=== block 1 ===
Block 1, routed metal per tile:
Scale bar: 50 microns. The die is cut into 20 by 20 equal tiles; dark purple is low, yellow is high, scaled to the fullest tile. Values are wire area over tile area, all layers added.
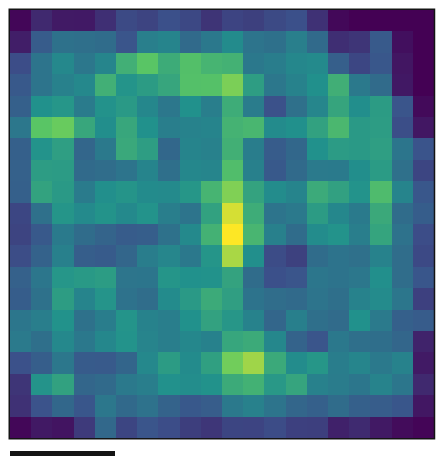
Block 1, placement view:
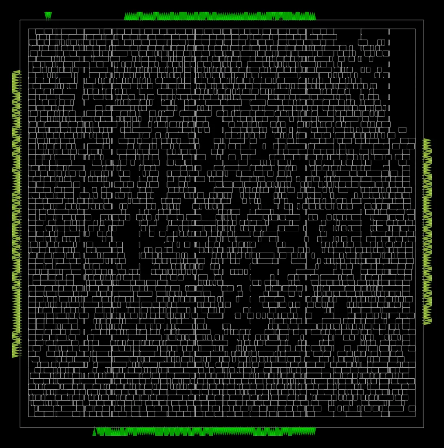
$ cat config.mk
export PLATFORM = sky130hd
export DESIGN_NAME = iid_allocator
export DESIGN_NICKNAME = d
export VERILOG_FILES = /design/src/rtl/iid_allocator.sv
export SDC_FILE = /design/constraint.sdc
export NUM_CORES = 1
export LEC_CHECK = 0
export CAP_MARGIN = 20
export CORE_AREA = 4 4 197 199
export DETAILED_ROUTE_END_ITERATION = 8
export DIE_AREA = 0 0 201 203
export HOLD_SLACK_MARGIN = 0.05
export PLACE_DENSITY = 0.8
export SETUP_SLACK_MARGIN = 0.15
export SYNTH_ARGS = -nofsm -noshare
export SYNTH_HDL_FRONTEND = slang
export SYNTH_SLANG_ARGS = --single-unit
export TNS_END_PERCENT = 100
$ cat constraint.sdc
create_clock -name clk -period 16.85 [get_ports clk]
set_input_delay 3.37 -clock clk [delete_from_list [all_inputs] [get_ports clk]]
set_output_delay 3.37 -clock clk [all_outputs]
set_load 0.05 [all_outputs]
$ cat src/rtl/iid_allocator.sv
// Instruction-ID allocator: hands out up to LANES consecutive IDs per cycle,
// retires them in order, and rewinds the allocation point on pipeline flush.
module iid_allocator #(
    parameter int WIDTH        = 64,
    parameter int LANES        = 2,
    parameter int MAX_INFLIGHT = 16
) (
    input  logic                              clk,
    input  logic                              reset,
    input  logic [$clog2(LANES+1)-1:0]        alloc_cnt,
    output logic                              alloc_ready,
    output logic [LANES*WIDTH-1:0]            alloc_ids,
    input  logic                              commit_valid,
    input  logic [WIDTH-1:0]                  commit_id,
    input  logic                              flush_valid,
    input  logic [WIDTH-1:0]                  flush_id,
    output logic [WIDTH-1:0]                  next_id,
    output logic [WIDTH-1:0]                  retire_id,
    output logic [$clog2(MAX_INFLIGHT+1)-1:0] inflight,
    output logic                              commit_err,
    output logic                              flush_err
);
    localparam int CW = $clog2(LANES + 1);
    localparam int IW = $clog2(MAX_INFLIGHT + 1);
    // One extra bit so inflight + alloc_cnt cannot overflow the capacity test.
    localparam int SW = IW + 1;

    logic [WIDTH-1:0] next_id_reg, next_id_next;
    logic [WIDTH-1:0] retire_id_reg, retire_id_next;
    logic             commit_err_reg, commit_err_next;
    logic             flush_err_reg, flush_err_next;

    logic [CW-1:0]    eff_cnt;
    logic             commit_ok;
    logic [WIDTH-1:0] retire_post;
    logic [WIDTH-1:0] flush_dist;
    logic [WIDTH-1:0] flush_window;
    logic             flush_ok;
    logic             alloc_ready_c;

    assign inflight = IW'(next_id_reg - retire_id_reg);

    generate
        for (genvar gi = 0; gi < LANES; gi++) begin : g_lane
            assign alloc_ids[gi*WIDTH +: WIDTH] = next_id_reg + WIDTH'(gi);
        end
    endgenerate

    always_comb begin
        // Out-of-range requests behave exactly like an idle cycle.
        eff_cnt       = (alloc_cnt > CW'(LANES)) ? '0 : alloc_cnt;
        alloc_ready_c = !flush_valid &&
                        ((SW'(inflight) + SW'(eff_cnt)) <= SW'(MAX_INFLIGHT));

        commit_ok   = commit_valid && (inflight != '0) && (commit_id == retire_id_reg);
        retire_post = commit_ok ? (retire_id_reg + WIDTH'(1)) : retire_id_reg;

        // The flush target must lie inside the post-commit window [r', n];
        // flush_id == r'-1 gives distance 0 and empties the window.
        flush_dist   = flush_id + WIDTH'(1) - retire_post;
        flush_window = next_id_reg - retire_post;
        flush_ok     = flush_valid && (flush_dist <= flush_window);

        retire_id_next  = retire_post;
        commit_err_next = commit_err_reg | (commit_valid && !commit_ok);
        flush_err_next  = flush_err_reg | (flush_valid && !flush_ok);

        next_id_next = next_id_reg;
        if (flush_ok) begin
            next_id_next = flush_id + WIDTH'(1);
        end else if (alloc_ready_c && (eff_cnt != '0)) begin
            next_id_next = next_id_reg + WIDTH'(eff_cnt);
        end
    end

    always_ff @(posedge clk) begin
        if (reset) begin
            next_id_reg    <= '0;
            retire_id_reg  <= '0;
            commit_err_reg <= 1'b0;
            flush_err_reg  <= 1'b0;
        end else begin
            next_id_reg    <= next_id_next;
            retire_id_reg  <= retire_id_next;
            commit_err_reg <= commit_err_next;
            flush_err_reg  <= flush_err_next;
        end
    end

    assign alloc_ready = alloc_ready_c;
    assign next_id     = next_id_reg;
    assign retire_id   = retire_id_reg;
    assign commit_err  = commit_err_reg;
    assign flush_err   = flush_err_reg;

endmodule

==> notes.md <==
Update from the flow run.

The run finished with clean final reports. The insertion delay of the later-clocked pin in the worst-skew pair is between 0.4 and 0.5 ns. The worst-path cell with the longest stage delay is nor4_1. The proportion of layout cells with a drive suffix above 1 is 0.0302.

The fraction of the cycle the final worst path needs is 0.808. The flop share of the area is 0.114. Checking max transition, the worst relative margin is 0.190. The count of mapped cells out of synthesis is about 2.5k. Ranked by instance count, the synthesized netlist is headed by 272 x nor2_1, 258 x xnor2_1, 211 x nand2_1.

At the pin with the least slew margin, the transition time is around 1.2 ns. The cell chosen for the clock root is clkbuf_16. The count of buffers added by post-CTS timing repair for setup is 0.

Of the total synthesized cell area, the portion taken by XOR and XNOR cells is 0.203. The horizontal die dimension is approximately 200 microns. The flop and latch count out of synthesis is approximately 130. Setup repair after global routing left no endpoint under its margin. The violation count after the first detailed-route iteration is about 2.4k. The wire length of the first global-routing pass is 126 mm.

The maximum fanout encountered on the critical timing path is around 90.
Notes on 'routed metal per tile' of block 1 above:
2.5% of the tiles are nearly empty. The fullest tile reaches 0.92. 26% of the tiles are over half the peak. The mean over all tiles is 0.37. The densest ninth of the die: middle.
vias post-DR: 20.9k
Total Routed Length: 86.5 mm
wire length per cell after detailed routing: 26.6 microns

Notes on 'placement view' of block 1 above:
Final Non-Filler Cells: 3252
placeable core region: 0.0372 sq mm
number of fillers in the final layout: 3407
sequential cell count of the final layout: 130

==> power groups by stage <==
| stage | Combinational (mW) | Sequential [mW] | Clock (mW) |
|---|---|---|---|
| floorplan | 2.80 | 0.776 | 0 |
| global placement | 4.13 | 0.654 | 0 |
| detailed placement | 4.17 | 0.658 | 0 |
| CTS | 4.20 | 0.651 | 0.390 |
| global route | 4.57 | 0.669 | 0.401 |
| finish | 4.29 | 0.669 | 0.392 |
==> cells in the final DEF, fill, tap and decap left out, types with 17 or more instances in the layout <==
cell	n
clkdlybuf4s50_1	396
nor2_1	272
xnor2_1	258
nand2_1	210
ha_1	202
xor2_1	167
a21oi_1	150
dfxtp_1	130
a21o_1	119
nand4_1	105
nand3_1	94
inv_1	72
o21ai_0	71
and3_1	66
a211oi_1	62
nor3_1	47
o21bai_1	25
nor4_1	22
nand2b_1	21
and2_1	20
a31oi_1	20
and4_1	19
nor2b_1	18
clkbuf_16	17
==> path summary, 6_finish.rpt <==
check,slack [ns],endpoint,depth (start not counted),start
max,3.23,next_id[23],34,commit_id[41]
min,0.49,flush_err,2,flush_err
max reg2reg,5.97,next_id[23],37,next_id[0]
min reg2reg,0.49,flush_err,2,flush_err

=== block 2 ===
Block 2, placement view:
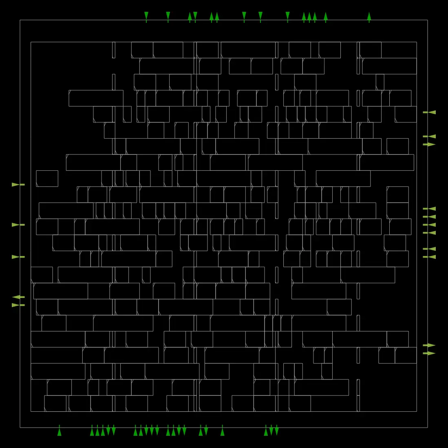
Block 2, cells by drive strength:
Scale bar: 20 microns.
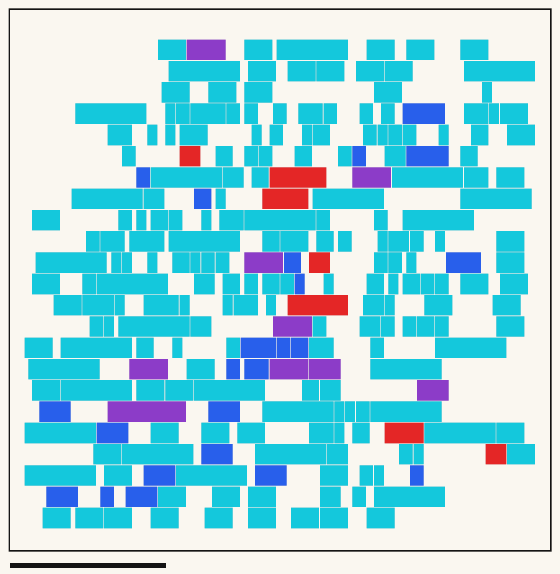
File: src/rtl/mem_dump_unit.sv
// mem_dump_unit: streams a contiguous window of byte memory out as a
// valid/ready byte stream, holding the CPU halted while it owns the read port.
// Each byte takes READ (issue strobe), CAPTURE (latch read data) and SEND
// (hold until accepted), so an always-ready sink sees one byte every 3 cycles.
module mem_dump_unit #(
  parameter int ADDR_BITS = 8,
  parameter int DATA_BITS = 8
) (
  input  logic                 clk,
  input  logic                 reset,
  input  logic                 start,
  input  logic [ADDR_BITS-1:0] start_addr,
  input  logic [ADDR_BITS:0]   length,
  output logic                 busy,
  output logic                 done,
  output logic                 cpu_halt,
  output logic                 mem_rd_en,
  output logic [ADDR_BITS-1:0] mem_addr,
  input  logic [DATA_BITS-1:0] mem_rd_data,
  output logic                 out_valid,
  output logic [DATA_BITS-1:0] out_data,
  output logic                 out_last,
  input  logic                 out_ready
);

  typedef enum logic [2:0] {
    IDLE    = 3'd0,
    READ    = 3'd1,
    CAPTURE = 3'd2,
    SEND    = 3'd3,
    DONE    = 3'd4
  } state_t;

  state_t               state, state_nxt;
  logic [ADDR_BITS-1:0] addr, addr_nxt;
  logic [ADDR_BITS:0]   remaining, remaining_nxt;
  logic [DATA_BITS-1:0] data_q;
  logic                 last_q;
  logic                 busy_q;

  // Next-state logic: address and count advance only on an accepted byte.
  always_comb begin
    state_nxt     = state;
    addr_nxt      = addr;
    remaining_nxt = remaining;
    case (state)
      IDLE: begin
        if (start) begin
          if (length != '0) begin
            addr_nxt      = start_addr;
            remaining_nxt = length;
            state_nxt     = READ;
          end else begin
            state_nxt = DONE;
          end
        end
      end
      READ:    state_nxt = CAPTURE;
      CAPTURE: state_nxt = SEND;
      SEND: begin
        if (out_ready) begin
          if (remaining == (ADDR_BITS+1)'(1)) begin
            state_nxt = DONE;
          end else begin
            addr_nxt      = addr + ADDR_BITS'(1);
            remaining_nxt = remaining - (ADDR_BITS+1)'(1);
            state_nxt     = READ;
          end
        end
      end
      DONE:    state_nxt = IDLE;
      default: state_nxt = IDLE;
    endcase
  end

  // State, address, count and the busy flag; reset aborts a dump at once.
  always_ff @(posedge clk or negedge reset) begin
    if (!reset) begin
      state     <= IDLE;
      addr      <= '0;
      remaining <= '0;
      busy_q    <= 1'b0;
    end else begin
      state     <= state_nxt;
      addr      <= addr_nxt;
      remaining <= remaining_nxt;
      busy_q    <= (state_nxt != IDLE);
    end
  end

  // Capture the read byte and its last-flag; both stay stable through SEND.
  always_ff @(posedge clk or negedge reset) begin
    if (!reset) begin
      data_q <= '0;
      last_q <= 1'b0;
    end else if (state == CAPTURE) begin
      data_q <= mem_rd_data;
      last_q <= (remaining == (ADDR_BITS+1)'(1));
    end
  end

  assign busy      = busy_q;
  assign cpu_halt  = busy_q;
  assign done      = (state == DONE);
  assign mem_rd_en = (state == READ);
  assign mem_addr  = addr;
  assign out_valid = (state == SEND);
  assign out_data  = data_q;
  assign out_last  = last_q && (state == SEND);

endmodule

File: config.mk
export PLATFORM = sky130hd
export DESIGN_NAME = mem_dump_unit
export DESIGN_NICKNAME = d
export VERILOG_FILES = /design/src/rtl/mem_dump_unit.sv
export SDC_FILE = /design/constraint.sdc
export NUM_CORES = 1
export LEC_CHECK = 0
export CAP_MARGIN = 20
export CORE_MARGIN = 1.5
export CORE_UTILIZATION = 40
export CTS_CLUSTER_DIAMETER = 120
export CTS_CLUSTER_SIZE = 28
export DETAILED_ROUTE_END_ITERATION = 6
export GPL_TIMING_DRIVEN = 0
export HOLD_SLACK_MARGIN = 0.12
export PLACE_DENSITY = 0.69
export SETUP_SLACK_MARGIN = 0.15
export SLEW_MARGIN = 30
export SYNTH_ARGS = -nofsm -noshare
export SYNTH_HDL_FRONTEND = slang
export SYNTH_SLANG_ARGS = --single-unit
File: constraint.sdc
create_clock -name clk -period 2.5 [get_ports clk]
set_input_delay 0.25 -clock clk [delete_from_list [all_inputs] [get_ports clk]]
set_output_delay 0.25 -clock clk [all_outputs]
set_load 0.005 [all_outputs]
==> notes.md <==
Update from the flow run.

The number of antenna violations at the first check in global routing is 0. The flow ran to the end, and the final reports show no timing, DRC or antenna violations. Summing every instance area after synthesis gives 0.00174 sq mm. The register area share after synthesis is 0.431. The most used routing layer is met2. Overall power consumption after layout is estimated at 2.87 mW. The cell chosen for the clock root is clkbuf_8.

The leakage power figure is about 0.94 nW. The met2 usage is 0.309. The fraction of final cell area spent on clock buffers and inverters in this run is 0.0389. The number of top-level design ports is between 50 and 60. The violation count after the first detailed-route iteration is ~180. The adder-cell share of the synthesized area is 0.0215. The share of total power dissipated in combinational logic is 0.544. The cell-mix breakdown from Yosys lists the compound-gate area share as 0.248. On the critical path the largest part of the delay comes from buffers and inverters. The clock network power consumption is approximately 0.42 mW.

The count of cells resized by post-cts repair is 1. The layout report lists the multi-input gate area as between 800 and 900 sq um. The post-layout utilization of the core is 0.598. The share of async-settable or async-resettable flops after synthesis is 1.00.

The maximum fanout encountered on the critical timing path is 10. OpenSTA, run right after detailed placement, puts the worst setup slack at 0.234 ns. The count of port buffers added during placement is 50.

The time the final worst path needs with I/O delays and setup is approximately 2.2 ns. For this sky-water flow run, the detailed-routed wirelength per cell is reported as 15.8 microns. The non-clock inverters instantiated in the layout total 9. For the sequential group, total power comes out at around 0.9 mW.

For this run, the leading register cell type out of synthesis is dfrtp_1. Measured against the total synthesized area, the mux share comes to 0.0632.
## Picture notes: 'placement view' of block 2
placement row count: 23
Final Non-Filler Cells: 290

## Picture notes: 'cells by drive strength' of block 2
x1 and smaller: shown in cyan, cells 201, share 84%. x3 and x4: shown in red, cells 7, share 2.9%. x2: shown in blue, cells 23, share 9.6%. x6 and larger: shown in purple, cells 9, share 3.8%.
buffers outside the clock class: 65
cell area after layout: 0.00244 sq mm
area delta synth->final: 40.2%
worst-case setup margin in the final layout: 0.265 ns

registers in the layout (all words and copies together), names as in the netlist:
signal and flops:
remaining 9, busy 1, out_data 8, state 3, mem_addr 8, last_q 1
worst reg2reg max path, delay by kind of cell (launching register included):
kind                       cells  cell delay (ns)
AOI/OAI and AO/OA              2             0.55
and+or+nand+nor                2             0.86
adders and majority gates      1             0.15
DFF                            1             0.38
buffers and inverters          1             0.10
worst paths after layout:
| kind | slack (ns) | depth (start not counted) | from | endpoint |
|---|---|---|---|---|
| max in group asynchronous | 1.70 | 3 | reset | remaining[6] |
| worst min-delay path | 0.39 | 2 | reset | out_data[4] |
| worst max register to register | 0.38 | 6 | remaining[1] | remaining[8] |
| worst min register to register | 0.51 | 1 | out_data[0] | out_data[0] |
| worst max-delay path | 0.26 | 4 | state[2] | out_valid |
| min in group clk | 0.51 | 1 | out_data[0] | out_data[0] |
kinds of logic after synthesis:
family | after synthesis
AND/OR/NAND/NOR | 59
multiplexers | 10
buffers and inverters | 21
AND-OR/OR-AND | 56
adder cells (fa/ha/maj) | 3
flip-flops | 30

=== block 3 ===
Block 3, clock wires, drivers and flops:
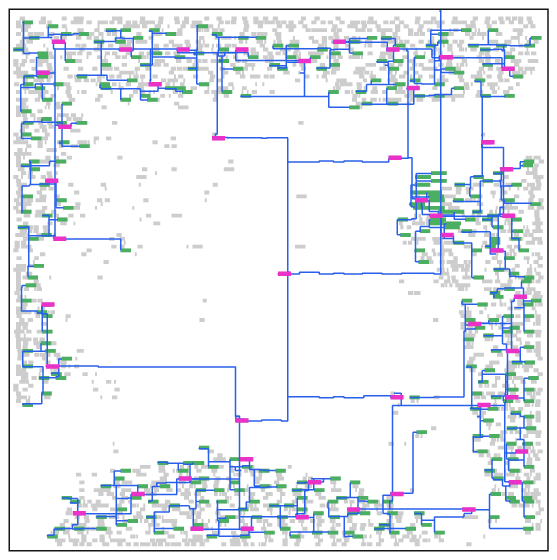
Block 3, metal 4:
Scale bar: 100 microns. Supply wires on this layer in grey.
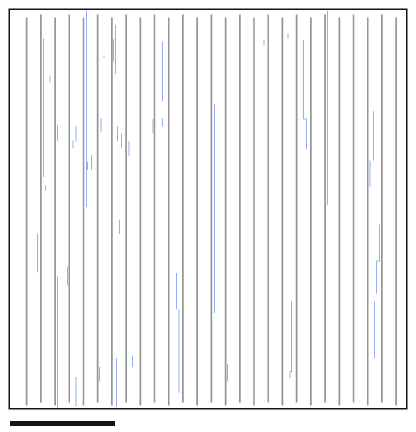
===== config.mk =====
export PLATFORM = sky130hd
export DESIGN_NAME = mem_req_arbiter
export DESIGN_NICKNAME = d
export VERILOG_FILES = /design/src/rtl/mem_req_arbiter.sv
export SDC_FILE = /design/constraint.sdc
export NUM_CORES = 1
export LEC_CHECK = 0
export CORE_AREA = 2 2 376 378
export DETAILED_ROUTE_END_ITERATION = 8
export DIE_AREA = 0 0 378 380
export PLACE_DENSITY = 0.44
export SLEW_MARGIN = 0
export SYNTH_ARGS = -nofsm -noshare
export SYNTH_HDL_FRONTEND = slang
export SYNTH_SLANG_ARGS = --single-unit

===== constraint.sdc =====
create_clock -name clk -period 6.5 [get_ports clk]
set_input_delay 1.3 -clock clk [delete_from_list [all_inputs] [get_ports clk]]
set_output_delay 1.3 -clock clk [all_outputs]
set_load 0.02 [all_outputs]

===== src/rtl/mem_req_arbiter.sv =====
// mem_req_arbiter: N-channel arbiter onto the MIG app interface with in-order read-return routing
module mem_req_arbiter #(
  parameter int N_CH      = 3,
  parameter int AW        = 29,
  parameter int DW        = 128,
  parameter int PRIO_MODE = 0,
  parameter int MAX_OUT   = 8
) (
  input  logic                   clk,
  input  logic                   rst,
  input  logic [N_CH-1:0]        req_valid,
  output logic [N_CH-1:0]        req_ready,
  input  logic [N_CH-1:0]        req_we,
  input  logic [N_CH*AW-1:0]     req_addr,
  input  logic [N_CH*DW-1:0]     req_wdata,
  input  logic [N_CH*DW/8-1:0]   req_wmask,
  output logic [N_CH-1:0]        rsp_valid,
  output logic [DW-1:0]          rsp_data,
  output logic [AW-1:0]          app_addr,
  output logic [2:0]             app_cmd,
  output logic                   app_en,
  input  logic                   app_rdy,
  output logic [DW-1:0]          app_wdf_data,
  output logic [DW/8-1:0]        app_wdf_mask,
  output logic                   app_wdf_wren,
  output logic                   app_wdf_end,
  input  logic                   app_wdf_rdy,
  input  logic [DW-1:0]          app_rd_data,
  input  logic                   app_rd_data_valid,
  output logic                   err_orphan
);
  localparam int IW = $clog2(N_CH);
  localparam int PW = $clog2(MAX_OUT);
  localparam int MW = DW / 8;
  localparam logic [PW:0] MAXC = MAX_OUT[PW:0];
  typedef enum logic {IDLE, ISSUE} state_t;
  state_t st, st_n;
  logic [IW-1:0] id, ptr, win;
  logic [IW-1:0] fifo [MAX_OUT];
  logic [PW-1:0] wp, rp;
  logic [PW:0] cnt;
  logic we_r;
  logic [AW-1:0] addr_r;
  logic [DW-1:0] wdata_r;
  logic [MW-1:0] wmask_r;
  logic [N_CH-1:0] elig;
  logic found, acc, push, pop;
  always_comb begin
    elig = req_valid & (req_we | {N_CH{cnt < MAXC}});
    win = '0;
    found = 1'b0;
    if (PRIO_MODE != 0) begin
      for (int i = N_CH - 1; i >= 0; i--)
        if (elig[i]) win = IW'(i);
    end else begin
      for (int k = 1; k <= N_CH; k++)
        if (!found && elig[(int'(ptr) + k) % N_CH]) begin
          win = IW'((int'(ptr) + k) % N_CH);
          found = 1'b1;
        end
    end
  end
  assign acc  = (st == ISSUE) && app_rdy && (!we_r || app_wdf_rdy);
  assign push = acc && !we_r;
  assign pop  = app_rd_data_valid && (cnt != '0);
  always_ff @(posedge clk) st <= !rst ? IDLE : st_n;
  always_comb st_n = (st == IDLE) ? ((|elig) ? ISSUE : IDLE) : (acc ? IDLE : ISSUE);
  always_comb begin
    app_en       = (st == ISSUE);
    app_wdf_wren = app_en & we_r;
    app_wdf_end  = app_wdf_wren;
    app_cmd      = {2'b00, app_en & ~we_r};
    app_addr     = addr_r;
    app_wdf_data = wdata_r;
    app_wdf_mask = wmask_r;
    req_ready    = acc ? (N_CH'(1) << id) : '0;
  end
  always_ff @(posedge clk) begin
    if (!rst) begin
      id         <= '0;
      ptr        <= IW'(N_CH - 1);
      we_r       <= 1'b0;
      addr_r     <= '0;
      wdata_r    <= '0;
      wmask_r    <= '0;
      wp         <= '0;
      rp         <= '0;
      cnt        <= '0;
      rsp_valid  <= '0;
      rsp_data   <= '0;
      err_orphan <= 1'b0;
    end else begin
      if (st == IDLE && |elig) begin
        id      <= win;
        we_r    <= req_we[win];
        addr_r  <= req_addr[win*AW +: AW];
        wdata_r <= req_wdata[win*DW +: DW];
        wmask_r <= req_wmask[win*MW +: MW];
      end
      if (acc) ptr <= id;
      if (push) begin
        fifo[wp] <= id;
        wp       <= wp + 1'b1;
      end
      if (pop) rp <= rp + 1'b1;
      cnt       <= cnt + {{PW{1'b0}}, push} - {{PW{1'b0}}, pop};
      rsp_valid <= pop ? (N_CH'(1) << fifo[rp]) : '0;
      if (pop) rsp_data <= app_rd_data;
      if (app_rd_data_valid && cnt == '0) err_orphan <= 1'b1;
    end
  end
endmodule


==> notes.md <==
Update from the flow run.

The number of buffers added by the clock tree synthesis step is about 47. The worst path required time is 5.20 ns. The count of buffers added by post-CTS timing repair for setup is 0. The run finished with clean final reports. The count of port buffers added during placement is 969. The capture endpoint of the worst hold path is app_wdf_data[46]. In the setup report, the worst path falls into the class primary input to primary output.

In the power breakdown, the internal column shows 5.77 mW. For this run, the total global-route usage over all layers was measured as 0.121. The overall die size recorded for this design is between 0.1 and 0.15 sq mm. The power report puts the leakage power at roughly 11 nW. In the CTS report, the clock slew at the register clock pins of the worst setup and hold paths is listed as 0.06 ns. The number of top-level design ports is slightly below 1k. Measured on the finished design, the core utilization comes to 0.204. Between clock sinks in the finished design, the worst skew comes to ~0.025 ns. In this run, synthesis inferred 16 flip-flops with an integrated enable.

In this run the cell area of the synthesized design comes to 0.0151 sq mm. The highest metal layer used by the detailed router is met5. The largest power group is combinational cells. Yosys attributes the largest share of cell area to dfxtp_1 43%, mux2i_1 12%, nand2_1 11%, o221ai_1 10%, a21boi_0 6.6%. The top cell type's share of synthesized area is 0.428.

The number of buffers inserted by hold repair at cts is 0. Power spread over the standard cell area amounts to 321 mW/mm^2. The synthesized area per cell is around 9.0 sq um. The worst path meets setup with ~2.1 ns of slack.

The number of instances on the worst hold path is 2. CTS placed an instance of clkbuf_16 at the clock tree root. For the completed layout, the total cell area is recorded as around 0.028 sq mm. The dominant kind of combinational cell is AND-OR/OR-AND gates.
About 'clock wires, drivers and flops' of block 3:
clock wires: shown in blue, length 7170 microns. clock-net drivers: shown in magenta, count 47. flip-flops: shown in green, count 340.
There are 48 routed clock nets. Position of the flops: widely spread.

About 'metal 4' of block 3:
The layer carries 1780 microns of wire. The wires run mostly vertical. The longest straight run is 199 microns. The layer holds 2.0% of the routed length.

final cells by class:
| cell class | count | area share |
|---|---|---|
| Antenna cell | 11 | 0.000970 |
| Clock buffer | 64 | 0.0454 |
| Clock inverter | 19 | 0.00679 |
| Inverter | 183 | 0.0242 |
| Multi-Input combinational cell | 1040 | 0.242 |
| Sequential cell | 340 | 0.245 |
| Tap cell | 1876 | 0.0827 |
| Timing Repair Buffer | 995 | 0.352 |
cells in the final DEF (no fill, tap or decap), types with 3 or more instances in the layout:
master           instances
clkdlybuf4s50_1        968
nand2_1                450
dfxtp_1                324
inv_1                  182
mux2i_1                179
o221ai_1               174
a21boi_0               133
clkbuf_16               47
buf_4                   18
edfxtp_1                16
and2_1                  12
clkbuf_1                12
diode_2                 11
ha_1                     9
buf_12                   9
nor2_1                   8
nor3_1                   8
nand3_1                  6
nor2b_1                  6
xnor2_1                  5
clkinv_2                 5
clkbuf_8                 5
nand2b_1                 4
a21oi_1                  4
mux4_2                   4
inv_6                    3
bufinv_16                3
clkinvlp_4               3
clkinv_1                 3
worst max-delay path: stages:
cell and delay (ns):
clkdlybuf4s50_1 0.46, nand2_1 0.10, a21o_1 0.31, nor3_1 0.26, clkdlybuf4s50_1 0.66

=== block 4 ===
Block 4, placement view:
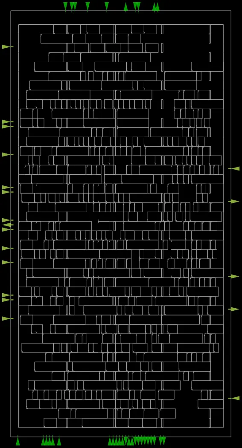
Block 4, clock wires, drivers and flops:
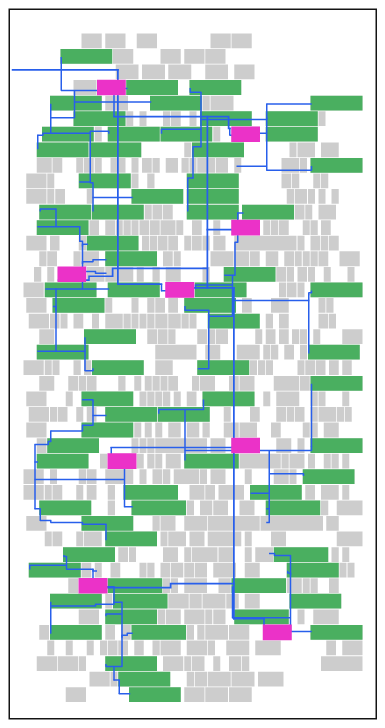
Block 4, routed metal per tile:
Scale bar: 20 microns. The die is cut into 13 by 25 equal tiles; dark purple is low, yellow is high, scaled to the fullest tile. Values are wire area over tile area, all layers added.
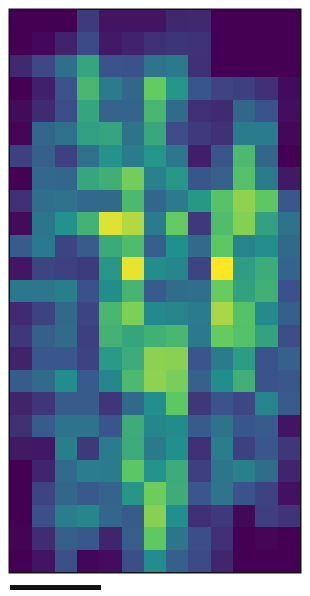
===== src/rtl/seg_scan_if.sv =====
// seg_scan_if -- bundle between game logic / shared hex decoder and seg_scan_ctrl.
//
// Signals:
//   load        frame write request (accepted only while ready=1)
//   load_value  nibble per digit, digit k = bits [4k+3:4k]
//   load_blank  1 = digit k dark
//   load_dp     1 = decimal point k lit
//   ready       1 = no frame pending
//   hex_out     nibble presented to the shared decoder
//   seg_in      active-low decoder output (bit 7 = dp position)
//   seg_out     active-low segments to pins
//   an          active-low anode enables, at most one low
//
// The master side is whatever sits around the controller: game logic drives the
// load bus and the shared decoder drives seg_in back.
interface seg_scan_if #(
    parameter int NUM_DIGITS = 4
);
    logic                    load;
    logic [4*NUM_DIGITS-1:0] load_value;
    logic [NUM_DIGITS-1:0]   load_blank;
    logic [NUM_DIGITS-1:0]   load_dp;
    logic                    ready;
    logic [3:0]              hex_out;
    logic [7:0]              seg_in;
    logic [7:0]              seg_out;
    logic [NUM_DIGITS-1:0]   an;

    modport master (
        output load, load_value, load_blank, load_dp, seg_in,
        input  ready, hex_out, seg_out, an
    );

    modport slave (
        input  load, load_value, load_blank, load_dp, seg_in,
        output ready, hex_out, seg_out, an
    );
endinterface


===== src/rtl/seg_scan_ctrl.sv =====
// seg_scan_ctrl -- time-multiplexed scan controller for a common-anode
// seven-segment bank sharing one hex-to-segment decoder.
//
// Each digit slot is REFRESH_DIV cycles: BLANK_CYCLES of all-anodes-off guard
// followed by the ON time. A frame written through load/ready is held in a
// shadow copy and only becomes active at the guard exit that wraps back to
// digit 0, so a frame is never displayed half old / half new.
//
// Ports:
//   clk    system clock
//   rst_n  asynchronous active-low reset
//   bus    seg_scan_if.slave (load bus, ready, hex_out, seg_in, seg_out, an)
module seg_scan_ctrl #(
    parameter int NUM_DIGITS   = 4,
    parameter int REFRESH_DIV  = 50000,
    parameter int BLANK_CYCLES = 16
) (
    input logic       clk,
    input logic       rst_n,
    seg_scan_if.slave bus
);
    localparam int CW = $clog2(REFRESH_DIV);
    localparam int IW = $clog2(NUM_DIGITS);

    localparam logic [CW-1:0] GUARD_LAST = CW'(BLANK_CYCLES - 1);
    localparam logic [CW-1:0] ON_LAST    = CW'(REFRESH_DIV - BLANK_CYCLES - 1);
    localparam logic [IW-1:0] IDX_LAST   = IW'(NUM_DIGITS - 1);

    typedef enum logic {
        GUARD = 1'b0,
        ON    = 1'b1
    } state_t;

    state_t                state_reg;
    logic [CW-1:0]         cnt_reg;
    logic [IW-1:0]         idx_reg;
    logic                  pending_reg;
    logic [NUM_DIGITS-1:0] an_reg;
    logic [3:0]            hex_reg;

    logic [3:0]            active_value_reg [NUM_DIGITS];
    logic [NUM_DIGITS-1:0] active_blank_reg;
    logic [NUM_DIGITS-1:0] active_dp_reg;
    logic [3:0]            shadow_value_reg [NUM_DIGITS];
    logic [NUM_DIGITS-1:0] shadow_blank_reg;
    logic [NUM_DIGITS-1:0] shadow_dp_reg;

    // Split the flat load bus into one nibble per digit.
    logic [3:0] load_nib [NUM_DIGITS];
    for (genvar gi = 0; gi < NUM_DIGITS; gi++) begin : g_unpack
        assign load_nib[gi] = bus.load_value[4*gi +: 4];
    end

    logic [IW-1:0] idx_next;
    logic          guard_exit;
    logic          commit;
    logic          load_accept;

    assign idx_next    = (idx_reg == IDX_LAST) ? '0 : idx_reg + 1'b1;
    assign guard_exit  = (state_reg == GUARD) && (cnt_reg == GUARD_LAST);
    // Frame boundary: leaving the guard that precedes digit 0.
    assign commit      = guard_exit && (idx_reg == IDX_LAST) && pending_reg;
    // ready is ~pending, so a load in the commit cycle is never accepted and
    // the shadow cannot be overwritten while it is being copied.
    assign load_accept = bus.load && !pending_reg;

    always_ff @(posedge clk or negedge rst_n) begin
        if (!rst_n) begin
            state_reg        <= GUARD;
            cnt_reg          <= '0;
            idx_reg          <= IDX_LAST;
            pending_reg      <= 1'b0;
            an_reg           <= '1;
            hex_reg          <= '0;
            active_blank_reg <= '1;
            active_dp_reg    <= '0;
            shadow_blank_reg <= '0;
            shadow_dp_reg    <= '0;
            for (int k = 0; k < NUM_DIGITS; k++) begin
                active_value_reg[k] <= '0;
                shadow_value_reg[k] <= '0;
            end
        end else begin
            if (load_accept) begin
                for (int k = 0; k < NUM_DIGITS; k++) begin
                    shadow_value_reg[k] <= load_nib[k];
                end
                shadow_blank_reg <= bus.load_blank;
                shadow_dp_reg    <= bus.load_dp;
                pending_reg      <= 1'b1;
            end

            case (state_reg)
                GUARD: begin
                    if (guard_exit) begin
                        state_reg <= ON;
                        cnt_reg   <= '0;
                        idx_reg   <= idx_next;
                        an_reg    <= ~(NUM_DIGITS'(1) << idx_next);
                        // On a commit the wrapped digit is 0 and must come
                        // from the frame being committed this very edge.
                        hex_reg   <= commit ? shadow_value_reg[0]
                                            : active_value_reg[idx_next];
                        if (commit) begin
                            for (int k = 0; k < NUM_DIGITS; k++) begin
                                active_value_reg[k] <= shadow_value_reg[k];
                            end
                            active_blank_reg <= shadow_blank_reg;
                            active_dp_reg    <= shadow_dp_reg;
                            pending_reg      <= 1'b0;
                        end
                    end else begin
                        cnt_reg <= cnt_reg + 1'b1;
                    end
                end
                ON: begin
                    if (cnt_reg == ON_LAST) begin
                        state_reg <= GUARD;
                        cnt_reg   <= '0;
                        an_reg    <= '1;
                    end else begin
                        cnt_reg <= cnt_reg + 1'b1;
                    end
                end
                default: begin
                    state_reg <= GUARD;
                    cnt_reg   <= '0;
                    an_reg    <= '1;
                end
            endcase
        end
    end

    // Segment gating stays combinational so the decoder round trip
    // (hex_out -> seg_in -> seg_out) adds no cycle of latency.
    always_comb begin
        bus.seg_out = 8'hFF;
        if (state_reg == ON) begin
            bus.seg_out[6:0] = active_blank_reg[idx_reg] ? 7'h7F : bus.seg_in[6:0];
            bus.seg_out[7]   = ~(active_dp_reg[idx_reg] & ~active_blank_reg[idx_reg]);
        end
    end

    assign bus.ready   = ~pending_reg;
    assign bus.an      = an_reg;
    assign bus.hex_out = hex_reg;
endmodule


===== src/flat_wrapper.sv =====
// flat-port wrapper written by rule: the top's interface ports become plain ports
module seg_scan_ctrl_flat 
#(
    parameter int NUM_DIGITS   = 4,
    parameter int REFRESH_DIV  = 50000,
    parameter int BLANK_CYCLES = 16
)
  (clk, rst_n, bus_load, bus_load_value, bus_load_blank, bus_load_dp, bus_seg_in, bus_ready, bus_hex_out, bus_seg_out, bus_an);
  seg_scan_if #(.NUM_DIGITS(NUM_DIGITS)) bus_i ();
  input logic clk;
  input logic rst_n;
  input wire logic [$bits(bus_i.load)-1:0] bus_load;
  input wire logic [$bits(bus_i.load_value)-1:0] bus_load_value;
  input wire logic [$bits(bus_i.load_blank)-1:0] bus_load_blank;
  input wire logic [$bits(bus_i.load_dp)-1:0] bus_load_dp;
  input wire logic [$bits(bus_i.seg_in)-1:0] bus_seg_in;
  output wire logic [$bits(bus_i.ready)-1:0] bus_ready;
  output wire logic [$bits(bus_i.hex_out)-1:0] bus_hex_out;
  output wire logic [$bits(bus_i.seg_out)-1:0] bus_seg_out;
  output wire logic [$bits(bus_i.an)-1:0] bus_an;
  assign bus_i.load = bus_load;
  assign bus_i.load_value = bus_load_value;
  assign bus_i.load_blank = bus_load_blank;
  assign bus_i.load_dp = bus_load_dp;
  assign bus_i.seg_in = bus_seg_in;
  assign bus_ready = bus_i.ready;
  assign bus_hex_out = bus_i.hex_out;
  assign bus_seg_out = bus_i.seg_out;
  assign bus_an = bus_i.an;
  seg_scan_ctrl #(.NUM_DIGITS(NUM_DIGITS), .REFRESH_DIV(REFRESH_DIV), .BLANK_CYCLES(BLANK_CYCLES)) u_core (.clk(clk), .rst_n(rst_n), .bus(bus_i));
endmodule

===== config.mk =====
export PLATFORM = sky130hd
export DESIGN_NAME = seg_scan_ctrl_flat
export DESIGN_NICKNAME = d
export VERILOG_FILES = /design/src/rtl/seg_scan_if.sv /design/src/rtl/seg_scan_ctrl.sv /design/src/flat_wrapper.sv
export SDC_FILE = /design/constraint.sdc
export NUM_CORES = 1
export LEC_CHECK = 0
export ABC_AREA = 1
export CAP_MARGIN = 5
export CORE_ASPECT_RATIO = 2
export CORE_MARGIN = 2
export CORE_UTILIZATION = 50
export CTS_BUF_LIST = sky130_fd_sc_hd__clkbuf_8
export CTS_CLUSTER_DIAMETER = 60
export CTS_CLUSTER_SIZE = 30
export DETAILED_ROUTE_END_ITERATION = 10
export HOLD_SLACK_MARGIN = 0.15
export PLACE_DENSITY = 0.74
export SKIP_CTS_REPAIR_TIMING = 1
export SLEW_MARGIN = 25
export SYNTH_ARGS = -nofsm -noshare
export SYNTH_HDL_FRONTEND = slang
export SYNTH_SLANG_ARGS = --single-unit

===== constraint.sdc =====
create_clock -name clk -period 1.95 [get_ports clk]
set_clock_uncertainty 0.05 [all_clocks]
set_input_delay 0.39 -clock clk [delete_from_list [all_inputs] [get_ports clk]]
set_output_delay 0.39 -clock clk [all_outputs]
set_load 0.02 [all_outputs]

==> notes.md <==
Update from the flow run.

The run finished, with violations left. The checks that failed: setup timing. The design draws roughly 3.2 mW. Setup violations remaining at the end of the flow were counted as 8. The insertion delay of the later-clocked pin in the worst-skew pair is about 0.35 ns. The post-synthesis net count is about 460.

The sequential power reported by the tool is 1.64 mW. The worst setup path is launched from a flip-flop. The count of distinct cell types in the synthesized netlist is 31. No sink is reached through more buffers than the 2 on the longest clock path. The power report lists the clock group at between 1 and 1.5 mW. Dividing the final minimum period by the clock period gives 1.10. Summed over all layers, the routed wires come to approximately 7.7 mm.

The launching element of the worst setup path is u_core.idx_reg[0]. In the final layout, the clock buffer count is 11. The combinational share of cell area is 0.303.

The final timing report gives a worst setup slack of -0.189 ns. The count of mapped cells out of synthesis is about 420. The routed wirelength on the met1 layer is recorded as 2.86 mm. Per the OpenROAD power report, switching power amounts to 0.648 mW. The number of flip-flops and latches is ~76.

The post-layout net count is between 500 and 600. The minimum setup slack among reg-to-reg paths is 0.09 ns. The total routing resource utilization after global routing is 0.213.

Setup total negative slack on the finished layout was measured at -1.47 ns. The number of levels the H-tree was split into is 3. Setup repair after global routing could not meet its margin everywhere. The reported max-cap violation count is 0.

In this run the count of I/O pins placed on the die edge is about 52. Looking at the critical path, the single cell with the biggest stage delay is dfstp_2. The overall die height is roughly 120 microns. The library cells used most frequently in the layout, excluding fill and tap cells, are 78 x nand2_1, 66 x dfrtp_1, 61 x inv_1, 50 x nor2_1, 37 x clkdlybuf4s50_1. The worst setup path is captured at a primary output. STA reports the tightest min-delay check as being of type flip-flop to flip-flop. The power report attributes to the sequential group a share of 0.519. The initial core utilization is 0.516. The iteration count of the initial detailed-routing pass is 4. The CTS log lists the clock sinks for this run as 76.
Notes on 'placement view' of block 4 above:
number of well taps: 90
Final Util: 0.677
Final Non-Filler Cells: 594
Seq area share: 0.407
placement row count: 43

Notes on 'clock wires, drivers and flops' of block 4 above:
flip-flops: shown in green, count 76. clock-net drivers: shown in magenta, count 9. clock wires: shown in blue, length 866 microns.
Position of the flops: widely spread. There are 10 routed clock nets.

Notes on 'routed metal per tile' of block 4 above:
9.8% of the tiles are nearly empty. The emptiest ninth of the die: top right. The mean over all tiles is 0.15. 23% of the tiles are over half the peak.

## per-layer routing
layer  track usage  up-vias
met3        0.0533       22
met4         0.110        0
met1         0.214     1385
li1              -     1466
met2         0.397       50
met5             0        -
## logic make-up after synthesis
family / after synthesis / synth area share
xor+xnor: 7 / 0.0171
simple gates: 180 / 0.212
compound gates: 67 / 0.104
fa+ha+maj: 6 / 0.0210
buf+inv: 76 / 0.0863
mux: 8 / 0.0251
flops: 76 / 0.534
## cell usage after synthesis, types with 2 or more instances
master | n | area, sq um
inv_2 | 5 | 18.8
a21oi_1 | 25 | 125
buf_2 | 4 | 20.0
o22ai_1 | 2 | 12.5
nor2_4 | 2 | 22.5
nor2_1 | 53 | 199
buf_6 | 2 | 22.5
ha_1 | 6 | 75.1
o21ai_1 | 5 | 25.0
dfstp_2 | 10 | 263
xor2_1 | 7 | 61.3
inv_1 | 60 | 225
nand2_1 | 86 | 323
nand3_1 | 16 | 80.1
mux2_2 | 8 | 90.1
nor2_2 | 2 | 12.5
o21a_1 | 4 | 30.0
o21ai_0 | 24 | 120
or2_2 | 5 | 31.3
nor3_1 | 12 | 60.1
dfrtp_1 | 66 | 1650
o21ai_2 | 5 | 43.8
clkbuf_1 | 3 | 11.3

=== block 5 ===
Block 5, placement view:
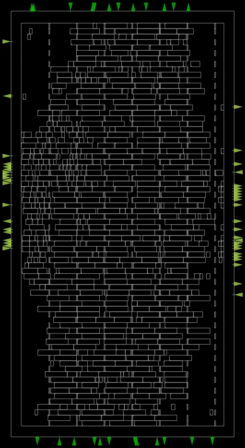
Block 5, metal 4:
Scale bar: 20 microns. Supply wires on this layer in grey.
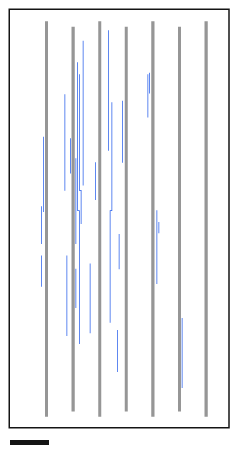
<file path="config.mk">
export PLATFORM = sky130hd
export DESIGN_NAME = dvs_event_fifo
export DESIGN_NICKNAME = d
export VERILOG_FILES = /design/src/rtl/dvs_ravens_pkg.sv /design/src/rtl/dvs_event_fifo.sv
export SDC_FILE = /design/constraint.sdc
export NUM_CORES = 1
export LEC_CHECK = 0
export CAP_MARGIN = 30
export CORE_ASPECT_RATIO = 2
export CORE_MARGIN = 5
export CORE_UTILIZATION = 53
export DETAILED_ROUTE_END_ITERATION = 12
export PLACE_DENSITY = 0.74
export REMOVE_ABC_BUFFERS = 1
export SYNTH_ARGS = -nofsm -noshare
export SYNTH_HDL_FRONTEND = slang
export SYNTH_SLANG_ARGS = --single-unit
</file>
<file path="constraint.sdc">
create_clock -name clk -period 3.1 [get_ports clk]
set_clock_uncertainty 0.15 [all_clocks]
set_input_delay 0.62 -clock clk [delete_from_list [all_inputs] [get_ports clk]]
set_output_delay 0.62 -clock clk [all_outputs]
set_load 0.01 [all_outputs]
</file>
<file path="src/rtl/dvs_ravens_pkg.sv">
// Shared constants for the DVS event path.
package dvs_ravens_pkg;
    localparam int unsigned EVENT_BITS = 16;
endpackage

</file>
<file path="src/rtl/dvs_event_fifo.sv">
// First-word-fall-through event FIFO with request/grant write access and drop tracking.
// Define DVS_EVENT_FIFO_STATS_EN to build the drop_count / high_water statistics.
module dvs_event_fifo #(
    parameter int unsigned EVENT_BITS = dvs_ravens_pkg::EVENT_BITS,
    parameter int unsigned DEPTH      = 16
) (
    input  logic                       clk,
    input  logic                       rst,
    input  logic                       fifo_req,
    output logic                       fifo_grant,
    input  logic                       fifo_wr_en,
    input  logic [EVENT_BITS-1:0]      fifo_event,
    output logic [EVENT_BITS-1:0]      event_out,
    output logic                       event_valid,
    input  logic                       event_ready,
    output logic [$clog2(DEPTH):0]     count,
    output logic                       full,
    output logic                       overflow,
    output logic [15:0]                drop_count,
    output logic [$clog2(DEPTH):0]     high_water
);
    localparam int unsigned AW = $clog2(DEPTH);
    localparam int unsigned CW = AW + 1;

    typedef enum logic {StIdle, StGranted} state_t;

    state_t                state_q, state_d;
    logic [EVENT_BITS-1:0] mem [DEPTH];
    logic [AW-1:0]         wptr_q, rptr_q;
    logic [CW-1:0]         count_q;
    logic                  overflow_q;
    logic                  pop, wr_acc, drop;

    assign count       = count_q;
    assign full        = (count_q == CW'(DEPTH));
    assign event_valid = (count_q != '0);
    assign event_out   = mem[rptr_q];
    assign fifo_grant  = (state_q == StGranted);
    assign overflow    = overflow_q;

    assign pop    = event_valid && event_ready;
    // A pop in the same cycle frees a slot, so a full FIFO can still take the write.
    assign wr_acc = fifo_wr_en && fifo_grant && (!full || pop);
    assign drop   = fifo_wr_en && !wr_acc;

    always_comb begin
        state_d = state_q;
        unique case (state_q)
            StIdle:    if (fifo_req && !full) state_d = StGranted;
            StGranted: if (!fifo_req) state_d = StIdle;
            default:   state_d = StIdle;
        endcase
    end

    always_ff @(posedge clk) begin
        if (rst) begin
            state_q    <= StIdle;
            wptr_q     <= '0;
            rptr_q     <= '0;
            count_q    <= '0;
            overflow_q <= 1'b0;
        end else begin
            state_q <= state_d;
            if (wr_acc) wptr_q <= wptr_q + 1'b1;
            if (pop)    rptr_q <= rptr_q + 1'b1;
            unique case ({wr_acc, pop})
                2'b10:   count_q <= count_q + 1'b1;
                2'b01:   count_q <= count_q - 1'b1;
                default: count_q <= count_q;
            endcase
            if (drop) overflow_q <= 1'b1;
        end
    end

    always_ff @(posedge clk) begin
        if (!rst && wr_acc) mem[wptr_q] <= fifo_event;
    end

`ifdef DVS_EVENT_FIFO_STATS_EN
    logic [15:0]   drop_q;
    logic [CW-1:0] hw_q;

    always_ff @(posedge clk) begin
        if (rst) begin
            drop_q <= '0;
            hw_q   <= '0;
        end else begin
            if (drop && drop_q != 16'hFFFF) drop_q <= drop_q + 16'd1;
            if (count_q > hw_q) hw_q <= count_q;
        end
    end

    assign drop_count = drop_q;
    assign high_water = hw_q;
`else
    assign drop_count = '0;
    assign high_water = '0;
`endif

endmodule
</file>
==> notes.md <==
Update from the flow run.

The total DRC errors in the routed layout is 0. Across all register-to-register paths, the minimum setup slack is approximately 0.63 ns. The area of the multi-input gates is between 0.002 and 0.003 sq mm.

Clock network power for this build is ~2.8 mW. The number of warnings the tools reported is 30. The timing report attributes the biggest portion of critical-path delay to buffers and inverters. The synthesized design contains around 280 register bits. The power share of the clock group is 0.296. In the power breakdown, the internal column shows 7.09 mW. The die covers approximately 0.024 sq mm. The max-slew headroom at the worst pin is 0.574. Combinational cells consume a total of between 2 and 3 mW. The synthesized area per cell is 19.6 sq um. The global-route track usage on met1 is 0.230. The total negative slack for setup checks is -0.0255 ns.

The flow ran to the end, but the final reports show violations. The total length of routed met2 wires is around 14 mm. The total routing resource utilization after global routing is 0.212. Of the total power, registers draw 0.440.

The final setup slack of the worst path is -0.0162 ns. The final timing report counts setup violations totalling 2. The dominant logic cell type in the layout is edfxtp_1. The number of antenna violations at the first check in global routing is 0. The capture endpoint of the worst hold path is overflow. For this run the detailed placement stage logged an HPWL of 14.4 mm. The cell sitting at the root of the clock tree is a clkbuf_16.

In this run the critical register-to-register path is launched from count[0]. The core area is between 0.02 and 0.025 sq mm. The largest power group is registers. The worst setup path is of the flip-flop to primary output kind. Total power for the finished layout comes to around 9.6 mW.

The final reports fail on setup timing. At the end of the flow, the number of nets in the layout was a little under 700. The worst setup path is launched from a flip-flop. The pre-antenna-repair detailed-routing pass consisted of 5 iterations. For reference, the critical path cell chain is buf_12 > buf_4 > clkbuf_16 > mux4_2 > a22oi_1 > nand2_1 > clkdlybuf4s15_2. The count of placed standard cells including taps is between 800 and 900.

Yosys reports that the most numerous cell types are 256 x edfxtp_1, 64 x mux4_2, 32 x a22oi_1. Along the critical path, the tally of buffer and inverter instances is 4. The via-per-instance ratio is between 5 and 6.

Compared with the post-synthesis result, the final layout area differs by 20.5%.
About 'placement view' of block 5:
Seq area share: 0.615
Final Util: 0.645
number of fillers in the final layout: 1388
sequential cell count of the final layout: 275
placement row count: 74

About 'metal 4' of block 5:
The longest straight run is 75.6 microns. 18 nets have wire on it.
Total Routed Length: 24.5 mm
vias post-DR: 5675

==> cells by family (layout without fill, tap and decap cells) <==
| kind of cell | count (synthesis) | count (layout) | synth area share |
|---|---|---|---|
| flip-flops | 275 | 275 | 0.741 |
| multiplexers | 67 | 67 | 0.135 |
| XOR/XNOR | 6 | 6 | 0.00482 |
| adder cells (fa/ha/maj) | 9 | 9 | 0.0110 |
| AND/OR/NAND/NOR | 78 | 78 | 0.0343 |
| AND-OR/OR-AND | 63 | 63 | 0.0453 |
| other | 1 | 21 | 0.000344 |
| buffers and inverters | 57 | 163 | 0.0286 |
==> final cells by class <==
class / count / share of cell area
Sequential cell: 275 / 0.615
Multi-Input combinational cell: 244 / 0.208
Timing Repair Buffer: 115 / 0.0933
Clock buffer: 28 / 0.0460
Tap cell: 266 / 0.0253
Clock inverter: 12 / 0.00982
Inverter: 8 / 0.00229
==> repair_timing <==
item,CTS,global route
endpoints found under the setup margin,17,15
gates resized,73,13
hold buffers,0,0
gates cloned,4,1
pin swaps,7,6
buffers inserted,24,4

=== block 6 ===
**src/rtl/core_pkg.sv**
```systemverilog
// core_pkg: shared ALU op codes, operand-select constants and datapath defaults
package core_pkg;
  localparam int XLEN_DEF       = 32;
  localparam int REG_ADDR_W_DEF = 5;
  localparam logic [3:0] ALU_ADD   = 4'b0000;
  localparam logic [3:0] ALU_SUB   = 4'b0001;
  localparam logic [3:0] ALU_SLL   = 4'b0010;
  localparam logic [3:0] ALU_SLTU  = 4'b0011;
  localparam logic [3:0] ALU_SLT   = 4'b0100;
  localparam logic [3:0] ALU_XOR   = 4'b0101;
  localparam logic [3:0] ALU_SRL   = 4'b0110;
  localparam logic [3:0] ALU_SRA   = 4'b0111;
  localparam logic [3:0] ALU_OR    = 4'b1000;
  localparam logic [3:0] ALU_AND   = 4'b1001;
  localparam logic [3:0] ALU_PASSB = 4'b1010;
  localparam logic A_SEL_RS1 = 1'b0;
  localparam logic A_SEL_PC  = 1'b1;
  localparam logic B_SEL_RS2 = 1'b0;
  localparam logic B_SEL_IMM = 1'b1;
endpackage

```
**src/rtl/hazard_fwd_unit.sv**
```systemverilog
// hazard_fwd_unit: operand forwarding and load-use/RAW hazard detection (IDEX_FORWARD_EN enables forwarding)
module hazard_fwd_unit
  import core_pkg::*;
#(
  parameter int XLEN       = XLEN_DEF,
  parameter int REG_ADDR_W = REG_ADDR_W_DEF
) (
  input  logic                  ex_valid,
  input  logic [REG_ADDR_W-1:0] ex_rd,
  input  logic                  ex_reg_write,
  input  logic                  ex_mem_read,
  input  logic [XLEN-1:0]       ex_alu_result,
  input  logic [REG_ADDR_W-1:0] mem_rd,
  input  logic                  mem_reg_write,
  input  logic [XLEN-1:0]       mem_result,
  input  logic [REG_ADDR_W-1:0] wb_rd,
  input  logic                  wb_reg_write,
  input  logic [XLEN-1:0]       wb_result,
  input  logic                  in_valid,
  input  logic [REG_ADDR_W-1:0] rs1_addr,
  input  logic [REG_ADDR_W-1:0] rs2_addr,
  input  logic [XLEN-1:0]       rs1_data,
  input  logic [XLEN-1:0]       rs2_data,
  input  logic                  a_sel,
  input  logic                  b_sel,
  input  logic                  mem_write,
  output logic [XLEN-1:0]       fwd_rs1,
  output logic [XLEN-1:0]       fwd_rs2,
  output logic                  lu
);
  logic [2:0] hit1, hit2;
  logic       load_use;
`ifndef IDEX_FORWARD_EN
  logic unused_results;
  assign unused_results = ^{ex_alu_result, mem_result, wb_result};
`endif
  // writer matches per source ({WB, MEM, EX}), x0 never matches; then select operand and hazard
  always_comb begin
    hit1 = {wb_reg_write & (wb_rd == rs1_addr), mem_reg_write & (mem_rd == rs1_addr),
            ex_valid & ex_reg_write & (ex_rd == rs1_addr)} & {3{rs1_addr != '0}};
    hit2 = {wb_reg_write & (wb_rd == rs2_addr), mem_reg_write & (mem_rd == rs2_addr),
            ex_valid & ex_reg_write & (ex_rd == rs2_addr)} & {3{rs2_addr != '0}};
    load_use = ex_valid & ex_mem_read & (ex_rd != '0) & in_valid &
               (((ex_rd == rs1_addr) & ~a_sel) | ((ex_rd == rs2_addr) & (~b_sel | mem_write)));
`ifdef IDEX_FORWARD_EN
    fwd_rs1 = (hit1[0] & ~ex_mem_read) ? ex_alu_result : hit1[1] ? mem_result : hit1[2] ? wb_result : rs1_data;
    fwd_rs2 = (hit2[0] & ~ex_mem_read) ? ex_alu_result : hit2[1] ? mem_result : hit2[2] ? wb_result : rs2_data;
    lu      = load_use;
`else
    fwd_rs1 = rs1_data;
    fwd_rs2 = rs2_data;
    lu      = load_use | (in_valid & ((|hit1) | (|hit2)));
`endif
  end
endmodule

```
**src/rtl/id_ex_stage.sv**
```systemverilog
// id_ex_stage: ID/EX pipeline register with operand select, forwarding and hazard stall (IDEX_FORWARD_EN enables forwarding)
module id_ex_stage
  import core_pkg::*;
#(
  parameter int XLEN       = XLEN_DEF,
  parameter int REG_ADDR_W = REG_ADDR_W_DEF
) (
  input  logic                  clk,
  input  logic                  rst_n,
  input  logic                  in_valid,
  output logic                  in_ready,
  input  logic [XLEN-1:0]       pc,
  input  logic [REG_ADDR_W-1:0] rs1_addr,
  input  logic [REG_ADDR_W-1:0] rs2_addr,
  input  logic [XLEN-1:0]       rs1_data,
  input  logic [XLEN-1:0]       rs2_data,
  input  logic [XLEN-1:0]       imm,
  input  logic [3:0]            alu_op,
  input  logic                  a_sel,
  input  logic                  b_sel,
  input  logic [REG_ADDR_W-1:0] rd_addr,
  input  logic                  reg_write,
  input  logic                  mem_read,
  input  logic                  mem_write,
  input  logic                  flush,
  input  logic [XLEN-1:0]       ex_alu_result,
  input  logic [REG_ADDR_W-1:0] mem_rd,
  input  logic [REG_ADDR_W-1:0] wb_rd,
  input  logic                  mem_reg_write,
  input  logic                  wb_reg_write,
  input  logic [XLEN-1:0]       mem_result,
  input  logic [XLEN-1:0]       wb_result,
  output logic                  out_valid,
  input  logic                  out_ready,
  output logic [XLEN-1:0]       srcA,
  output logic [XLEN-1:0]       srcB,
  output logic [3:0]            op_code,
  output logic [XLEN-1:0]       store_data,
  output logic [REG_ADDR_W-1:0] rd_out,
  output logic                  reg_write_out,
  output logic                  mem_read_out,
  output logic                  mem_write_out
);
  logic [XLEN-1:0] fwd_rs1, fwd_rs2;
  logic            lu, adv;
  hazard_fwd_unit #(.XLEN(XLEN), .REG_ADDR_W(REG_ADDR_W)) u_hfu (
    .ex_valid(out_valid), .ex_rd(rd_out), .ex_reg_write(reg_write_out), .ex_mem_read(mem_read_out),
    .ex_alu_result(ex_alu_result), .mem_rd(mem_rd), .mem_reg_write(mem_reg_write), .mem_result(mem_result),
    .wb_rd(wb_rd), .wb_reg_write(wb_reg_write), .wb_result(wb_result), .in_valid(in_valid),
    .rs1_addr(rs1_addr), .rs2_addr(rs2_addr), .rs1_data(rs1_data), .rs2_data(rs2_data),
    .a_sel(a_sel), .b_sel(b_sel), .mem_write(mem_write),
    .fwd_rs1(fwd_rs1), .fwd_rs2(fwd_rs2), .lu(lu)
  );
  assign adv      = out_ready | ~out_valid;
  assign in_ready = flush | (adv & ~lu);
  // pipeline register: flush, then bubble on hazard, then capture/drain, else hold
  always_ff @(posedge clk or negedge rst_n) begin
    if (!rst_n) begin
      out_valid     <= 1'b0;
      srcA          <= '0;
      srcB          <= '0;
      op_code       <= ALU_ADD;
      store_data    <= '0;
      rd_out        <= '0;
      reg_write_out <= 1'b0;
      mem_read_out  <= 1'b0;
      mem_write_out <= 1'b0;
    end else if (flush) begin
      out_valid <= 1'b0;
    end else if (adv & lu) begin
      out_valid     <= 1'b0;
      reg_write_out <= 1'b0;
      mem_read_out  <= 1'b0;
      mem_write_out <= 1'b0;
    end else if (adv & in_valid) begin
      out_valid     <= 1'b1;
      srcA          <= a_sel ? pc : fwd_rs1;
      srcB          <= b_sel ? imm : fwd_rs2;
      op_code       <= alu_op;
      store_data    <= fwd_rs2;
      rd_out        <= rd_addr;
      reg_write_out <= reg_write;
      mem_read_out  <= mem_read;
      mem_write_out <= mem_write;
    end else if (adv) begin
      out_valid <= 1'b0;
    end
  end
endmodule
```
**config.mk**
```make
export PLATFORM = sky130hd
export DESIGN_NAME = id_ex_stage
export DESIGN_NICKNAME = d
export VERILOG_FILES = /design/src/rtl/core_pkg.sv /design/src/rtl/hazard_fwd_unit.sv /design/src/rtl/id_ex_stage.sv
export SDC_FILE = /design/constraint.sdc
export NUM_CORES = 1
export LEC_CHECK = 0
export ABC_CLOCK_PERIOD_IN_PS = 4560
export CAP_MARGIN = 20
export CORE_AREA = 3 3 145 147
export CTS_CLUSTER_SIZE = 24
export DETAILED_ROUTE_END_ITERATION = 12
export DIE_AREA = 0 0 148 150
export HOLD_SLACK_MARGIN = 0.06
export PLACE_DENSITY = 0.69
export SKIP_CTS_REPAIR_TIMING = 1
export SLEW_MARGIN = 10
export SYNTH_ARGS = -nofsm -noshare
export SYNTH_HDL_FRONTEND = slang
export SYNTH_SLANG_ARGS = --single-unit
```
**constraint.sdc**
```tcl
create_clock -name clk -period 4.56 [get_ports clk]
set_clock_uncertainty 0.2 [all_clocks]
set_input_delay 0.456 -clock clk [delete_from_list [all_inputs] [get_ports clk]]
set_output_delay 0.456 -clock clk [all_outputs]
set_load 0.03 [all_outputs]
```
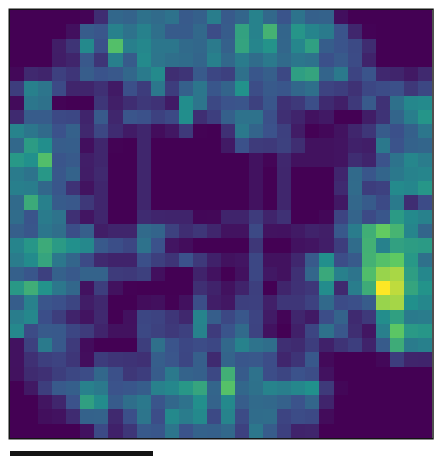
Block 6: routed metal per tile
Scale bar: 50 microns. The die is cut into 30 by 30 equal tiles; dark purple is low, yellow is high, scaled to the fullest tile. Values are wire area over tile area, all layers added.
The emptiest ninth of the die: middle. 6.6% of the tiles are over half the peak. 20% of the tiles are nearly empty. The mean over all tiles is 0.12. The densest ninth of the die: right middle.

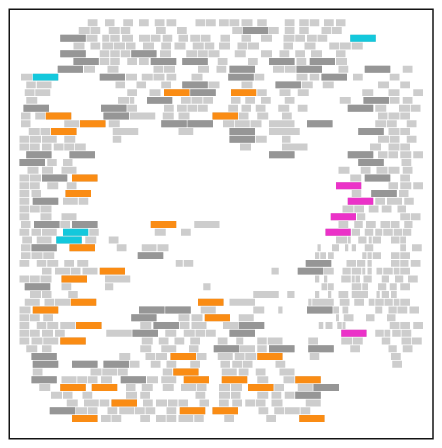
Block 6: sequential cells coloured by netlist name
Other sequential cells in the stronger grey, the rest of the logic in the fainter grey.
`op_code`: shown in cyan, flops 4. `rd_out`: shown in magenta, flops 5, where right middle. `store_data`: shown in orange, flops 32.
Another 68 sequential cells are not coloured.

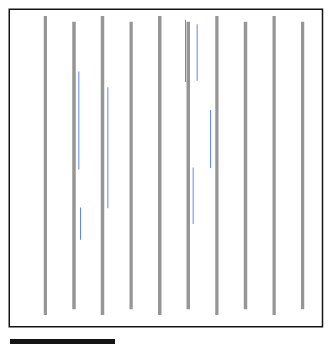
Block 6: metal 4
Scale bar: 50 microns. Supply wires on this layer in grey.
The layer carries 228 microns of wire. The longest straight run is 57.1 microns. The layer holds 1.4% of the routed length. 4 nets have wire on it.

==> notes.md <==
Update from the flow run.

Excluding fillers, the count of instances in the completed layout stands at 925. The wire length of the first global-routing pass is between 20 and 30 mm. The post-layout utilization of the core is 0.439.

The leakage power figure is 3.60 nW. On met2, the global router reports a usage of 0.249. The worst-case setup slack after placement is roughly 0.75 ns. Together, buffers and inverters on the worst path number 2. The placed wire-length estimate after detailed placement is approximately 12 mm. The main flop type is dfrtp_1.

By area, the class that comes first in the final layout consists of non-clock buffers. Each instance of the synthesized netlist takes up on average 14.5 sq um. Per the placement log, port buffering inserted between 200 and 300 buffers. The multi-input combinational cells in the finished layout cover a total of roughly 0.0026 sq mm.

The critical path runs through a total of 8 cells. The clock drives 109 sinks. The flow ran to the end, and the final reports show no timing, DRC or antenna violations. The count of multi-input combinational gates is 243.

The clock period could shrink to 3.81 ns. The number of buffers added by the clock tree synthesis step is 9. The data arrival time reported for the critical path is approximately 3.2 ns. The violation count after the first detailed-route iteration is between 70 and 80.
[registers in the layout, summed over array words and instances, names as in the netlist]
signal / cells
srcB: 32
srcA: 32
mem_read_out: 1
op_code: 4
out_valid: 1
rd_out: 5
mem_write_out: 1
reg_write_out: 1
store_data: 32
[kinds of logic after synthesis]
kind of cell,synth area share
compound gates,0.0113
xor+xnor,0.0484
buf+inv,0.0242
flops,0.502
mux,0.377
simple gates,0.0369
[worst min-delay path, stage by stage (launching register included)]
cell,delay [ns]
dfrtp_1,0.34
nand2_1,0.05
o21ai_0,0.07
[layout by cell type (no fill, tap or decap), drive strengths merged, types with 3 or more instances in the layout]
cell	n
clkdlybuf4s50	276
mux2	169
dfrtp	109
xnor2	24
clkbuf	9
nand2	8
nand4	8
buf	8
xor2	6
inv	6
nor3	5
o21ai	4
nor4	3
[power breakdown]
group / switching (mW) / internal, mW
logic: 0.783 / 0.800
clock network: 0.389 / 0.436
registers: 0.136 / 1.19
total: 1.31 / 2.43
[per-layer routing]
layer	up-vias	routed length, microns
li1	1888	-
met3	15	1240
met1	2021	6350
met5	-	0
met2	142	8430
met4	0	227

=== block 7 ===
Block 7, clock wires, drivers and flops:
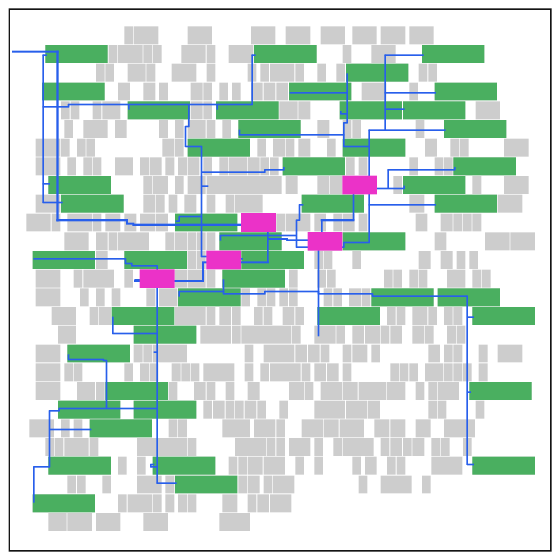
`src/rtl/booth_mult_pkg.sv`:
```
// ---------------------------------------------------------------------------
// booth_mult_pkg
//   Shared types and constants for the radix-2 Booth multiplier controller.
//   - state_t    : FSM encoding (IDLE/CALC/DONE; 2'b11 is unused/illegal)
//   - BOOTH_ADD  : Booth pair {Q[0], Q_-1} that adds the multiplicand
//   - BOOTH_SUB  : Booth pair {Q[0], Q_-1} that subtracts the multiplicand
//   - DEFAULT_N  : default operand width
// ---------------------------------------------------------------------------
package booth_mult_pkg;

  typedef enum logic [1:0] {
    IDLE = 2'b00,
    CALC = 2'b01,
    DONE = 2'b10
  } state_t;

  localparam logic [1:0] BOOTH_ADD = 2'b01;
  localparam logic [1:0] BOOTH_SUB = 2'b10;

  localparam int DEFAULT_N = 8;

endpackage

```
`src/rtl/booth_step.sv`:
```
// ---------------------------------------------------------------------------
// booth_step
//   One combinational radix-2 Booth iteration: conditionally add or subtract
//   the multiplicand into the accumulator, then arithmetic-shift the combined
//   {A, Q, Q_-1} register right by one.
// Ports
//   a         in   N+1  accumulator A (one guard bit so -2^(N-1) can be subtracted)
//   q         in   N    multiplier shift register Q
//   q_m1      in   1    extra bit Q_-1
//   m         in   N    multiplicand M (signed)
//   a_next    out  N+1  accumulator after add/sub and shift
//   q_next    out  N    Q after shift
//   q_m1_next out  1    Q_-1 after shift
// ---------------------------------------------------------------------------
module booth_step
  import booth_mult_pkg::*;
#(
  parameter int N = DEFAULT_N
) (
  input  logic [N:0]   a,
  input  logic [N-1:0] q,
  input  logic         q_m1,
  input  logic [N-1:0] m,
  output logic [N:0]   a_next,
  output logic [N-1:0] q_next,
  output logic         q_m1_next
);

  logic [N:0] m_ext;
  logic [N:0] sum;

  assign m_ext = {m[N-1], m};

  // Booth recoding of the current pair picks +M, -M or nothing.
  always_comb begin
    sum = a;
    case ({q[0], q_m1})
      BOOTH_ADD: sum = a + m_ext;
      BOOTH_SUB: sum = a - m_ext;
      default:   sum = a;
    endcase
  end

  // Arithmetic shift right of {sum, q, q_m1}: sign bit of sum is replicated.
  assign a_next    = {sum[N], sum[N:1]};
  assign q_next    = {sum[0], q[N-1:1]};
  assign q_m1_next = q[0];

endmodule

```
`src/rtl/booth_mult_ctrl.sv`:
```
// ---------------------------------------------------------------------------
// booth_mult_ctrl
//   Sequencing controller for a signed radix-2 Booth multiplier. Operands are
//   captured on an accepted start strobe, one Booth iteration runs per clock,
//   and the 2N-bit product is presented with a done flag held until the next
//   accepted start or reset.
// Ports
//   clk        in   1      rising-edge clock
//   rst        in   1      asynchronous reset, active low
//   start      in   1      operation request, honoured only in IDLE or DONE
//   a_in       in   N      multiplicand (signed)
//   b_in       in   N      multiplier (signed)
//   busy       out  1      high while iterating
//   done       out  1      high in DONE
//   resultado  out  2N     last completed signed product
//   estado     out  2      current FSM state encoding
//   temp       out  2      current Booth pair {Q[0], Q_-1}
//   contador   out  CNT_W  iterations completed in the current operation
// Configuration
//   MULT_EARLY_EXIT_EN : when defined, the operation finishes as soon as all
//                        remaining Booth pairs would be no-ops.
// ---------------------------------------------------------------------------
module booth_mult_ctrl
  import booth_mult_pkg::*;
#(
  parameter int N     = DEFAULT_N,
  parameter int CNT_W = $clog2(N)
) (
  input  logic             clk,
  input  logic             rst,
  input  logic             start,
  input  logic [N-1:0]     a_in,
  input  logic [N-1:0]     b_in,
  output logic             busy,
  output logic             done,
  output logic [2*N-1:0]   resultado,
  output logic [1:0]       estado,
  output logic [1:0]       temp,
  output logic [CNT_W-1:0] contador
);

  localparam int PW = 2 * N;

  state_t state, state_next;

  logic [N:0]       acc;
  logic [N-1:0]     mult_q;
  logic [N-1:0]     mcand;
  logic             q_m1;
  logic [CNT_W-1:0] cnt;
  logic [PW-1:0]    product_reg;

  logic [N:0]       acc_next;
  logic [N-1:0]     q_next;
  logic             q_m1_next;

  logic             accept;
  logic             last_iter;
  logic             finish;
  logic [PW-1:0]    product;

  booth_step #(.N(N)) u_step (
    .a         (acc),
    .q         (mult_q),
    .q_m1      (q_m1),
    .m         (mcand),
    .a_next    (acc_next),
    .q_next    (q_next),
    .q_m1_next (q_m1_next)
  );

  assign accept    = start && ((state == IDLE) || (state == DONE));
  assign last_iter = (cnt == CNT_W'(N - 1));

`ifdef MULT_EARLY_EXIT_EN
  // Checked on the post-iteration register image: once every multiplier bit
  // still to be examined equals the new Q_-1, all later pairs are 00 or 11
  // and only shift, so the result is the remaining shifts done in one go.
  logic rest_uniform;

  always_comb begin
    rest_uniform = 1'b1;
    for (int i = 0; i < N; i++) begin
      if (((i + int'(cnt)) <= (N - 2)) && (q_next[i] != q_m1_next)) begin
        rest_uniform = 1'b0;
      end
    end
  end

  assign finish  = last_iter || rest_uniform;
  assign product = PW'($signed({acc_next, q_next}) >>> (N - 1 - int'(cnt)));
`else
  assign finish  = last_iter;
  assign product = {acc_next[N-1:0], q_next};
`endif

  always_ff @(posedge clk or negedge rst) begin
    if (!rst) begin
      state <= IDLE;
    end else begin
      state <= state_next;
    end
  end

  // The unused encoding 2'b11 falls through to IDLE.
  always_comb begin
    state_next = state;
    busy       = 1'b0;
    done       = 1'b0;
    case (state)
      IDLE: begin
        if (start) state_next = CALC;
      end
      CALC: begin
        busy = 1'b1;
        if (finish) state_next = DONE;
      end
      DONE: begin
        done = 1'b1;
        if (start) state_next = CALC;
      end
      default: state_next = IDLE;
    endcase
  end

  // The counter stops at N-1 on the final iteration so it never wraps while
  // busy; the product register is only written on completion so the previous
  // result stays visible while a new operation runs.
  always_ff @(posedge clk or negedge rst) begin
    if (!rst) begin
      acc         <= '0;
      mult_q      <= '0;
      mcand       <= '0;
      q_m1        <= 1'b0;
      cnt         <= '0;
      product_reg <= '0;
    end else if (accept) begin
      mcand  <= a_in;
      mult_q <= b_in;
      acc    <= '0;
      q_m1   <= 1'b0;
      cnt    <= '0;
    end else if (state == CALC) begin
      acc    <= acc_next;
      mult_q <= q_next;
      q_m1   <= q_m1_next;
      if (finish) begin
        product_reg <= product;
      end else begin
        cnt <= cnt + 1'b1;
      end
    end
  end

  assign resultado = product_reg;
  assign estado    = state;
  assign temp      = {mult_q[0], q_m1};
  assign contador  = cnt;

endmodule

```
`config.mk`:
```
export PLATFORM = sky130hd
export DESIGN_NAME = booth_mult_ctrl
export DESIGN_NICKNAME = d
export VERILOG_FILES = /design/src/rtl/booth_mult_pkg.sv /design/src/rtl/booth_step.sv /design/src/rtl/booth_mult_ctrl.sv
export SDC_FILE = /design/constraint.sdc
export NUM_CORES = 1
export LEC_CHECK = 0
export ABC_AREA = 1
export CORE_MARGIN = 2
export CORE_UTILIZATION = 50
export DETAILED_ROUTE_END_ITERATION = 8
export GPL_TIMING_DRIVEN = 0
export PLACE_DENSITY = 0.73
export SLEW_MARGIN = 40
export SYNTH_ARGS = -nofsm -noshare
export SYNTH_HDL_FRONTEND = slang
export SYNTH_HIERARCHICAL = 1
export SYNTH_SLANG_ARGS = --single-unit
```
`constraint.sdc`:
```
create_clock -name clk -period 3.2 [get_ports clk]
set_input_delay 0.32 -clock clk [delete_from_list [all_inputs] [get_ports clk]]
set_output_delay 0.32 -clock clk [all_outputs]
set_load 0.01 [all_outputs]
```
==> notes.md <==
Update from the flow run.

The total DRC errors in the routed layout is 0. The total power is between 4 and 5 mW. The number of vias after detailed routing is around 2.4k. Relative to the synthesized area, the layout overhead comes to 24.1%. The largest power group is combinational cells. The cell chosen for the clock root is clkbuf_8. The critical path goes through inv_1 > ha_1 > inv_2 > nor2_4 > nand2_2 > o31ai_2 > xor2_1 > inv_1 > ha_1 > nand2_2 > inv_1 > a21oi_1 > nand2_1 > nand2_1 > nand3_1 > nand2_1 > nand2_1 > buf_4 > nand2_1 > nand2_1.

Measured along the x axis, the die boundary spans 78.5 microns. Of the total synthesized cell area, the portion taken by AND, OR, NAND and NOR gates is 0.347. The area share of and-or/or-and cells after synthesis is 0.0492. The worst setup path is captured at a flip-flop. The worst path buffer plus inverter count is 5.

For this run, the slowest stage of the critical path takes between 0.4 and 0.5 ns. STA shows the worst reg2reg path with a cell count of 20. The post-layout net count is 457. The synthesized area per cell is roughly 7.4 sq um. At the pin with the least slew margin, the transition time is between 0.3 and 0.4 ns. The tool flagged a number of max-cap violations equal to 0. The number of warnings the tools reported is 26.

The flow ran to the end, and the final reports show no timing, DRC or antenna violations. Buffers inserted to repair hold after CTS numbered 1. The area share of xor/xnor cells in the synthesized design is 0.0189. Max-slew check failures listed in the final report amount to 0. The post-synthesis net count is just over 400. The wire length of the first global-routing pass is 10.6 mm. Of the total power, registers draw 0.250. The final antenna diode tally reported by the flow is 0.

The dominant kind of combinational cell is simple AND/OR/NAND/NOR gates. Per the post-CTS timing run, clock transition at the registers of the reported paths is roughly 0.09 ns. Power attributed to combinational cells is ~2.9 mW. The count of cells resized by post-cts repair is 0. Of all nets on the critical path, the largest fanout is 5.

The critical path in this run is classified as flip-flop to flip-flop. For this design the ratio of total power to cell area is 1300 mW/mm^2. The OpenROAD report gives the critical path a required time of ~3.4 ns. The number of setup buffers added after CTS is 0. The first TritonRoute pass finished after 5 iterations. Yosys mapped a number of flops with a built-in enable equal to 0. The top cell type's share of synthesized area is 0.424. The power report attributes to the combinational group a share of 0.645. After synthesis the cells add up to around 0.0028 sq mm.
## Picture notes: 'clock wires, drivers and flops' of block 7
clock wires: shown in blue, length 580 microns. flip-flops: shown in green, count 47. clock-net drivers: shown in magenta, count 5.
Position of the flops: widely spread. There are 6 routed clock nets.
clock latency on the worst-skew pair: 0.30 ns
clock skew: 0.00938 ns
P_clk: 0.468 mW
clock network fraction of design power: 0.105

## worst paths after layout
kind | start | endpoint | slack, ns
worst max-delay path | mcand[0] | acc[8] | 0.43
worst min-delay path | rst | mcand[3] | 0.37
worst max register to register | mcand[0] | acc[8] | 0.43
worst min register to register | resultado[15] | resultado[15] | 0.48
max in group asynchronous | rst | acc[6] | 2.41
min in group clk | resultado[15] | resultado[15] | 0.48
## state kept, by name, summed over array words and instances, names as in the netlist
register,cells
contador,3
mult_q,8
q_m1,1
mcand,8
acc,9
resultado,16
estado,2
## final cells by class
cell class              instances  share of cell area
plain buffers                  22              0.0396
clock buffers                   6              0.0240
clock inverters                 2              0.0113
inverters                      37              0.0403
multi-input cells             267               0.384
flip-flops and latches         47               0.342
well taps                      72              0.0262
repair buffers                 45               0.133
## per-layer routing
layer / vias up / routed length (microns) / track usage / share of wire
met5: - / 0 / 0 / 0
met4: 0 / 46 / 0.0421 / 0.0076
met3: 4 / 188 / 0.0345 / 0.031
met2: 46 / 2780 / 0.359 / 0.46
met1: 1090 / 3050 / 0.300 / 0.50
li1: 1253 / - / - / -

=== block 8 ===
Block 8, placement view:
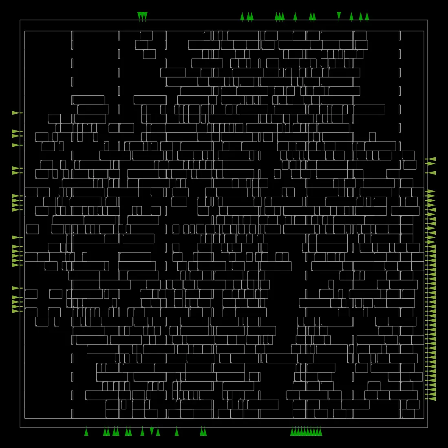
Block 8, metal 4:
Scale bar: 20 microns. Supply wires on this layer in grey.
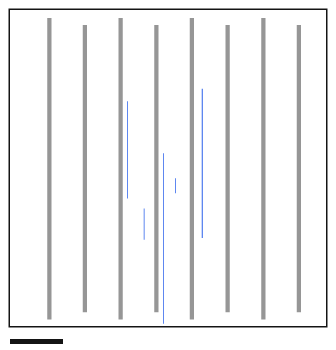
Block 8, routed metal per tile:
Scale bar: 20 microns. The die is cut into 24 by 24 equal tiles; dark purple is low, yellow is high, scaled to the fullest tile. Values are wire area over tile area, all layers added.
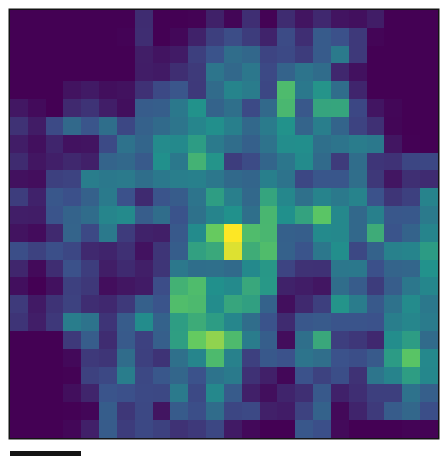
**src/rtl/al422_bam_packer.sv**
```systemverilog
// al422_bam_packer: write-side sequencer for the AL422 line FIFO.
// For every (row, plane) pair it writes a 5-byte header and COLS pixel bytes.
// Pixel addresses run two launches ahead of the byte being written, because
// the pixel memory answers one cycle after the address. A one-entry skid
// register keeps the due pixel across wr_hold stalls.
module al422_bam_packer #(
    parameter int ROWS   = 16,
    parameter int COLS   = 64,
    parameter int PLANES = 8,
    parameter int AW     = $clog2(ROWS * COLS)
) (
    input  logic                  in_clk,
    input  logic                  in_rst,
    input  logic                  frame_start,
    input  logic [2:0]            cfg_phases,
    input  logic [15:0]           cfg_oe_base,
    input  logic [15:0]           cfg_oe_passive,
    output logic [AW-1:0]         pix_addr,
    input  logic [6*PLANES-1:0]   pix_data,
    output logic [7:0]            al422_wr_data,
    output logic                  al422_we,
    output logic                  al422_wrst_n,
    input  logic                  wr_hold,
    output logic                  busy,
    output logic                  done
);

    localparam int CW = (COLS > 1) ? $clog2(COLS) : 1;
    localparam logic [CW-1:0] COL_LAST   = CW'(COLS - 1);
    localparam logic [4:0]    ROW_LAST   = 5'(ROWS - 1);
    localparam logic [3:0]    PLANE_LAST = 4'(PLANES - 1);

    typedef enum logic [2:0] {
        IDLE = 3'd0,
        WRST = 3'd1,
        HDR  = 3'd2,
        PIX  = 3'd3,
        DONE = 3'd4
    } state_t;

    // OE active time for a plane: base doubled per plane, clamped to 16 bits.
    function automatic logic [15:0] oe_shift(input logic [15:0] base, input logic [3:0] sh);
        logic [31:0] w;
        w = {16'h0000, base} << sh;
        if (w[31:16] != 16'h0000) begin
            return 16'hFFFF;
        end else begin
            return w[15:0];
        end
    endfunction

    // Linear pixel memory address row*COLS + col.
    function automatic logic [AW-1:0] pix_index(input logic [4:0] r, input logic [31:0] c);
        logic [31:0] t;
        t = 32'(r) * 32'(COLS) + c;
        return t[AW-1:0];
    endfunction

    state_t        state_q, state_d;
    logic [4:0]    row_q, row_d;
    logic [3:0]    plane_q, plane_d;
    logic [CW-1:0] col_q, col_d;
    logic [2:0]    hdr_q, hdr_d;
    logic [2:0]    ph_q, ph_d;
    logic [15:0]   base_q, base_d;
    logic [15:0]   pas_q, pas_d;
    logic [5:0]    skid_q, skid_d;
    logic          skid_v_q, skid_v_d;
    logic          we_q, we_d;
    logic          wrst_n_q, wrst_n_d;
    logic [7:0]    data_q, data_d;
    logic [AW-1:0] addr_q, addr_d;
    logic          busy_q, busy_d;
    logic          done_q, done_d;

    logic [5:0]    slice_s;
    logic [5:0]    pix_byte_s;
    logic [15:0]   oe_act_s;
    logic          eob_s;
    logic          last_pkt_s;
    logic          eof_s;
    logic [7:0]    hdr_byte_s;

    assign slice_s    = pix_data[int'(plane_q) * 6 +: 6];
    assign pix_byte_s = skid_v_q ? skid_q : slice_s;
    assign oe_act_s   = oe_shift(base_q, plane_q);
    assign eob_s      = (col_q == COL_LAST);
    assign last_pkt_s = (row_q == ROW_LAST) && (plane_q == PLANE_LAST);
    assign eof_s      = eob_s && last_pkt_s;

    // Header byte selected by the header index of the current packet.
    always_comb begin
        hdr_byte_s = 8'h00;
        case (hdr_q)
            3'd0:    hdr_byte_s = {ph_q, row_q};
            3'd1:    hdr_byte_s = oe_act_s[7:0];
            3'd2:    hdr_byte_s = oe_act_s[15:8];
            3'd3:    hdr_byte_s = pas_q[7:0];
            3'd4:    hdr_byte_s = pas_q[15:8];
            default: hdr_byte_s = 8'h00;
        endcase
    end

    // Next-state logic: counters describe the next byte to be launched.
    always_comb begin
        state_d  = state_q;
        row_d    = row_q;
        plane_d  = plane_q;
        col_d    = col_q;
        hdr_d    = hdr_q;
        ph_d     = ph_q;
        base_d   = base_q;
        pas_d    = pas_q;
        skid_d   = skid_q;
        skid_v_d = skid_v_q;
        we_d     = 1'b0;
        wrst_n_d = 1'b1;
        data_d   = data_q;
        addr_d   = addr_q;
        busy_d   = busy_q;
        done_d   = 1'b0;
        case (state_q)
            IDLE: begin
                if (frame_start) begin
                    ph_d     = cfg_phases;
                    base_d   = cfg_oe_base;
                    pas_d    = cfg_oe_passive;
                    row_d    = 5'd0;
                    plane_d  = 4'd0;
                    col_d    = '0;
                    hdr_d    = 3'd0;
                    skid_v_d = 1'b0;
                    wrst_n_d = 1'b0;
                    busy_d   = 1'b1;
                    state_d  = WRST;
                end else begin
                    state_d = IDLE;
                end
            end
            WRST, HDR: begin
                state_d = HDR;
                if (!wr_hold) begin
                    we_d   = 1'b1;
                    data_d = hdr_byte_s;
                    if (hdr_q == 3'd3) begin
                        addr_d = pix_index(row_q, 32'd0);
                    end else if (hdr_q == 3'd4) begin
                        addr_d = pix_index(row_q, 32'd1);
                    end else begin
                        addr_d = addr_q;
                    end
                    if (hdr_q == 3'd4) begin
                        hdr_d   = 3'd0;
                        state_d = PIX;
                    end else begin
                        hdr_d = hdr_q + 3'd1;
                    end
                end else begin
                    we_d = 1'b0;
                end
            end
            PIX: begin
                if (wr_hold) begin
                    // Pixel data for the due byte is only on the bus this cycle.
                    if (!skid_v_q) begin
                        skid_d   = slice_s;
                        skid_v_d = 1'b1;
                    end else begin
                        skid_d = skid_q;
                    end
                end else begin
                    we_d     = 1'b1;
                    data_d   = {eof_s, eob_s, pix_byte_s};
                    skid_v_d = 1'b0;
                    if ((32'(col_q) + 32'd2) < 32'(COLS)) begin
                        addr_d = pix_index(row_q, 32'(col_q) + 32'd2);
                    end else begin
                        addr_d = addr_q;
                    end
                    if (eob_s) begin
                        col_d = '0;
                        if (last_pkt_s) begin
                            state_d = DONE;
                        end else begin
                            state_d = HDR;
                            if (plane_q == PLANE_LAST) begin
                                plane_d = 4'd0;
                                row_d   = row_q + 5'd1;
                            end else begin
                                plane_d = plane_q + 4'd1;
                            end
                        end
                    end else begin
                        col_d = col_q + CW'(1);
                    end
                end
            end
            DONE: begin
                // First DONE cycle follows the last write; second raises done.
                if (!done_q) begin
                    done_d = 1'b1;
                    busy_d = 1'b0;
                end else begin
                    state_d = IDLE;
                end
            end
            default: begin
                state_d = IDLE;
                busy_d  = 1'b0;
            end
        endcase
    end

    // State, counters, shadow config and registered outputs.
    always_ff @(posedge in_clk or posedge in_rst) begin
        if (in_rst) begin
            state_q  <= IDLE;
            row_q    <= 5'd0;
            plane_q  <= 4'd0;
            col_q    <= '0;
            hdr_q    <= 3'd0;
            ph_q     <= 3'd0;
            base_q   <= 16'h0000;
            pas_q    <= 16'h0000;
            skid_q   <= 6'd0;
            skid_v_q <= 1'b0;
            we_q     <= 1'b0;
            wrst_n_q <= 1'b1;
            data_q   <= 8'h00;
            addr_q   <= '0;
            busy_q   <= 1'b0;
            done_q   <= 1'b0;
        end else begin
            state_q  <= state_d;
            row_q    <= row_d;
            plane_q  <= plane_d;
            col_q    <= col_d;
            hdr_q    <= hdr_d;
            ph_q     <= ph_d;
            base_q   <= base_d;
            pas_q    <= pas_d;
            skid_q   <= skid_d;
            skid_v_q <= skid_v_d;
            we_q     <= we_d;
            wrst_n_q <= wrst_n_d;
            data_q   <= data_d;
            addr_q   <= addr_d;
            busy_q   <= busy_d;
            done_q   <= done_d;
        end
    end

    assign pix_addr      = addr_q;
    assign al422_wr_data = data_q;
    assign al422_we      = we_q;
    assign al422_wrst_n  = wrst_n_q;
    assign busy          = busy_q;
    assign done          = done_q;

endmodule

```
**config.mk**
```make
export PLATFORM = sky130hd
export DESIGN_NAME = al422_bam_packer
export DESIGN_NICKNAME = d
export VERILOG_FILES = /design/src/rtl/al422_bam_packer.sv
export SDC_FILE = /design/constraint.sdc
export NUM_CORES = 1
export LEC_CHECK = 0
export CAP_MARGIN = 20
export CORE_UTILIZATION = 38
export CTS_CLUSTER_SIZE = 40
export DETAILED_ROUTE_END_ITERATION = 16
export PLACE_DENSITY = 0.72
export SYNTH_ARGS = -nofsm -noshare
export SYNTH_HDL_FRONTEND = slang
export SYNTH_SLANG_ARGS = --single-unit
```
**constraint.sdc**
```tcl
create_clock -name in_clk -period 3.35 [get_ports in_clk]
set_input_delay 0.335 -clock in_clk [delete_from_list [all_inputs] [get_ports in_clk]]
set_output_delay 0.335 -clock in_clk [all_outputs]
set_load 0.01 [all_outputs]
```
==> notes.md <==
Update from the flow run.

Of the cells placed in the final design, the portion with a size suffix greater than 1 is 0.124. The area share of and-or/or-and cells after synthesis is 0.149. At the floorplan stage, the core utilization is reported as 0.395. Note that the worst hold path type here is primary input to async pin. The number of warnings the tools reported is 29. The worst hold slack is about 0.43 ns. In this run the power density over the cells is between 800 and 900 mW/mm^2.

The wire length per cell is 16.9 microns. The number of placed instances, taps included, is roughly 850. The worst path buffer plus inverter count is 1. Once layout is complete, the utilization of the core stands at 0.514.

The post-layout instance count excluding filler cells is 861. The warning tally printed by Yosys for this design is 0. The worst VDD IR drop from the latest analysis is about 0.33 mV.

Data arrives at the worst endpoint at 3.02 ns. The run finished with clean final reports. After layout, the design draws a total of 5.64 mW.

The mux cell area share after synthesis is 0.167.
Notes on 'placement view' of block 8 above:
number of fillers in the final layout: 1263
Seq area share: 0.308
placeable core region: 0.0135 sq mm
number of well taps: 176

Notes on 'metal 4' of block 8 above:
The layer carries 175 microns of wire. The layer holds 1.2% of the routed length.
vias post-DR: 4695
Total Routed Length: 14.5 mm

Notes on 'routed metal per tile' of block 8 above:
The densest ninth of the die: middle. 17% of the tiles are nearly empty. 8.7% of the tiles are over half the peak. The emptiest ninth of the die: top left. The fullest tile reaches 0.65. The mean over all tiles is 0.16.

[power by group]
group / total (mW) / internal (mW) / switching [mW]
combinational: 2.80 / 1.32 / 1.49
clock: 1.01 / 0.600 / 0.407
sequential: 1.83 / 1.43 / 0.399
total: 5.64 / 3.35 / 2.29
[state kept, by name, summed over array words and instances, names as in the netlist, 4 cells and up]
signal	count
col_q	6
pix_addr	10
base_q	16
pas_q	16
skid_q	6
al422_wr_data	8
row_q	5
plane_q	4
[layer usage]
| metal | share of wire | track usage | up-vias |
|---|---|---|---|
| met5 | 0 | 0 | - |
| met4 | 0.012 | 0.0586 | 0 |
| met3 | 0.060 | 0.0302 | 14 |
| met2 | 0.45 | 0.330 | 174 |
| met1 | 0.47 | 0.297 | 2242 |
| li1 | - | - | 2265 |
[cell type report]
type                    count  area share
multi-input cells         440       0.429
flip-flops and latches     85       0.308
repair buffers            125       0.177
clock buffers              11      0.0351
well taps                 176      0.0319
inverters                  19      0.0105
clock inverters             5     0.00833

=== block 9 ===
[src/rtl/branch_tag_allocator.sv]
// Branch tag allocator: hands out the 2-bit branch IDs that index the BTB in
// ring order, retires them oldest-first, and squashes every tag younger than
// a mispredicted branch so stale BTB entries are never consumed.
//
// Allocation handshake: decode raises alloc_req_i and may hold it; a tag is
// taken at the rising edge only in a cycle where alloc_gnt_o is high, and
// alloc_id_o names that tag. A low grant simply means "try again next cycle".
module branch_tag_allocator #(
    parameter int N_TAG  = 4,
    parameter int W_BRID = 2
) (
    input  logic              clk,
    input  logic              reset,
    input  logic              alloc_req_i,
    output logic              alloc_gnt_o,
    output logic [W_BRID-1:0] alloc_id_o,
    input  logic              resolve_v_i,
    input  logic [W_BRID-1:0] resolve_id_i,
    input  logic              mispredict_i,
    output logic              retire_v_o,
    output logic [W_BRID-1:0] retire_id_o,
    output logic              flush_v_o,
    output logic [N_TAG-1:0]  flush_mask_o,
    output logic [W_BRID:0]   count_o,
    output logic              full_o,
    output logic              empty_o
);

    logic [W_BRID-1:0] r_head;
    logic [W_BRID-1:0] r_tail;
    logic [W_BRID:0]   r_count;
    logic [N_TAG-1:0]  r_live;
    logic [N_TAG-1:0]  r_done;
    logic              r_flush_v;
    logic [N_TAG-1:0]  r_flush_mask;

    logic              w_full;
    logic              w_empty;
    logic              w_res_acc;
    logic              w_mp;
    logic              w_gnt;
    logic              w_retire;
    logic [N_TAG-1:0]  w_young;
    logic [W_BRID:0]   w_n_young;
    logic [W_BRID:0]   w_count_nxt;
    logic [W_BRID-1:0] w_tail_nxt;
    logic [W_BRID-1:0] w_head_nxt;
    logic [N_TAG-1:0]  w_live_nxt;
    logic [N_TAG-1:0]  w_done_nxt;

    // Full/empty come from the registered count, so a same-cycle retire
    // never opens a slot for a grant.
    assign w_full  = (r_count == (W_BRID+1)'(N_TAG));
    assign w_empty = (r_count == '0);

    // A resolve only counts for a live, not-yet-resolved tag; anything else
    // (including its mispredict flag) is dropped.
    assign w_res_acc = resolve_v_i & r_live[resolve_id_i] & ~r_done[resolve_id_i];
    assign w_mp      = w_res_acc & mispredict_i;
    assign w_gnt     = alloc_req_i & ~w_full & ~w_mp;
    assign w_retire  = r_live[r_head] & r_done[r_head];

    // Younger-than-X set: live tags whose distance from head exceeds X's.
    // Live tags always form one contiguous run starting at head.
    always_comb begin
        logic [W_BRID-1:0] v_off_x;
        logic [W_BRID-1:0] v_off_i;
        v_off_x   = resolve_id_i - r_head;
        v_off_i   = '0;
        w_young   = '0;
        w_n_young = '0;
        for (int i = 0; i < N_TAG; i++) begin
            v_off_i = W_BRID'(i) - r_head;
            if (r_live[i] && (v_off_i > v_off_x)) begin
                w_young[i] = 1'b1;
            end
            w_n_young = w_n_young + (W_BRID+1)'(w_young[i]);
        end
    end

    // Next-state for pointers, count and per-tag live/done bits.
    always_comb begin
        w_live_nxt = r_live;
        w_done_nxt = r_done;
        if (w_retire) begin
            w_live_nxt[r_head] = 1'b0;
        end
        if (w_gnt) begin
            w_live_nxt[r_tail] = 1'b1;
            w_done_nxt[r_tail] = 1'b0;
        end
        if (w_res_acc) begin
            w_done_nxt[resolve_id_i] = 1'b1;
        end
        if (w_mp) begin
            w_live_nxt = w_live_nxt & ~w_young;
            w_done_nxt = w_done_nxt & ~w_young;
        end

        w_head_nxt = w_retire ? (r_head + W_BRID'(1)) : r_head;
        if (w_mp) begin
            w_tail_nxt = resolve_id_i + W_BRID'(1);
        end else if (w_gnt) begin
            w_tail_nxt = r_tail + W_BRID'(1);
        end else begin
            w_tail_nxt = r_tail;
        end

        w_count_nxt = r_count + (W_BRID+1)'(w_gnt) - (W_BRID+1)'(w_retire)
                      - (w_mp ? w_n_young : '0);
    end

    // State registers; reset clears everything with no flush or retire.
    always_ff @(posedge clk or posedge reset) begin
        if (reset) begin
            r_head       <= '0;
            r_tail       <= '0;
            r_count      <= '0;
            r_live       <= '0;
            r_done       <= '0;
            r_flush_v    <= 1'b0;
            r_flush_mask <= '0;
        end else begin
            r_head       <= w_head_nxt;
            r_tail       <= w_tail_nxt;
            r_count      <= w_count_nxt;
            r_live       <= w_live_nxt;
            r_done       <= w_done_nxt;
            r_flush_v    <= w_mp;
            r_flush_mask <= w_mp ? w_young : '0;
        end
    end

    assign alloc_gnt_o  = w_gnt;
    assign alloc_id_o   = r_tail;
    assign retire_v_o   = w_retire;
    assign retire_id_o  = r_head;
    assign flush_v_o    = r_flush_v;
    assign flush_mask_o = r_flush_mask;
    assign count_o      = r_count;
    assign full_o       = w_full;
    assign empty_o      = w_empty;

endmodule

[config.mk]
export PLATFORM = sky130hd
export DESIGN_NAME = branch_tag_allocator
export DESIGN_NICKNAME = d
export VERILOG_FILES = /design/src/rtl/branch_tag_allocator.sv
export SDC_FILE = /design/constraint.sdc
export NUM_CORES = 1
export LEC_CHECK = 0
export CORE_MARGIN = 2
export CORE_UTILIZATION = 53
export DETAILED_ROUTE_END_ITERATION = 12
export PLACE_DENSITY = 0.82
export SYNTH_ARGS = -nofsm -noshare
export SYNTH_HDL_FRONTEND = slang
export SYNTH_SLANG_ARGS = --single-unit
[constraint.sdc]
create_clock -name clk -period 4.9 [get_ports clk]
set_input_delay 0.98 -clock clk [delete_from_list [all_inputs] [get_ports clk]]
set_output_delay 0.98 -clock clk [all_outputs]
set_load 0.01 [all_outputs]
==> notes.md <==
Update from the flow run.

The run finished with clean final reports. The worst-case setup slack after placement is -0.373 ns. STA puts the critical path data required time at around 5.1 ns. STA lists the startpoint of the worst register-to-register path as retire_id_o[0]. The cell total in the yosys stat output is 141.

Wires add up to about 3.0 mm. The worst hold slack is 0.578 ns. The data arrival time at the worst-slack endpoint is 4.91 ns.

The number of vias after detailed routing is 1144. Among cell families on the critical path, the largest total delay comes from adder cells. The worst reg2reg path depth is 18.

Per the power-grid run, VDD falls by no more than 0.426 mV. The critical path depth in cells is 18. The number of buffers inserted by hold repair at cts is 0. The termination of the worst setup path is count_o[2].

According to the CTS report, the clock sink count is 20. The share of async-settable or async-resettable flops after synthesis is 1.00. The overall die height is ~55 microns. The max-slew headroom at the worst pin is 0.500. The first global-routing pass estimated ~4.8 mm of wire.

The detail route stage leaves a number of antenna-violating nets equal to 0. The via-per-instance ratio is between 5 and 6. The total routing resource utilization after global routing is 0.227. Per the synthesis report, the adder-cell share of the synthesized area is 0.159.

Static timing analysis puts the maximum clock frequency at between 200 and 250 MHz. The total overflow reported by the global router is 0. From the final report, the count of setup violators was given as 0.
[power by group]
part	switching (mW)	internal, mW
Combinational	0.392	0.432
Sequential	0.101	0.238
Clock	0.0511	0.0454
Total	0.544	0.715
[layout make-up]
type | instances | area, sq um
fill | 206 | 726
sequential | 20 | 500
timing repair buffer | 31 | 290
tap | 30 | 37.5
inverter | 16 | 65.1
clock buffer | 4 | 36.3
multi-input combinational | 101 | 822
[layer usage]
metal  wire [microns]  GRT usage
met5                0          0
met4              102      0.134
met3              170     0.0296
met2             1470      0.389
met1             1240      0.271
[what timing repair did]
| item | in CTS | in global routing |
|---|---|---|
| resized | 2 | 7 |
| endpoints found under the setup margin | 1 | 1 |
| pin swaps | 4 | 5 |
| hold endpoints to repair | 0 | 0 |
[stage by stage]
stage | cells | util | total power, mW
2_1_floorplan | 141 | - | 0.819
3_3_place_gp | 198 | 0.676 | 1.07
3_5_place_dp | 198 | 0.676 | 1.11
4_1_cts | 202 | 0.695 | 1.22
5_1_grt | 202 | 0.707 | 1.38
6_report | 202 | 0.707 | 1.26
[state kept, by name, summed over array words and instances, names as in the netlist]
register / cells
flush_mask_o: 4
count_o: 3
r_live: 4
alloc_id_o: 2
r_done: 4
flush_v_o: 1
retire_id_o: 2
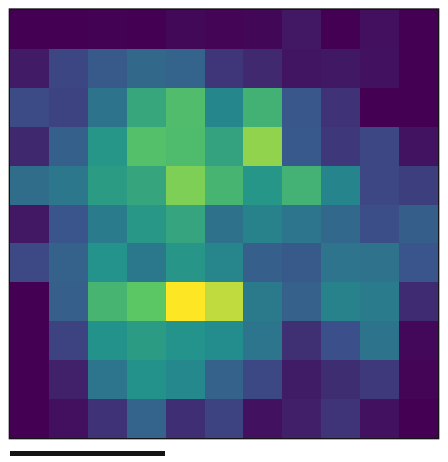
Block 9: routed metal per tile
Scale bar: 20 microns. The die is cut into 11 by 11 equal tiles; dark purple is low, yellow is high, scaled to the fullest tile. Values are wire area over tile area, all layers added.
The mean over all tiles is 0.16. The fullest tile reaches 0.54. The densest ninth of the die: middle.

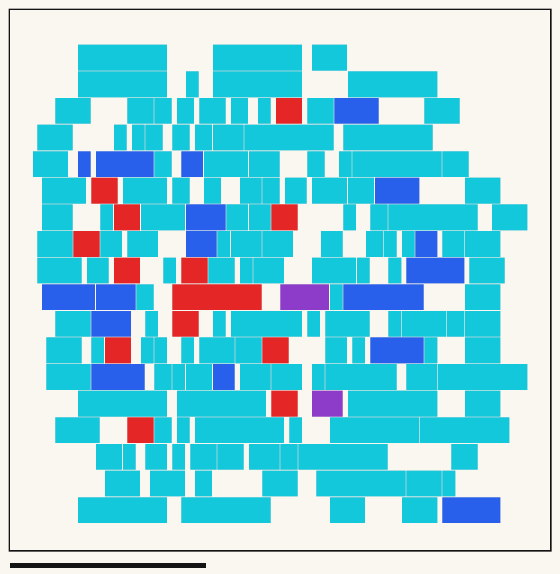
Block 9: cells by drive strength
Scale bar: 20 microns.
x6 and larger: shown in purple, cells 2, share 1.2%. x1 and smaller: shown in cyan, cells 140, share 81%. x3 and x4: shown in red, cells 13, share 7.6%. x2: shown in blue, cells 17, share 9.9%.
cell area after layout: 0.00175 sq mm
buffers outside the clock class: 31
area delta synth->final: 26.1%
worst-case setup margin in the final layout: 0.227 ns


=== block 10 ===
File: config.mk
export PLATFORM = sky130hd
export DESIGN_NAME = regn_univ
export DESIGN_NICKNAME = d
export VERILOG_FILES = /design/src/rtl/regn_pkg.sv /design/src/rtl/regn_univ_shift_unit.sv /design/src/rtl/regn_univ.sv
export SDC_FILE = /design/constraint.sdc
export NUM_CORES = 1
export LEC_CHECK = 0
export ABC_AREA = 1
export CORE_MARGIN = 8
export CORE_UTILIZATION = 40
export DETAILED_ROUTE_END_ITERATION = 10
export PLACE_DENSITY_LB_ADDON = 0.2
export SLEW_MARGIN = 20
export SYNTH_ARGS = -nofsm -noshare
export SYNTH_HDL_FRONTEND = slang
export SYNTH_SLANG_ARGS = --single-unit
File: constraint.sdc
create_clock -name ck -period 3.9 [get_ports ck]
set_clock_uncertainty 0.1 [all_clocks]
set_input_delay 0.975 -clock ck [delete_from_list [all_inputs] [get_ports ck]]
set_output_delay 0.975 -clock ck [all_outputs]
set_load 0.01 [all_outputs]
File: src/rtl/regn_pkg.sv
// regn_pkg: shared encodings for the universal register.
//   mode_e  : the eight synchronous operating modes (3 bits)
//   state_e : burst FSM states (2 bits)
//   DIR_L/DIR_R : shift direction constants
//   mode_dir() : serial-out direction implied by a mode
package regn_pkg;

  typedef enum logic [2:0] {
    MODE_HOLD = 3'd0,
    MODE_LOAD = 3'd1,
    MODE_SHL  = 3'd2,
    MODE_SHR  = 3'd3,
    MODE_ROL  = 3'd4,
    MODE_ROR  = 3'd5,
    MODE_CLR  = 3'd6,
    MODE_INC  = 3'd7
  } mode_e;

  typedef enum logic [1:0] {
    ST_IDLE  = 2'd0,
    ST_SHIFT = 2'd1,
    ST_DONE  = 2'd2
  } state_e;

  localparam logic DIR_L = 1'b0;
  localparam logic DIR_R = 1'b1;

  // Right-moving modes present q[0] on so; everything else presents q[W-1].
  function automatic logic mode_dir(input logic [2:0] m);
    return ((m == MODE_SHR) || (m == MODE_ROR)) ? DIR_R : DIR_L;
  endfunction

endpackage

File: src/rtl/regn_univ_shift_unit.sv
// shift_unit: combinational next-value generator for the register.
// Ports:
//   q   (in,  W) current register value
//   d   (in,  W) parallel load data
//   si  (in,  1) serial fill bit for SHL/SHR
//   op  (in,  3) operation, encoded as mode_e
//   q_n (out, W) next register value
module shift_unit
  import regn_pkg::*;
#(
  parameter int W = 8
) (
  input  logic [W-1:0] q,
  input  logic [W-1:0] d,
  input  logic         si,
  input  logic [2:0]   op,
  output logic [W-1:0] q_n
);

  always_comb begin
    q_n = q;
    case (op)
      MODE_HOLD: q_n = q;
      MODE_LOAD: q_n = d;
      MODE_SHL:  q_n = {q[W-2:0], si};
      MODE_SHR:  q_n = {si, q[W-1:1]};
      MODE_ROL:  q_n = {q[W-2:0], q[W-1]};
      MODE_ROR:  q_n = {q[0], q[W-1:1]};
      MODE_CLR:  q_n = '0;
      MODE_INC:  q_n = q + W'(1);
      default:   q_n = q;
    endcase
  end

endmodule

File: src/rtl/regn_univ.sv
// regn_univ: W-bit universal register with a self-timed burst shifter.
// Ports:
//   ck    (in)      rising-edge clock
//   rst   (in)      asynchronous active-high reset
//   mode  (in, 3)   operation, applied in IDLE/DONE
//   d     (in, W)   parallel load data
//   si    (in)      serial fill bit
//   start (in)      burst request, taken in IDLE only (wins over mode)
//   cnt   (in, CW)  burst length, taken with start
//   dir   (in)      burst direction, 0 = left, 1 = right, taken with start
//   q     (out, W)  register contents
//   so    (out)     serial out: q[W-1] when moving left, q[0] when moving right
//   busy  (out)     high during every SHIFT cycle
//   done  (out)     one-cycle pulse after a burst completes
// Valid/ready: there is no backpressure; start is a request that is
// accepted exactly when the FSM is in IDLE, and busy/done report progress.
// Internal FSM state is held in state_q for observation.
module regn_univ
  import regn_pkg::*;
#(
  parameter int W  = 8,
  parameter int CW = 4
) (
  input  logic          ck,
  input  logic          rst,
  input  logic [2:0]    mode,
  input  logic [W-1:0]  d,
  input  logic          si,
  input  logic          start,
  input  logic [CW-1:0] cnt,
  input  logic          dir,
  output logic [W-1:0]  q,
  output logic          so,
  output logic          busy,
  output logic          done
);

  state_e        state_q, state_d;
  logic [W-1:0]  q_q, q_d;
  logic [CW-1:0] cnt_q, cnt_d;
  logic          dir_q, dir_d;
  logic          busy_q, busy_d;
  logic          done_q, done_d;

  logic [2:0]    su_op;
  logic [W-1:0]  su_q;

  // During a burst the shift unit runs the latched direction as a plain
  // shift with si fill; otherwise it runs whatever mode selects.
  always_comb begin
    su_op = mode;
    if (state_q == ST_SHIFT) begin
      su_op = (dir_q == DIR_R) ? MODE_SHR : MODE_SHL;
    end
  end

  shift_unit #(.W(W)) u_shift (
    .q   (q_q),
    .d   (d),
    .si  (si),
    .op  (su_op),
    .q_n (su_q)
  );

  always_comb begin
    state_d = state_q;
    q_d     = q_q;
    cnt_d   = cnt_q;
    dir_d   = dir_q;
    busy_d  = 1'b0;
    done_d  = 1'b0;
    case (state_q)
      ST_IDLE: begin
        if (start) begin
          // Accepting a burst leaves q alone this edge.
          dir_d = dir;
          cnt_d = cnt;
          if (cnt != '0) begin
            state_d = ST_SHIFT;
            busy_d  = 1'b1;
          end else begin
            state_d = ST_DONE;
            done_d  = 1'b1;
          end
        end else begin
          q_d = su_q;
        end
      end
      ST_SHIFT: begin
        q_d   = su_q;
        cnt_d = cnt_q - CW'(1);
        if (cnt_q == CW'(1)) begin
          state_d = ST_DONE;
          done_d  = 1'b1;
        end else begin
          busy_d  = 1'b1;
        end
      end
      ST_DONE: begin
        q_d     = su_q;
        state_d = ST_IDLE;
      end
      default: begin
        state_d = ST_IDLE;
      end
    endcase
  end

  always_ff @(posedge ck or posedge rst) begin
    if (rst) begin
      state_q <= ST_IDLE;
      q_q     <= '0;
      cnt_q   <= '0;
      dir_q   <= DIR_L;
      busy_q  <= 1'b0;
      done_q  <= 1'b0;
    end else begin
      state_q <= state_d;
      q_q     <= q_d;
      cnt_q   <= cnt_d;
      dir_q   <= dir_d;
      busy_q  <= busy_d;
      done_q  <= done_d;
    end
  end

  assign q    = q_q;
  assign busy = busy_q;
  assign done = done_q;
  assign so   = (((state_q == ST_SHIFT) ? dir_q : mode_dir(mode)) == DIR_R)
                ? q_q[0] : q_q[W-1];

endmodule

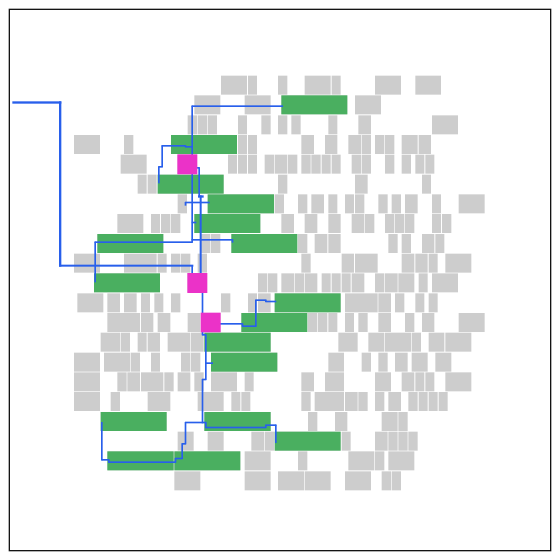
Block 10: clock wires, drivers and flops
clock-net drivers: shown in magenta, count 3. flip-flops: shown in green, count 17. clock wires: shown in blue, length 210 microns.
There are 4 routed clock nets.
P_clk: 0.0894 mW
clock network fraction of design power: 0.077
clock latency on the worst-skew pair: 0.28 ns

critical path, delay by kind of cell:
family | cells | cell delay [ns]
AOI/OAI and AO/OA | 2 | 0.33
and+or+nand+nor | 3 | 0.21
buffers and inverters | 3 | 1.19
Yosys cell counts (all sizes together) (3+ instances only):
master / count / area share
buf: 4 / 0.026
nand4: 3 / 0.014
dfrtp: 17 / 0.31
nand2: 74 / 0.22
nor2: 28 / 0.079
nand3: 33 / 0.13
o21ai: 11 / 0.041
inv: 27 / 0.075
ha: 3 / 0.028
flip-flops by register name, indices dropped and copies added (netlist names):
name     count
q            8
dir_q        1
state_q      2
cnt_q        4
busy         1
done         1
power groups by stage:
stage | clock network, mW | registers, mW | logic, mW
floorplan | 0 | 0.345 | 0.510
global placement | 0 | 0.358 | 0.709
detailed placement | 0 | 0.357 | 0.718
CTS | 0.0950 | 0.354 | 0.719
global route | 0.104 | 0.369 | 0.823
finish | 0.0894 | 0.355 | 0.713
logic make-up after synthesis:
family	after synthesis	synth area share
AND-OR/OR-AND	21	0.0949
XOR/XNOR	3	0.0194
adder cells (fa/ha/maj)	3	0.0277
buffers and inverters	31	0.100
flip-flops	17	0.313
AND/OR/NAND/NOR	139	0.444
==> notes.md <==
Update from the flow run.

The run finished with clean final reports. The total overflow reported by the global router is 0. On the reported timing paths, the clock transition at the registers reads approximately 0.090 ns. For this floorplan the total number of well-tap instances is 46. Routed signal wires occupy layers up through met4. The number of buffers added by the clock tree synthesis step is 3. For this design the total switching power over the nets is 0.571 mW.

In the routed layout, each cell is associated on average with a via count of between 4 and 5. The global routing report lists met1 layer usage as 0.180. The worst setup path is of the primary input to primary output kind. The part of the power in combinational logic is 0.616. The residual antenna-violating net count after detailed routing is 0. The number of nets handed over by synthesis was 237. Once layout is done, the placed cells without fillers occupy approximately 0.0017 sq mm. The count of multi-input combinational gates is 166. The largest cell class by area is logic gates.

In the global route stage, met2 resource usage came out at 0.212. Routability-driven placement finished with a final weighted congestion of 0.885. The script computed the net switching share of total power as 0.493. The total routing resource utilization after global routing is 0.135. The inverter count of the layout excluding clock inverters is 27. The horizontal die dimension is about 74 microns. The cell total in the yosys stat output is about 210. The via count of the first global-routing pass was approximately 1.4k.

The repair_antennas step left the layout with diodes totalling 0. In this run the critical register-to-register path is launched from q[0]. The worst hold slack is between 0.4 and 0.5 ns.

The most used routing layer is met2. The Yosys chip area is around 0.0014 sq mm. The iteration count of the initial detailed-routing pass is 4. The number of vias after detailed routing is roughly 1.4k. CTS reports a maximum clock tree buffer depth of 2. Counting I/O delays and the setup requirement, the final critical path takes about 3.8 ns. The number of pins exceeding their max-slew limit in the final report is 0.

=== block 11 ===
Block 11, routed metal per tile:
Scale bar: 50 microns. The die is cut into 36 by 36 equal tiles; dark purple is low, yellow is high, scaled to the fullest tile. Values are wire area over tile area, all layers added.
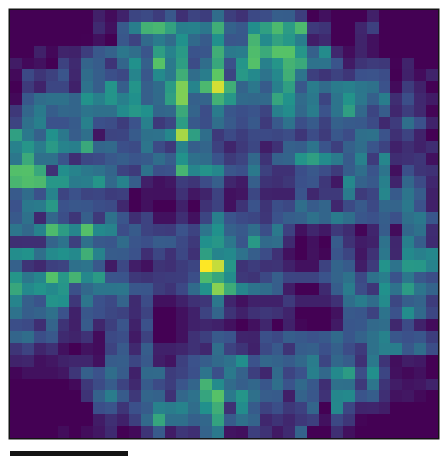
Block 11, placement view:
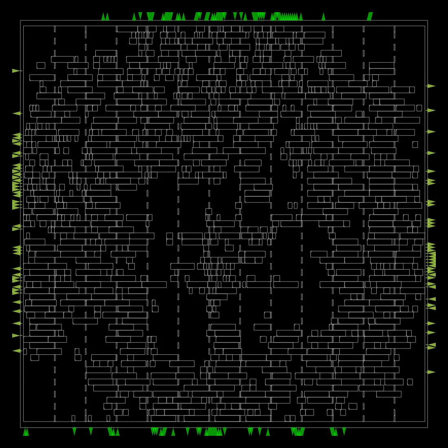
--- config.mk ---
export PLATFORM = sky130hd
export DESIGN_NAME = rv32_fetch_queue_flat
export DESIGN_NICKNAME = d
export VERILOG_FILES = /design/src/rtl/rv32_pkg.sv /design/src/rtl/rv32_fetch_queue_if.sv /design/src/rtl/rv32_sync_fifo.sv /design/src/rtl/rv32_fetch_queue.sv /design/src/flat_wrapper.sv
export SDC_FILE = /design/constraint.sdc
export NUM_CORES = 1
export LEC_CHECK = 0
export CELL_PAD_IN_SITES_DETAIL_PLACEMENT = 0
export CELL_PAD_IN_SITES_GLOBAL_PLACEMENT = 1
export CORE_UTILIZATION = 40
export CTS_BUF_LIST = sky130_fd_sc_hd__clkbuf_4
export DETAILED_ROUTE_END_ITERATION = 7
export DONT_BUFFER_PORTS = 1
export PLACE_DENSITY = 0.7
export SLEW_MARGIN = 0
export SYNTH_ARGS = -nofsm -noshare
export SYNTH_HDL_FRONTEND = slang
export SYNTH_SLANG_ARGS = --single-unit
export TNS_END_PERCENT = 10
--- constraint.sdc ---
create_clock -name clk -period 4.07 [get_ports clk]
set_clock_uncertainty 0.1 [all_clocks]
set_input_delay 0.407 -clock clk [delete_from_list [all_inputs] [get_ports clk]]
set_output_delay 0.407 -clock clk [all_outputs]
set_load 0.02 [all_outputs]
--- src/rtl/rv32_pkg.sv ---
// rtl/rv32_pkg.sv - shared RV32 fetch constants, fetch entry type and helpers
package rv32_pkg;

  localparam logic [31:0] RV32_NOP      = 32'h0000_0013;
  localparam logic [31:0] RV32_HALT     = 32'hFFFF_FFFF;
  localparam logic [31:0] RV32_RESET_PC = 32'h0000_0000;

  typedef struct packed {
    logic [31:0] instr;
    logic [31:0] pc;
  } fetch_entry_t;

  function automatic logic [31:0] word_align(input logic [31:0] addr);
    return {addr[31:2], 2'b00};
  endfunction

endpackage

--- src/rtl/rv32_fetch_queue_if.sv ---
// rtl/rv32_fetch_queue_if.sv - IF stage bus bundle: imem read port, IF/ID code bus, redirect
// master: fetch front end (drives imem_req/imem_addr, code_bus/code_pc/code_valid, halted)
// slave : surrounding core (drives imem_rdata, id_ready, redirect/redirect_pc)
interface rv32_fetch_queue_if;
  logic        imem_req;
  logic [31:0] imem_addr;
  logic [31:0] imem_rdata;
  logic [31:0] code_bus;
  logic [31:0] code_pc;
  logic        code_valid;
  logic        id_ready;
  logic        redirect;
  logic [31:0] redirect_pc;
  logic        halted;

  modport master (
    output imem_req, imem_addr, code_bus, code_pc, code_valid, halted,
    input  imem_rdata, id_ready, redirect, redirect_pc
  );

  modport slave (
    input  imem_req, imem_addr, code_bus, code_pc, code_valid, halted,
    output imem_rdata, id_ready, redirect, redirect_pc
  );
endinterface

--- src/rtl/rv32_sync_fifo.sv ---
// rtl/rv32_sync_fifo.sv - power-of-two synchronous FIFO with wrap-around pointers and clear
// Ports: clk, rst_n (async low), clear (sync flush, wins over push/pop),
//        push/push_data, pop, head_data (current head), count, empty.
module rv32_sync_fifo #(
  parameter int WIDTH = 64,
  parameter int DEPTH = 4
) (
  input  logic                       clk,
  input  logic                       rst_n,
  input  logic                       clear,
  input  logic                       push,
  input  logic [WIDTH-1:0]           push_data,
  input  logic                       pop,
  output logic [WIDTH-1:0]           head_data,
  output logic [$clog2(DEPTH):0]     count,
  output logic                       empty
);
  localparam int AW = $clog2(DEPTH);
  localparam int CW = AW + 1;

  logic [WIDTH-1:0] mem [DEPTH];
  logic [AW-1:0]    wptr;
  logic [AW-1:0]    rptr;
  logic             full;
  logic             do_push;
  logic             do_pop;

  assign empty   = (count == '0);
  assign full    = (count == CW'(DEPTH));
  assign do_pop  = pop && !empty;
  // A push into a full FIFO is only legal when the head leaves in the same cycle.
  assign do_push = push && (!full || do_pop);
  assign head_data = mem[rptr];

  always_ff @(posedge clk or negedge rst_n) begin
    if (!rst_n) begin
      wptr  <= '0;
      rptr  <= '0;
      count <= '0;
    end else if (clear) begin
      wptr  <= '0;
      rptr  <= '0;
      count <= '0;
    end else begin
      if (do_push) wptr <= wptr + AW'(1);
      if (do_pop)  rptr <= rptr + AW'(1);
      case ({do_push, do_pop})
        2'b10:   count <= count + CW'(1);
        2'b01:   count <= count - CW'(1);
        default: count <= count;
      endcase
    end
  end

  // Storage needs no reset: contents are only observed through a non-empty count.
  always_ff @(posedge clk) begin
    if (do_push && !clear) mem[wptr] <= push_data;
  end

endmodule

--- src/rtl/rv32_fetch_queue.sv ---
// rtl/rv32_fetch_queue.sv - RV32 instruction fetch front end with decode-side queue
// Ports: clk, rst_n (async low), bus (rv32_fetch_queue_if.master):
//   imem_req/imem_addr/imem_rdata : 1-cycle-latency instruction memory read
//   code_bus/code_pc/code_valid/id_ready : IF/ID handoff (NOP and pc 0 when empty)
//   redirect/redirect_pc : flush and restart fetch; halted : halt word enqueued
module rv32_fetch_queue
  import rv32_pkg::*;
#(
  parameter int          DEPTH    = 4,
  parameter logic [31:0] RESET_PC = RV32_RESET_PC
) (
  input  logic                clk,
  input  logic                rst_n,
  rv32_fetch_queue_if.master  bus
);
  localparam int CW = $clog2(DEPTH) + 1;

  logic [31:0]   fetch_pc;
  logic [31:0]   inflight_pc;
  logic          inflight;
  logic          drop;
  logic          halt_seen;
  logic          run;
  logic [CW-1:0] count;
  logic [CW:0]   occupancy;
  logic          empty;
  logic          issue;
  logic          push;
  logic          pop;
  fetch_entry_t  head;
  fetch_entry_t  push_entry;

  // Counting the outstanding read against capacity means a response always has a slot.
  assign occupancy = {1'b0, count} + {{CW{1'b0}}, inflight};
  assign issue     = run && !bus.redirect && !halt_seen && (occupancy < (CW+1)'(DEPTH));
  assign push      = inflight && !drop && !bus.redirect;
  assign pop       = !empty && bus.id_ready && !bus.redirect;

  assign push_entry = '{instr: bus.imem_rdata, pc: inflight_pc};

  assign bus.imem_req   = issue;
  assign bus.imem_addr  = fetch_pc;
  assign bus.code_valid = !empty;
  assign bus.code_bus   = empty ? RV32_NOP : head.instr;
  assign bus.code_pc    = empty ? 32'h0 : head.pc;
  assign bus.halted     = halt_seen;

  rv32_sync_fifo #(
    .WIDTH ($bits(fetch_entry_t)),
    .DEPTH (DEPTH)
  ) u_queue (
    .clk       (clk),
    .rst_n     (rst_n),
    .clear     (bus.redirect),
    .push      (push),
    .push_data (push_entry),
    .pop       (pop),
    .head_data (head),
    .count     (count),
    .empty     (empty)
  );

  always_ff @(posedge clk or negedge rst_n) begin
    if (!rst_n) begin
      fetch_pc    <= word_align(RESET_PC);
      inflight_pc <= word_align(RESET_PC);
      inflight    <= 1'b0;
      drop        <= 1'b0;
      halt_seen   <= 1'b0;
      run         <= 1'b0;
    end else begin
      // run holds off the first request until the first edge after reset release.
      run  <= 1'b1;
      // Guards the cycle after a flush so nothing issued before it can land.
      drop <= bus.redirect;
      if (bus.redirect) begin
        fetch_pc  <= word_align(bus.redirect_pc);
        inflight  <= 1'b0;
        halt_seen <= 1'b0;
      end else begin
        inflight <= issue;
        if (issue) begin
          fetch_pc    <= fetch_pc + 32'd4;
          inflight_pc <= fetch_pc;
        end
        if (push && (bus.imem_rdata == RV32_HALT)) halt_seen <= 1'b1;
      end
    end
  end

endmodule

--- src/flat_wrapper.sv ---
// flat-port wrapper written by rule: the top's interface ports become plain ports
module rv32_fetch_queue_flat import rv32_pkg::*;
#(
  parameter int          DEPTH    = 4,
  parameter logic [31:0] RESET_PC = RV32_RESET_PC
)
  (clk, rst_n, bus_imem_req, bus_imem_addr, bus_code_bus, bus_code_pc, bus_code_valid, bus_halted, bus_imem_rdata, bus_id_ready, bus_redirect, bus_redirect_pc);
  rv32_fetch_queue_if bus_i ();
  input  logic clk;
  input  logic rst_n;
  output wire logic [$bits(bus_i.imem_req)-1:0] bus_imem_req;
  output wire logic [$bits(bus_i.imem_addr)-1:0] bus_imem_addr;
  output wire logic [$bits(bus_i.code_bus)-1:0] bus_code_bus;
  output wire logic [$bits(bus_i.code_pc)-1:0] bus_code_pc;
  output wire logic [$bits(bus_i.code_valid)-1:0] bus_code_valid;
  output wire logic [$bits(bus_i.halted)-1:0] bus_halted;
  input wire logic [$bits(bus_i.imem_rdata)-1:0] bus_imem_rdata;
  input wire logic [$bits(bus_i.id_ready)-1:0] bus_id_ready;
  input wire logic [$bits(bus_i.redirect)-1:0] bus_redirect;
  input wire logic [$bits(bus_i.redirect_pc)-1:0] bus_redirect_pc;
  assign bus_imem_req = bus_i.imem_req;
  assign bus_imem_addr = bus_i.imem_addr;
  assign bus_code_bus = bus_i.code_bus;
  assign bus_code_pc = bus_i.code_pc;
  assign bus_code_valid = bus_i.code_valid;
  assign bus_halted = bus_i.halted;
  assign bus_i.imem_rdata = bus_imem_rdata;
  assign bus_i.id_ready = bus_id_ready;
  assign bus_i.redirect = bus_redirect;
  assign bus_i.redirect_pc = bus_redirect_pc;
  rv32_fetch_queue #(.DEPTH(DEPTH), .RESET_PC(RESET_PC)) u_core (.clk(clk), .rst_n(rst_n), .bus(bus_i));
endmodule
==> notes.md <==
Update from the flow run.

The number of buffers added by the clock tree synthesis step is between 80 and 90. The weighted congestion reported at the end of routability-driven placement is roughly 0.76. The synthesized netlist has a Yosys-reported chip area of approximately 0.013 sq mm. The number of antenna violations at the first check in global routing came to 3. The number of enable-type register cells in the synthesized netlist is ~250. Clock latency on the worst-skew pair, taken at its later pin, is around 0.7 ns.

The termination of the worst setup path is bus_code_pc[23]. Data arrives at the worst endpoint at around 2.7 ns. The worst-path cell with the longest stage delay is dfrtp_4. Max-cap violations in this run came to 0.

The mux cell area share after synthesis is 0.109. The horizontal die dimension is around 180 microns. For this run, the leading register cell type out of synthesis is edfxtp_1. The count of placed standard cells including taps is 1175. The total DRC errors in the routed layout is 0. The run finished with clean final reports. Of the available clock period, the critical path in the final layout requires 0.790. The detailed router reports a met2 wire length of between 10 and 15 mm. The power report attributes to the clock group a share of 0.366. The clock-pin slew on the worst setup and hold paths is roughly 0.07 ns. The leakage power figure is approximately 5.4 nW.

The clock network area share is 0.0722.
Notes on 'routed metal per tile' of block 11 above:
The fullest tile reaches 0.56. 11% of the tiles are nearly empty. The mean over all tiles is 0.14. The emptiest ninth of the die: bottom left.

Notes on 'placement view' of block 11 above:
placement row count: 65
number of fillers in the final layout: 2792
sequential cell count of the final layout: 319
Seq area share: 0.604

[cells in the final DEF, fill, tap and decap left out, drive strengths merged, types with 3 or more instances in the layout]
cell,Yosys,layout
nor3,8,8
edfxtp,248,248
o211ai,12,12
a31o,3,3
clkbuf,25,122
nor4,5,5
diode,0,3
a21oi,6,6
ha,5,5
inv,12,14
conb,2,5
nor2,16,16
a31oi,11,11
and4,3,3
or3,5,5
clkinv,1,23
o311ai,13,13
a211o,3,3
nand2,120,120
nand3,12,12
nand4,16,16
o21ai,22,22
dfrtp,71,71
buf,19,16
bufinv,0,3
xor2,3,3
and3,4,4
dlygate4sd3,0,69
mux4,62,62
or2,4,4
and2,67,67
[registers in the layout, indices dropped and copies added, names as in the netlist]
| signal | cells |
|---|---|
| u_core.bus.halted | 1 |
| u_core.bus.imem_addr | 30 |
| u_core.drop | 1 |
| u_core.inflight | 1 |
| u_core.inflight_pc | 30 |
| u_core.run | 1 |
| u_core.u_queue.count | 3 |
| u_core.u_queue.mem | 248 |
| u_core.u_queue.rptr | 2 |
| u_core.u_queue.wptr | 2 |
[tightest hold or removal path, cell delays in order]
cell and delay, ns:
o22ai_1 0.06, a21oi_1 0.14, a31oi_1 0.05, a31oi_1 0.14, nor2_1 0.05


## Gallery

Sequential cells coloured by netlist name.
Other sequential cells in the stronger grey, the rest of the logic in the fainter grey.
picture 1
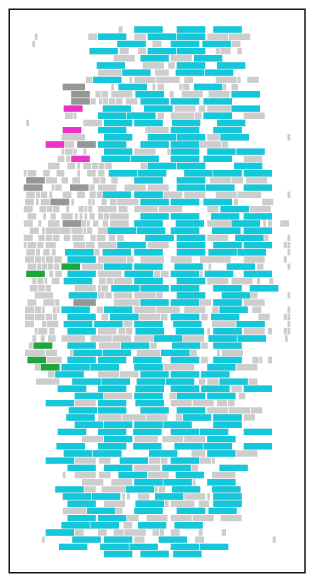
picture 2
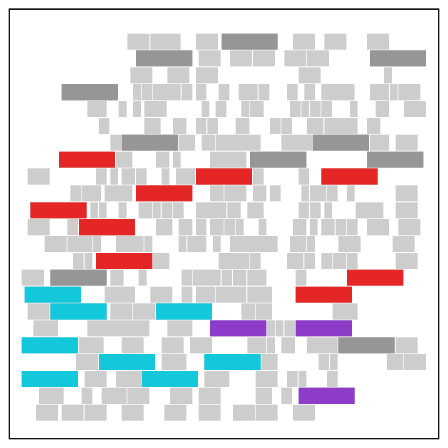
picture 3
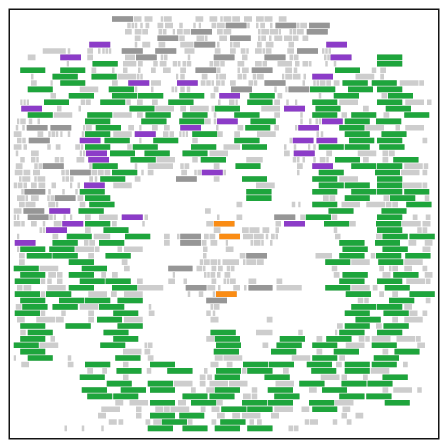
picture 4
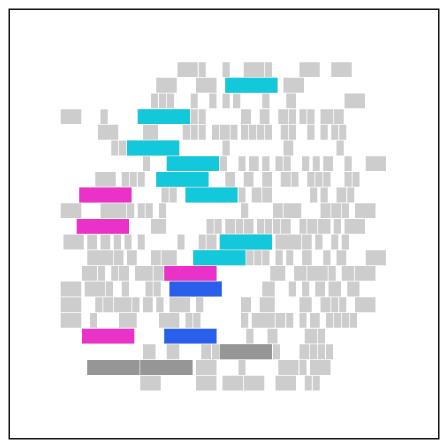
picture 5
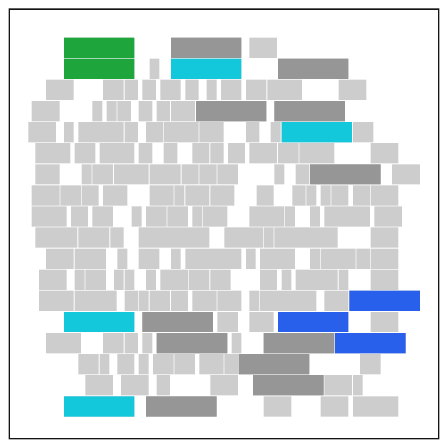
picture 6
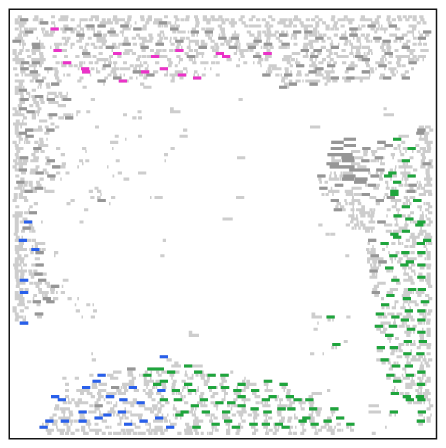
- block 10 = picture 4
- block 2 = picture 2
- block 5 = picture 1
- block 9 = picture 5
- block 3 = picture 6
- block 11 = picture 3
Of these, most cells: picture 6
Of these, fewest cells: picture 5

Key to picture 5:
`retire_id_o`: shown in green, flops 2. `count_o`: shown in blue, flops 3. `r_live`: shown in cyan, flops 4.
Another 11 sequential cells are not coloured.


==> gallery <==
Routed metal per tile.
(a)
Scale bar: 20 microns. The die is cut into 15 by 15 equal tiles; dark purple is low, yellow is high, scaled to the fullest tile. Values are wire area over tile area, all layers added.
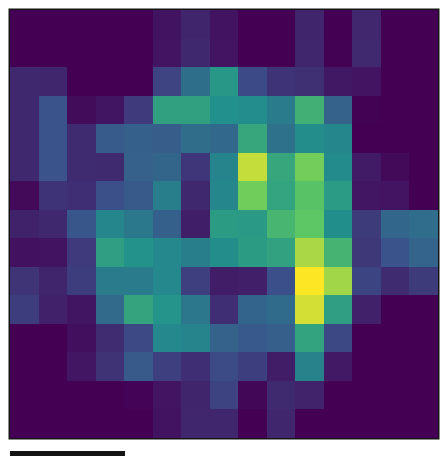
(b)
Scale bar: 20 microns. The die is cut into 16 by 16 equal tiles; dark purple is low, yellow is high, scaled to the fullest tile. Values are wire area over tile area, all layers added.
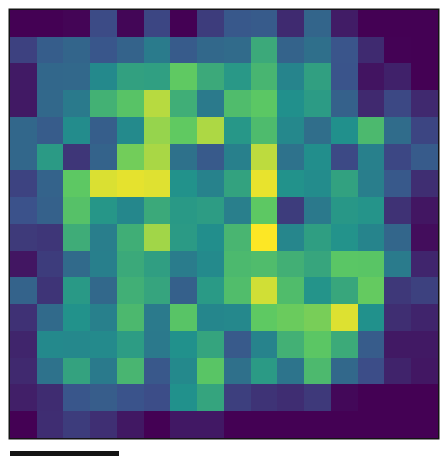
(c)
Scale bar: 100 microns. The die is cut into 38 by 38 equal tiles; dark purple is low, yellow is high, scaled to the fullest tile. Values are wire area over tile area, all layers added.
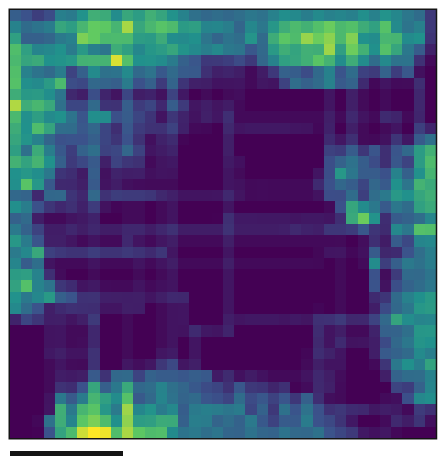
(d)
Scale bar: 20 microns. The die is cut into 11 by 21 equal tiles; dark purple is low, yellow is high, scaled to the fullest tile. Values are wire area over tile area, all layers added.
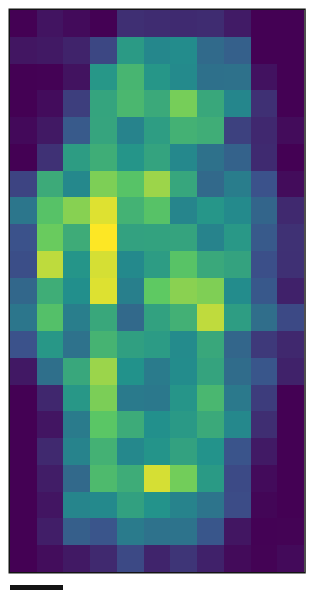
(e)
Scale bar: 20 microns. The die is cut into 14 by 14 equal tiles; dark purple is low, yellow is high, scaled to the fullest tile. Values are wire area over tile area, all layers added.
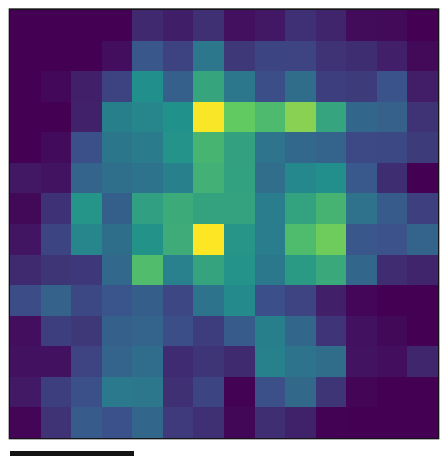
Of these, smallest die: (e)
Of these, largest die: (c)
(d) comes from block 5.
(a) comes from block 10.
(b) comes from block 7.
(e) comes from block 2.
(c) comes from block 3.

Power figures rest on the tool's default switching activity, not on a simulated workload.
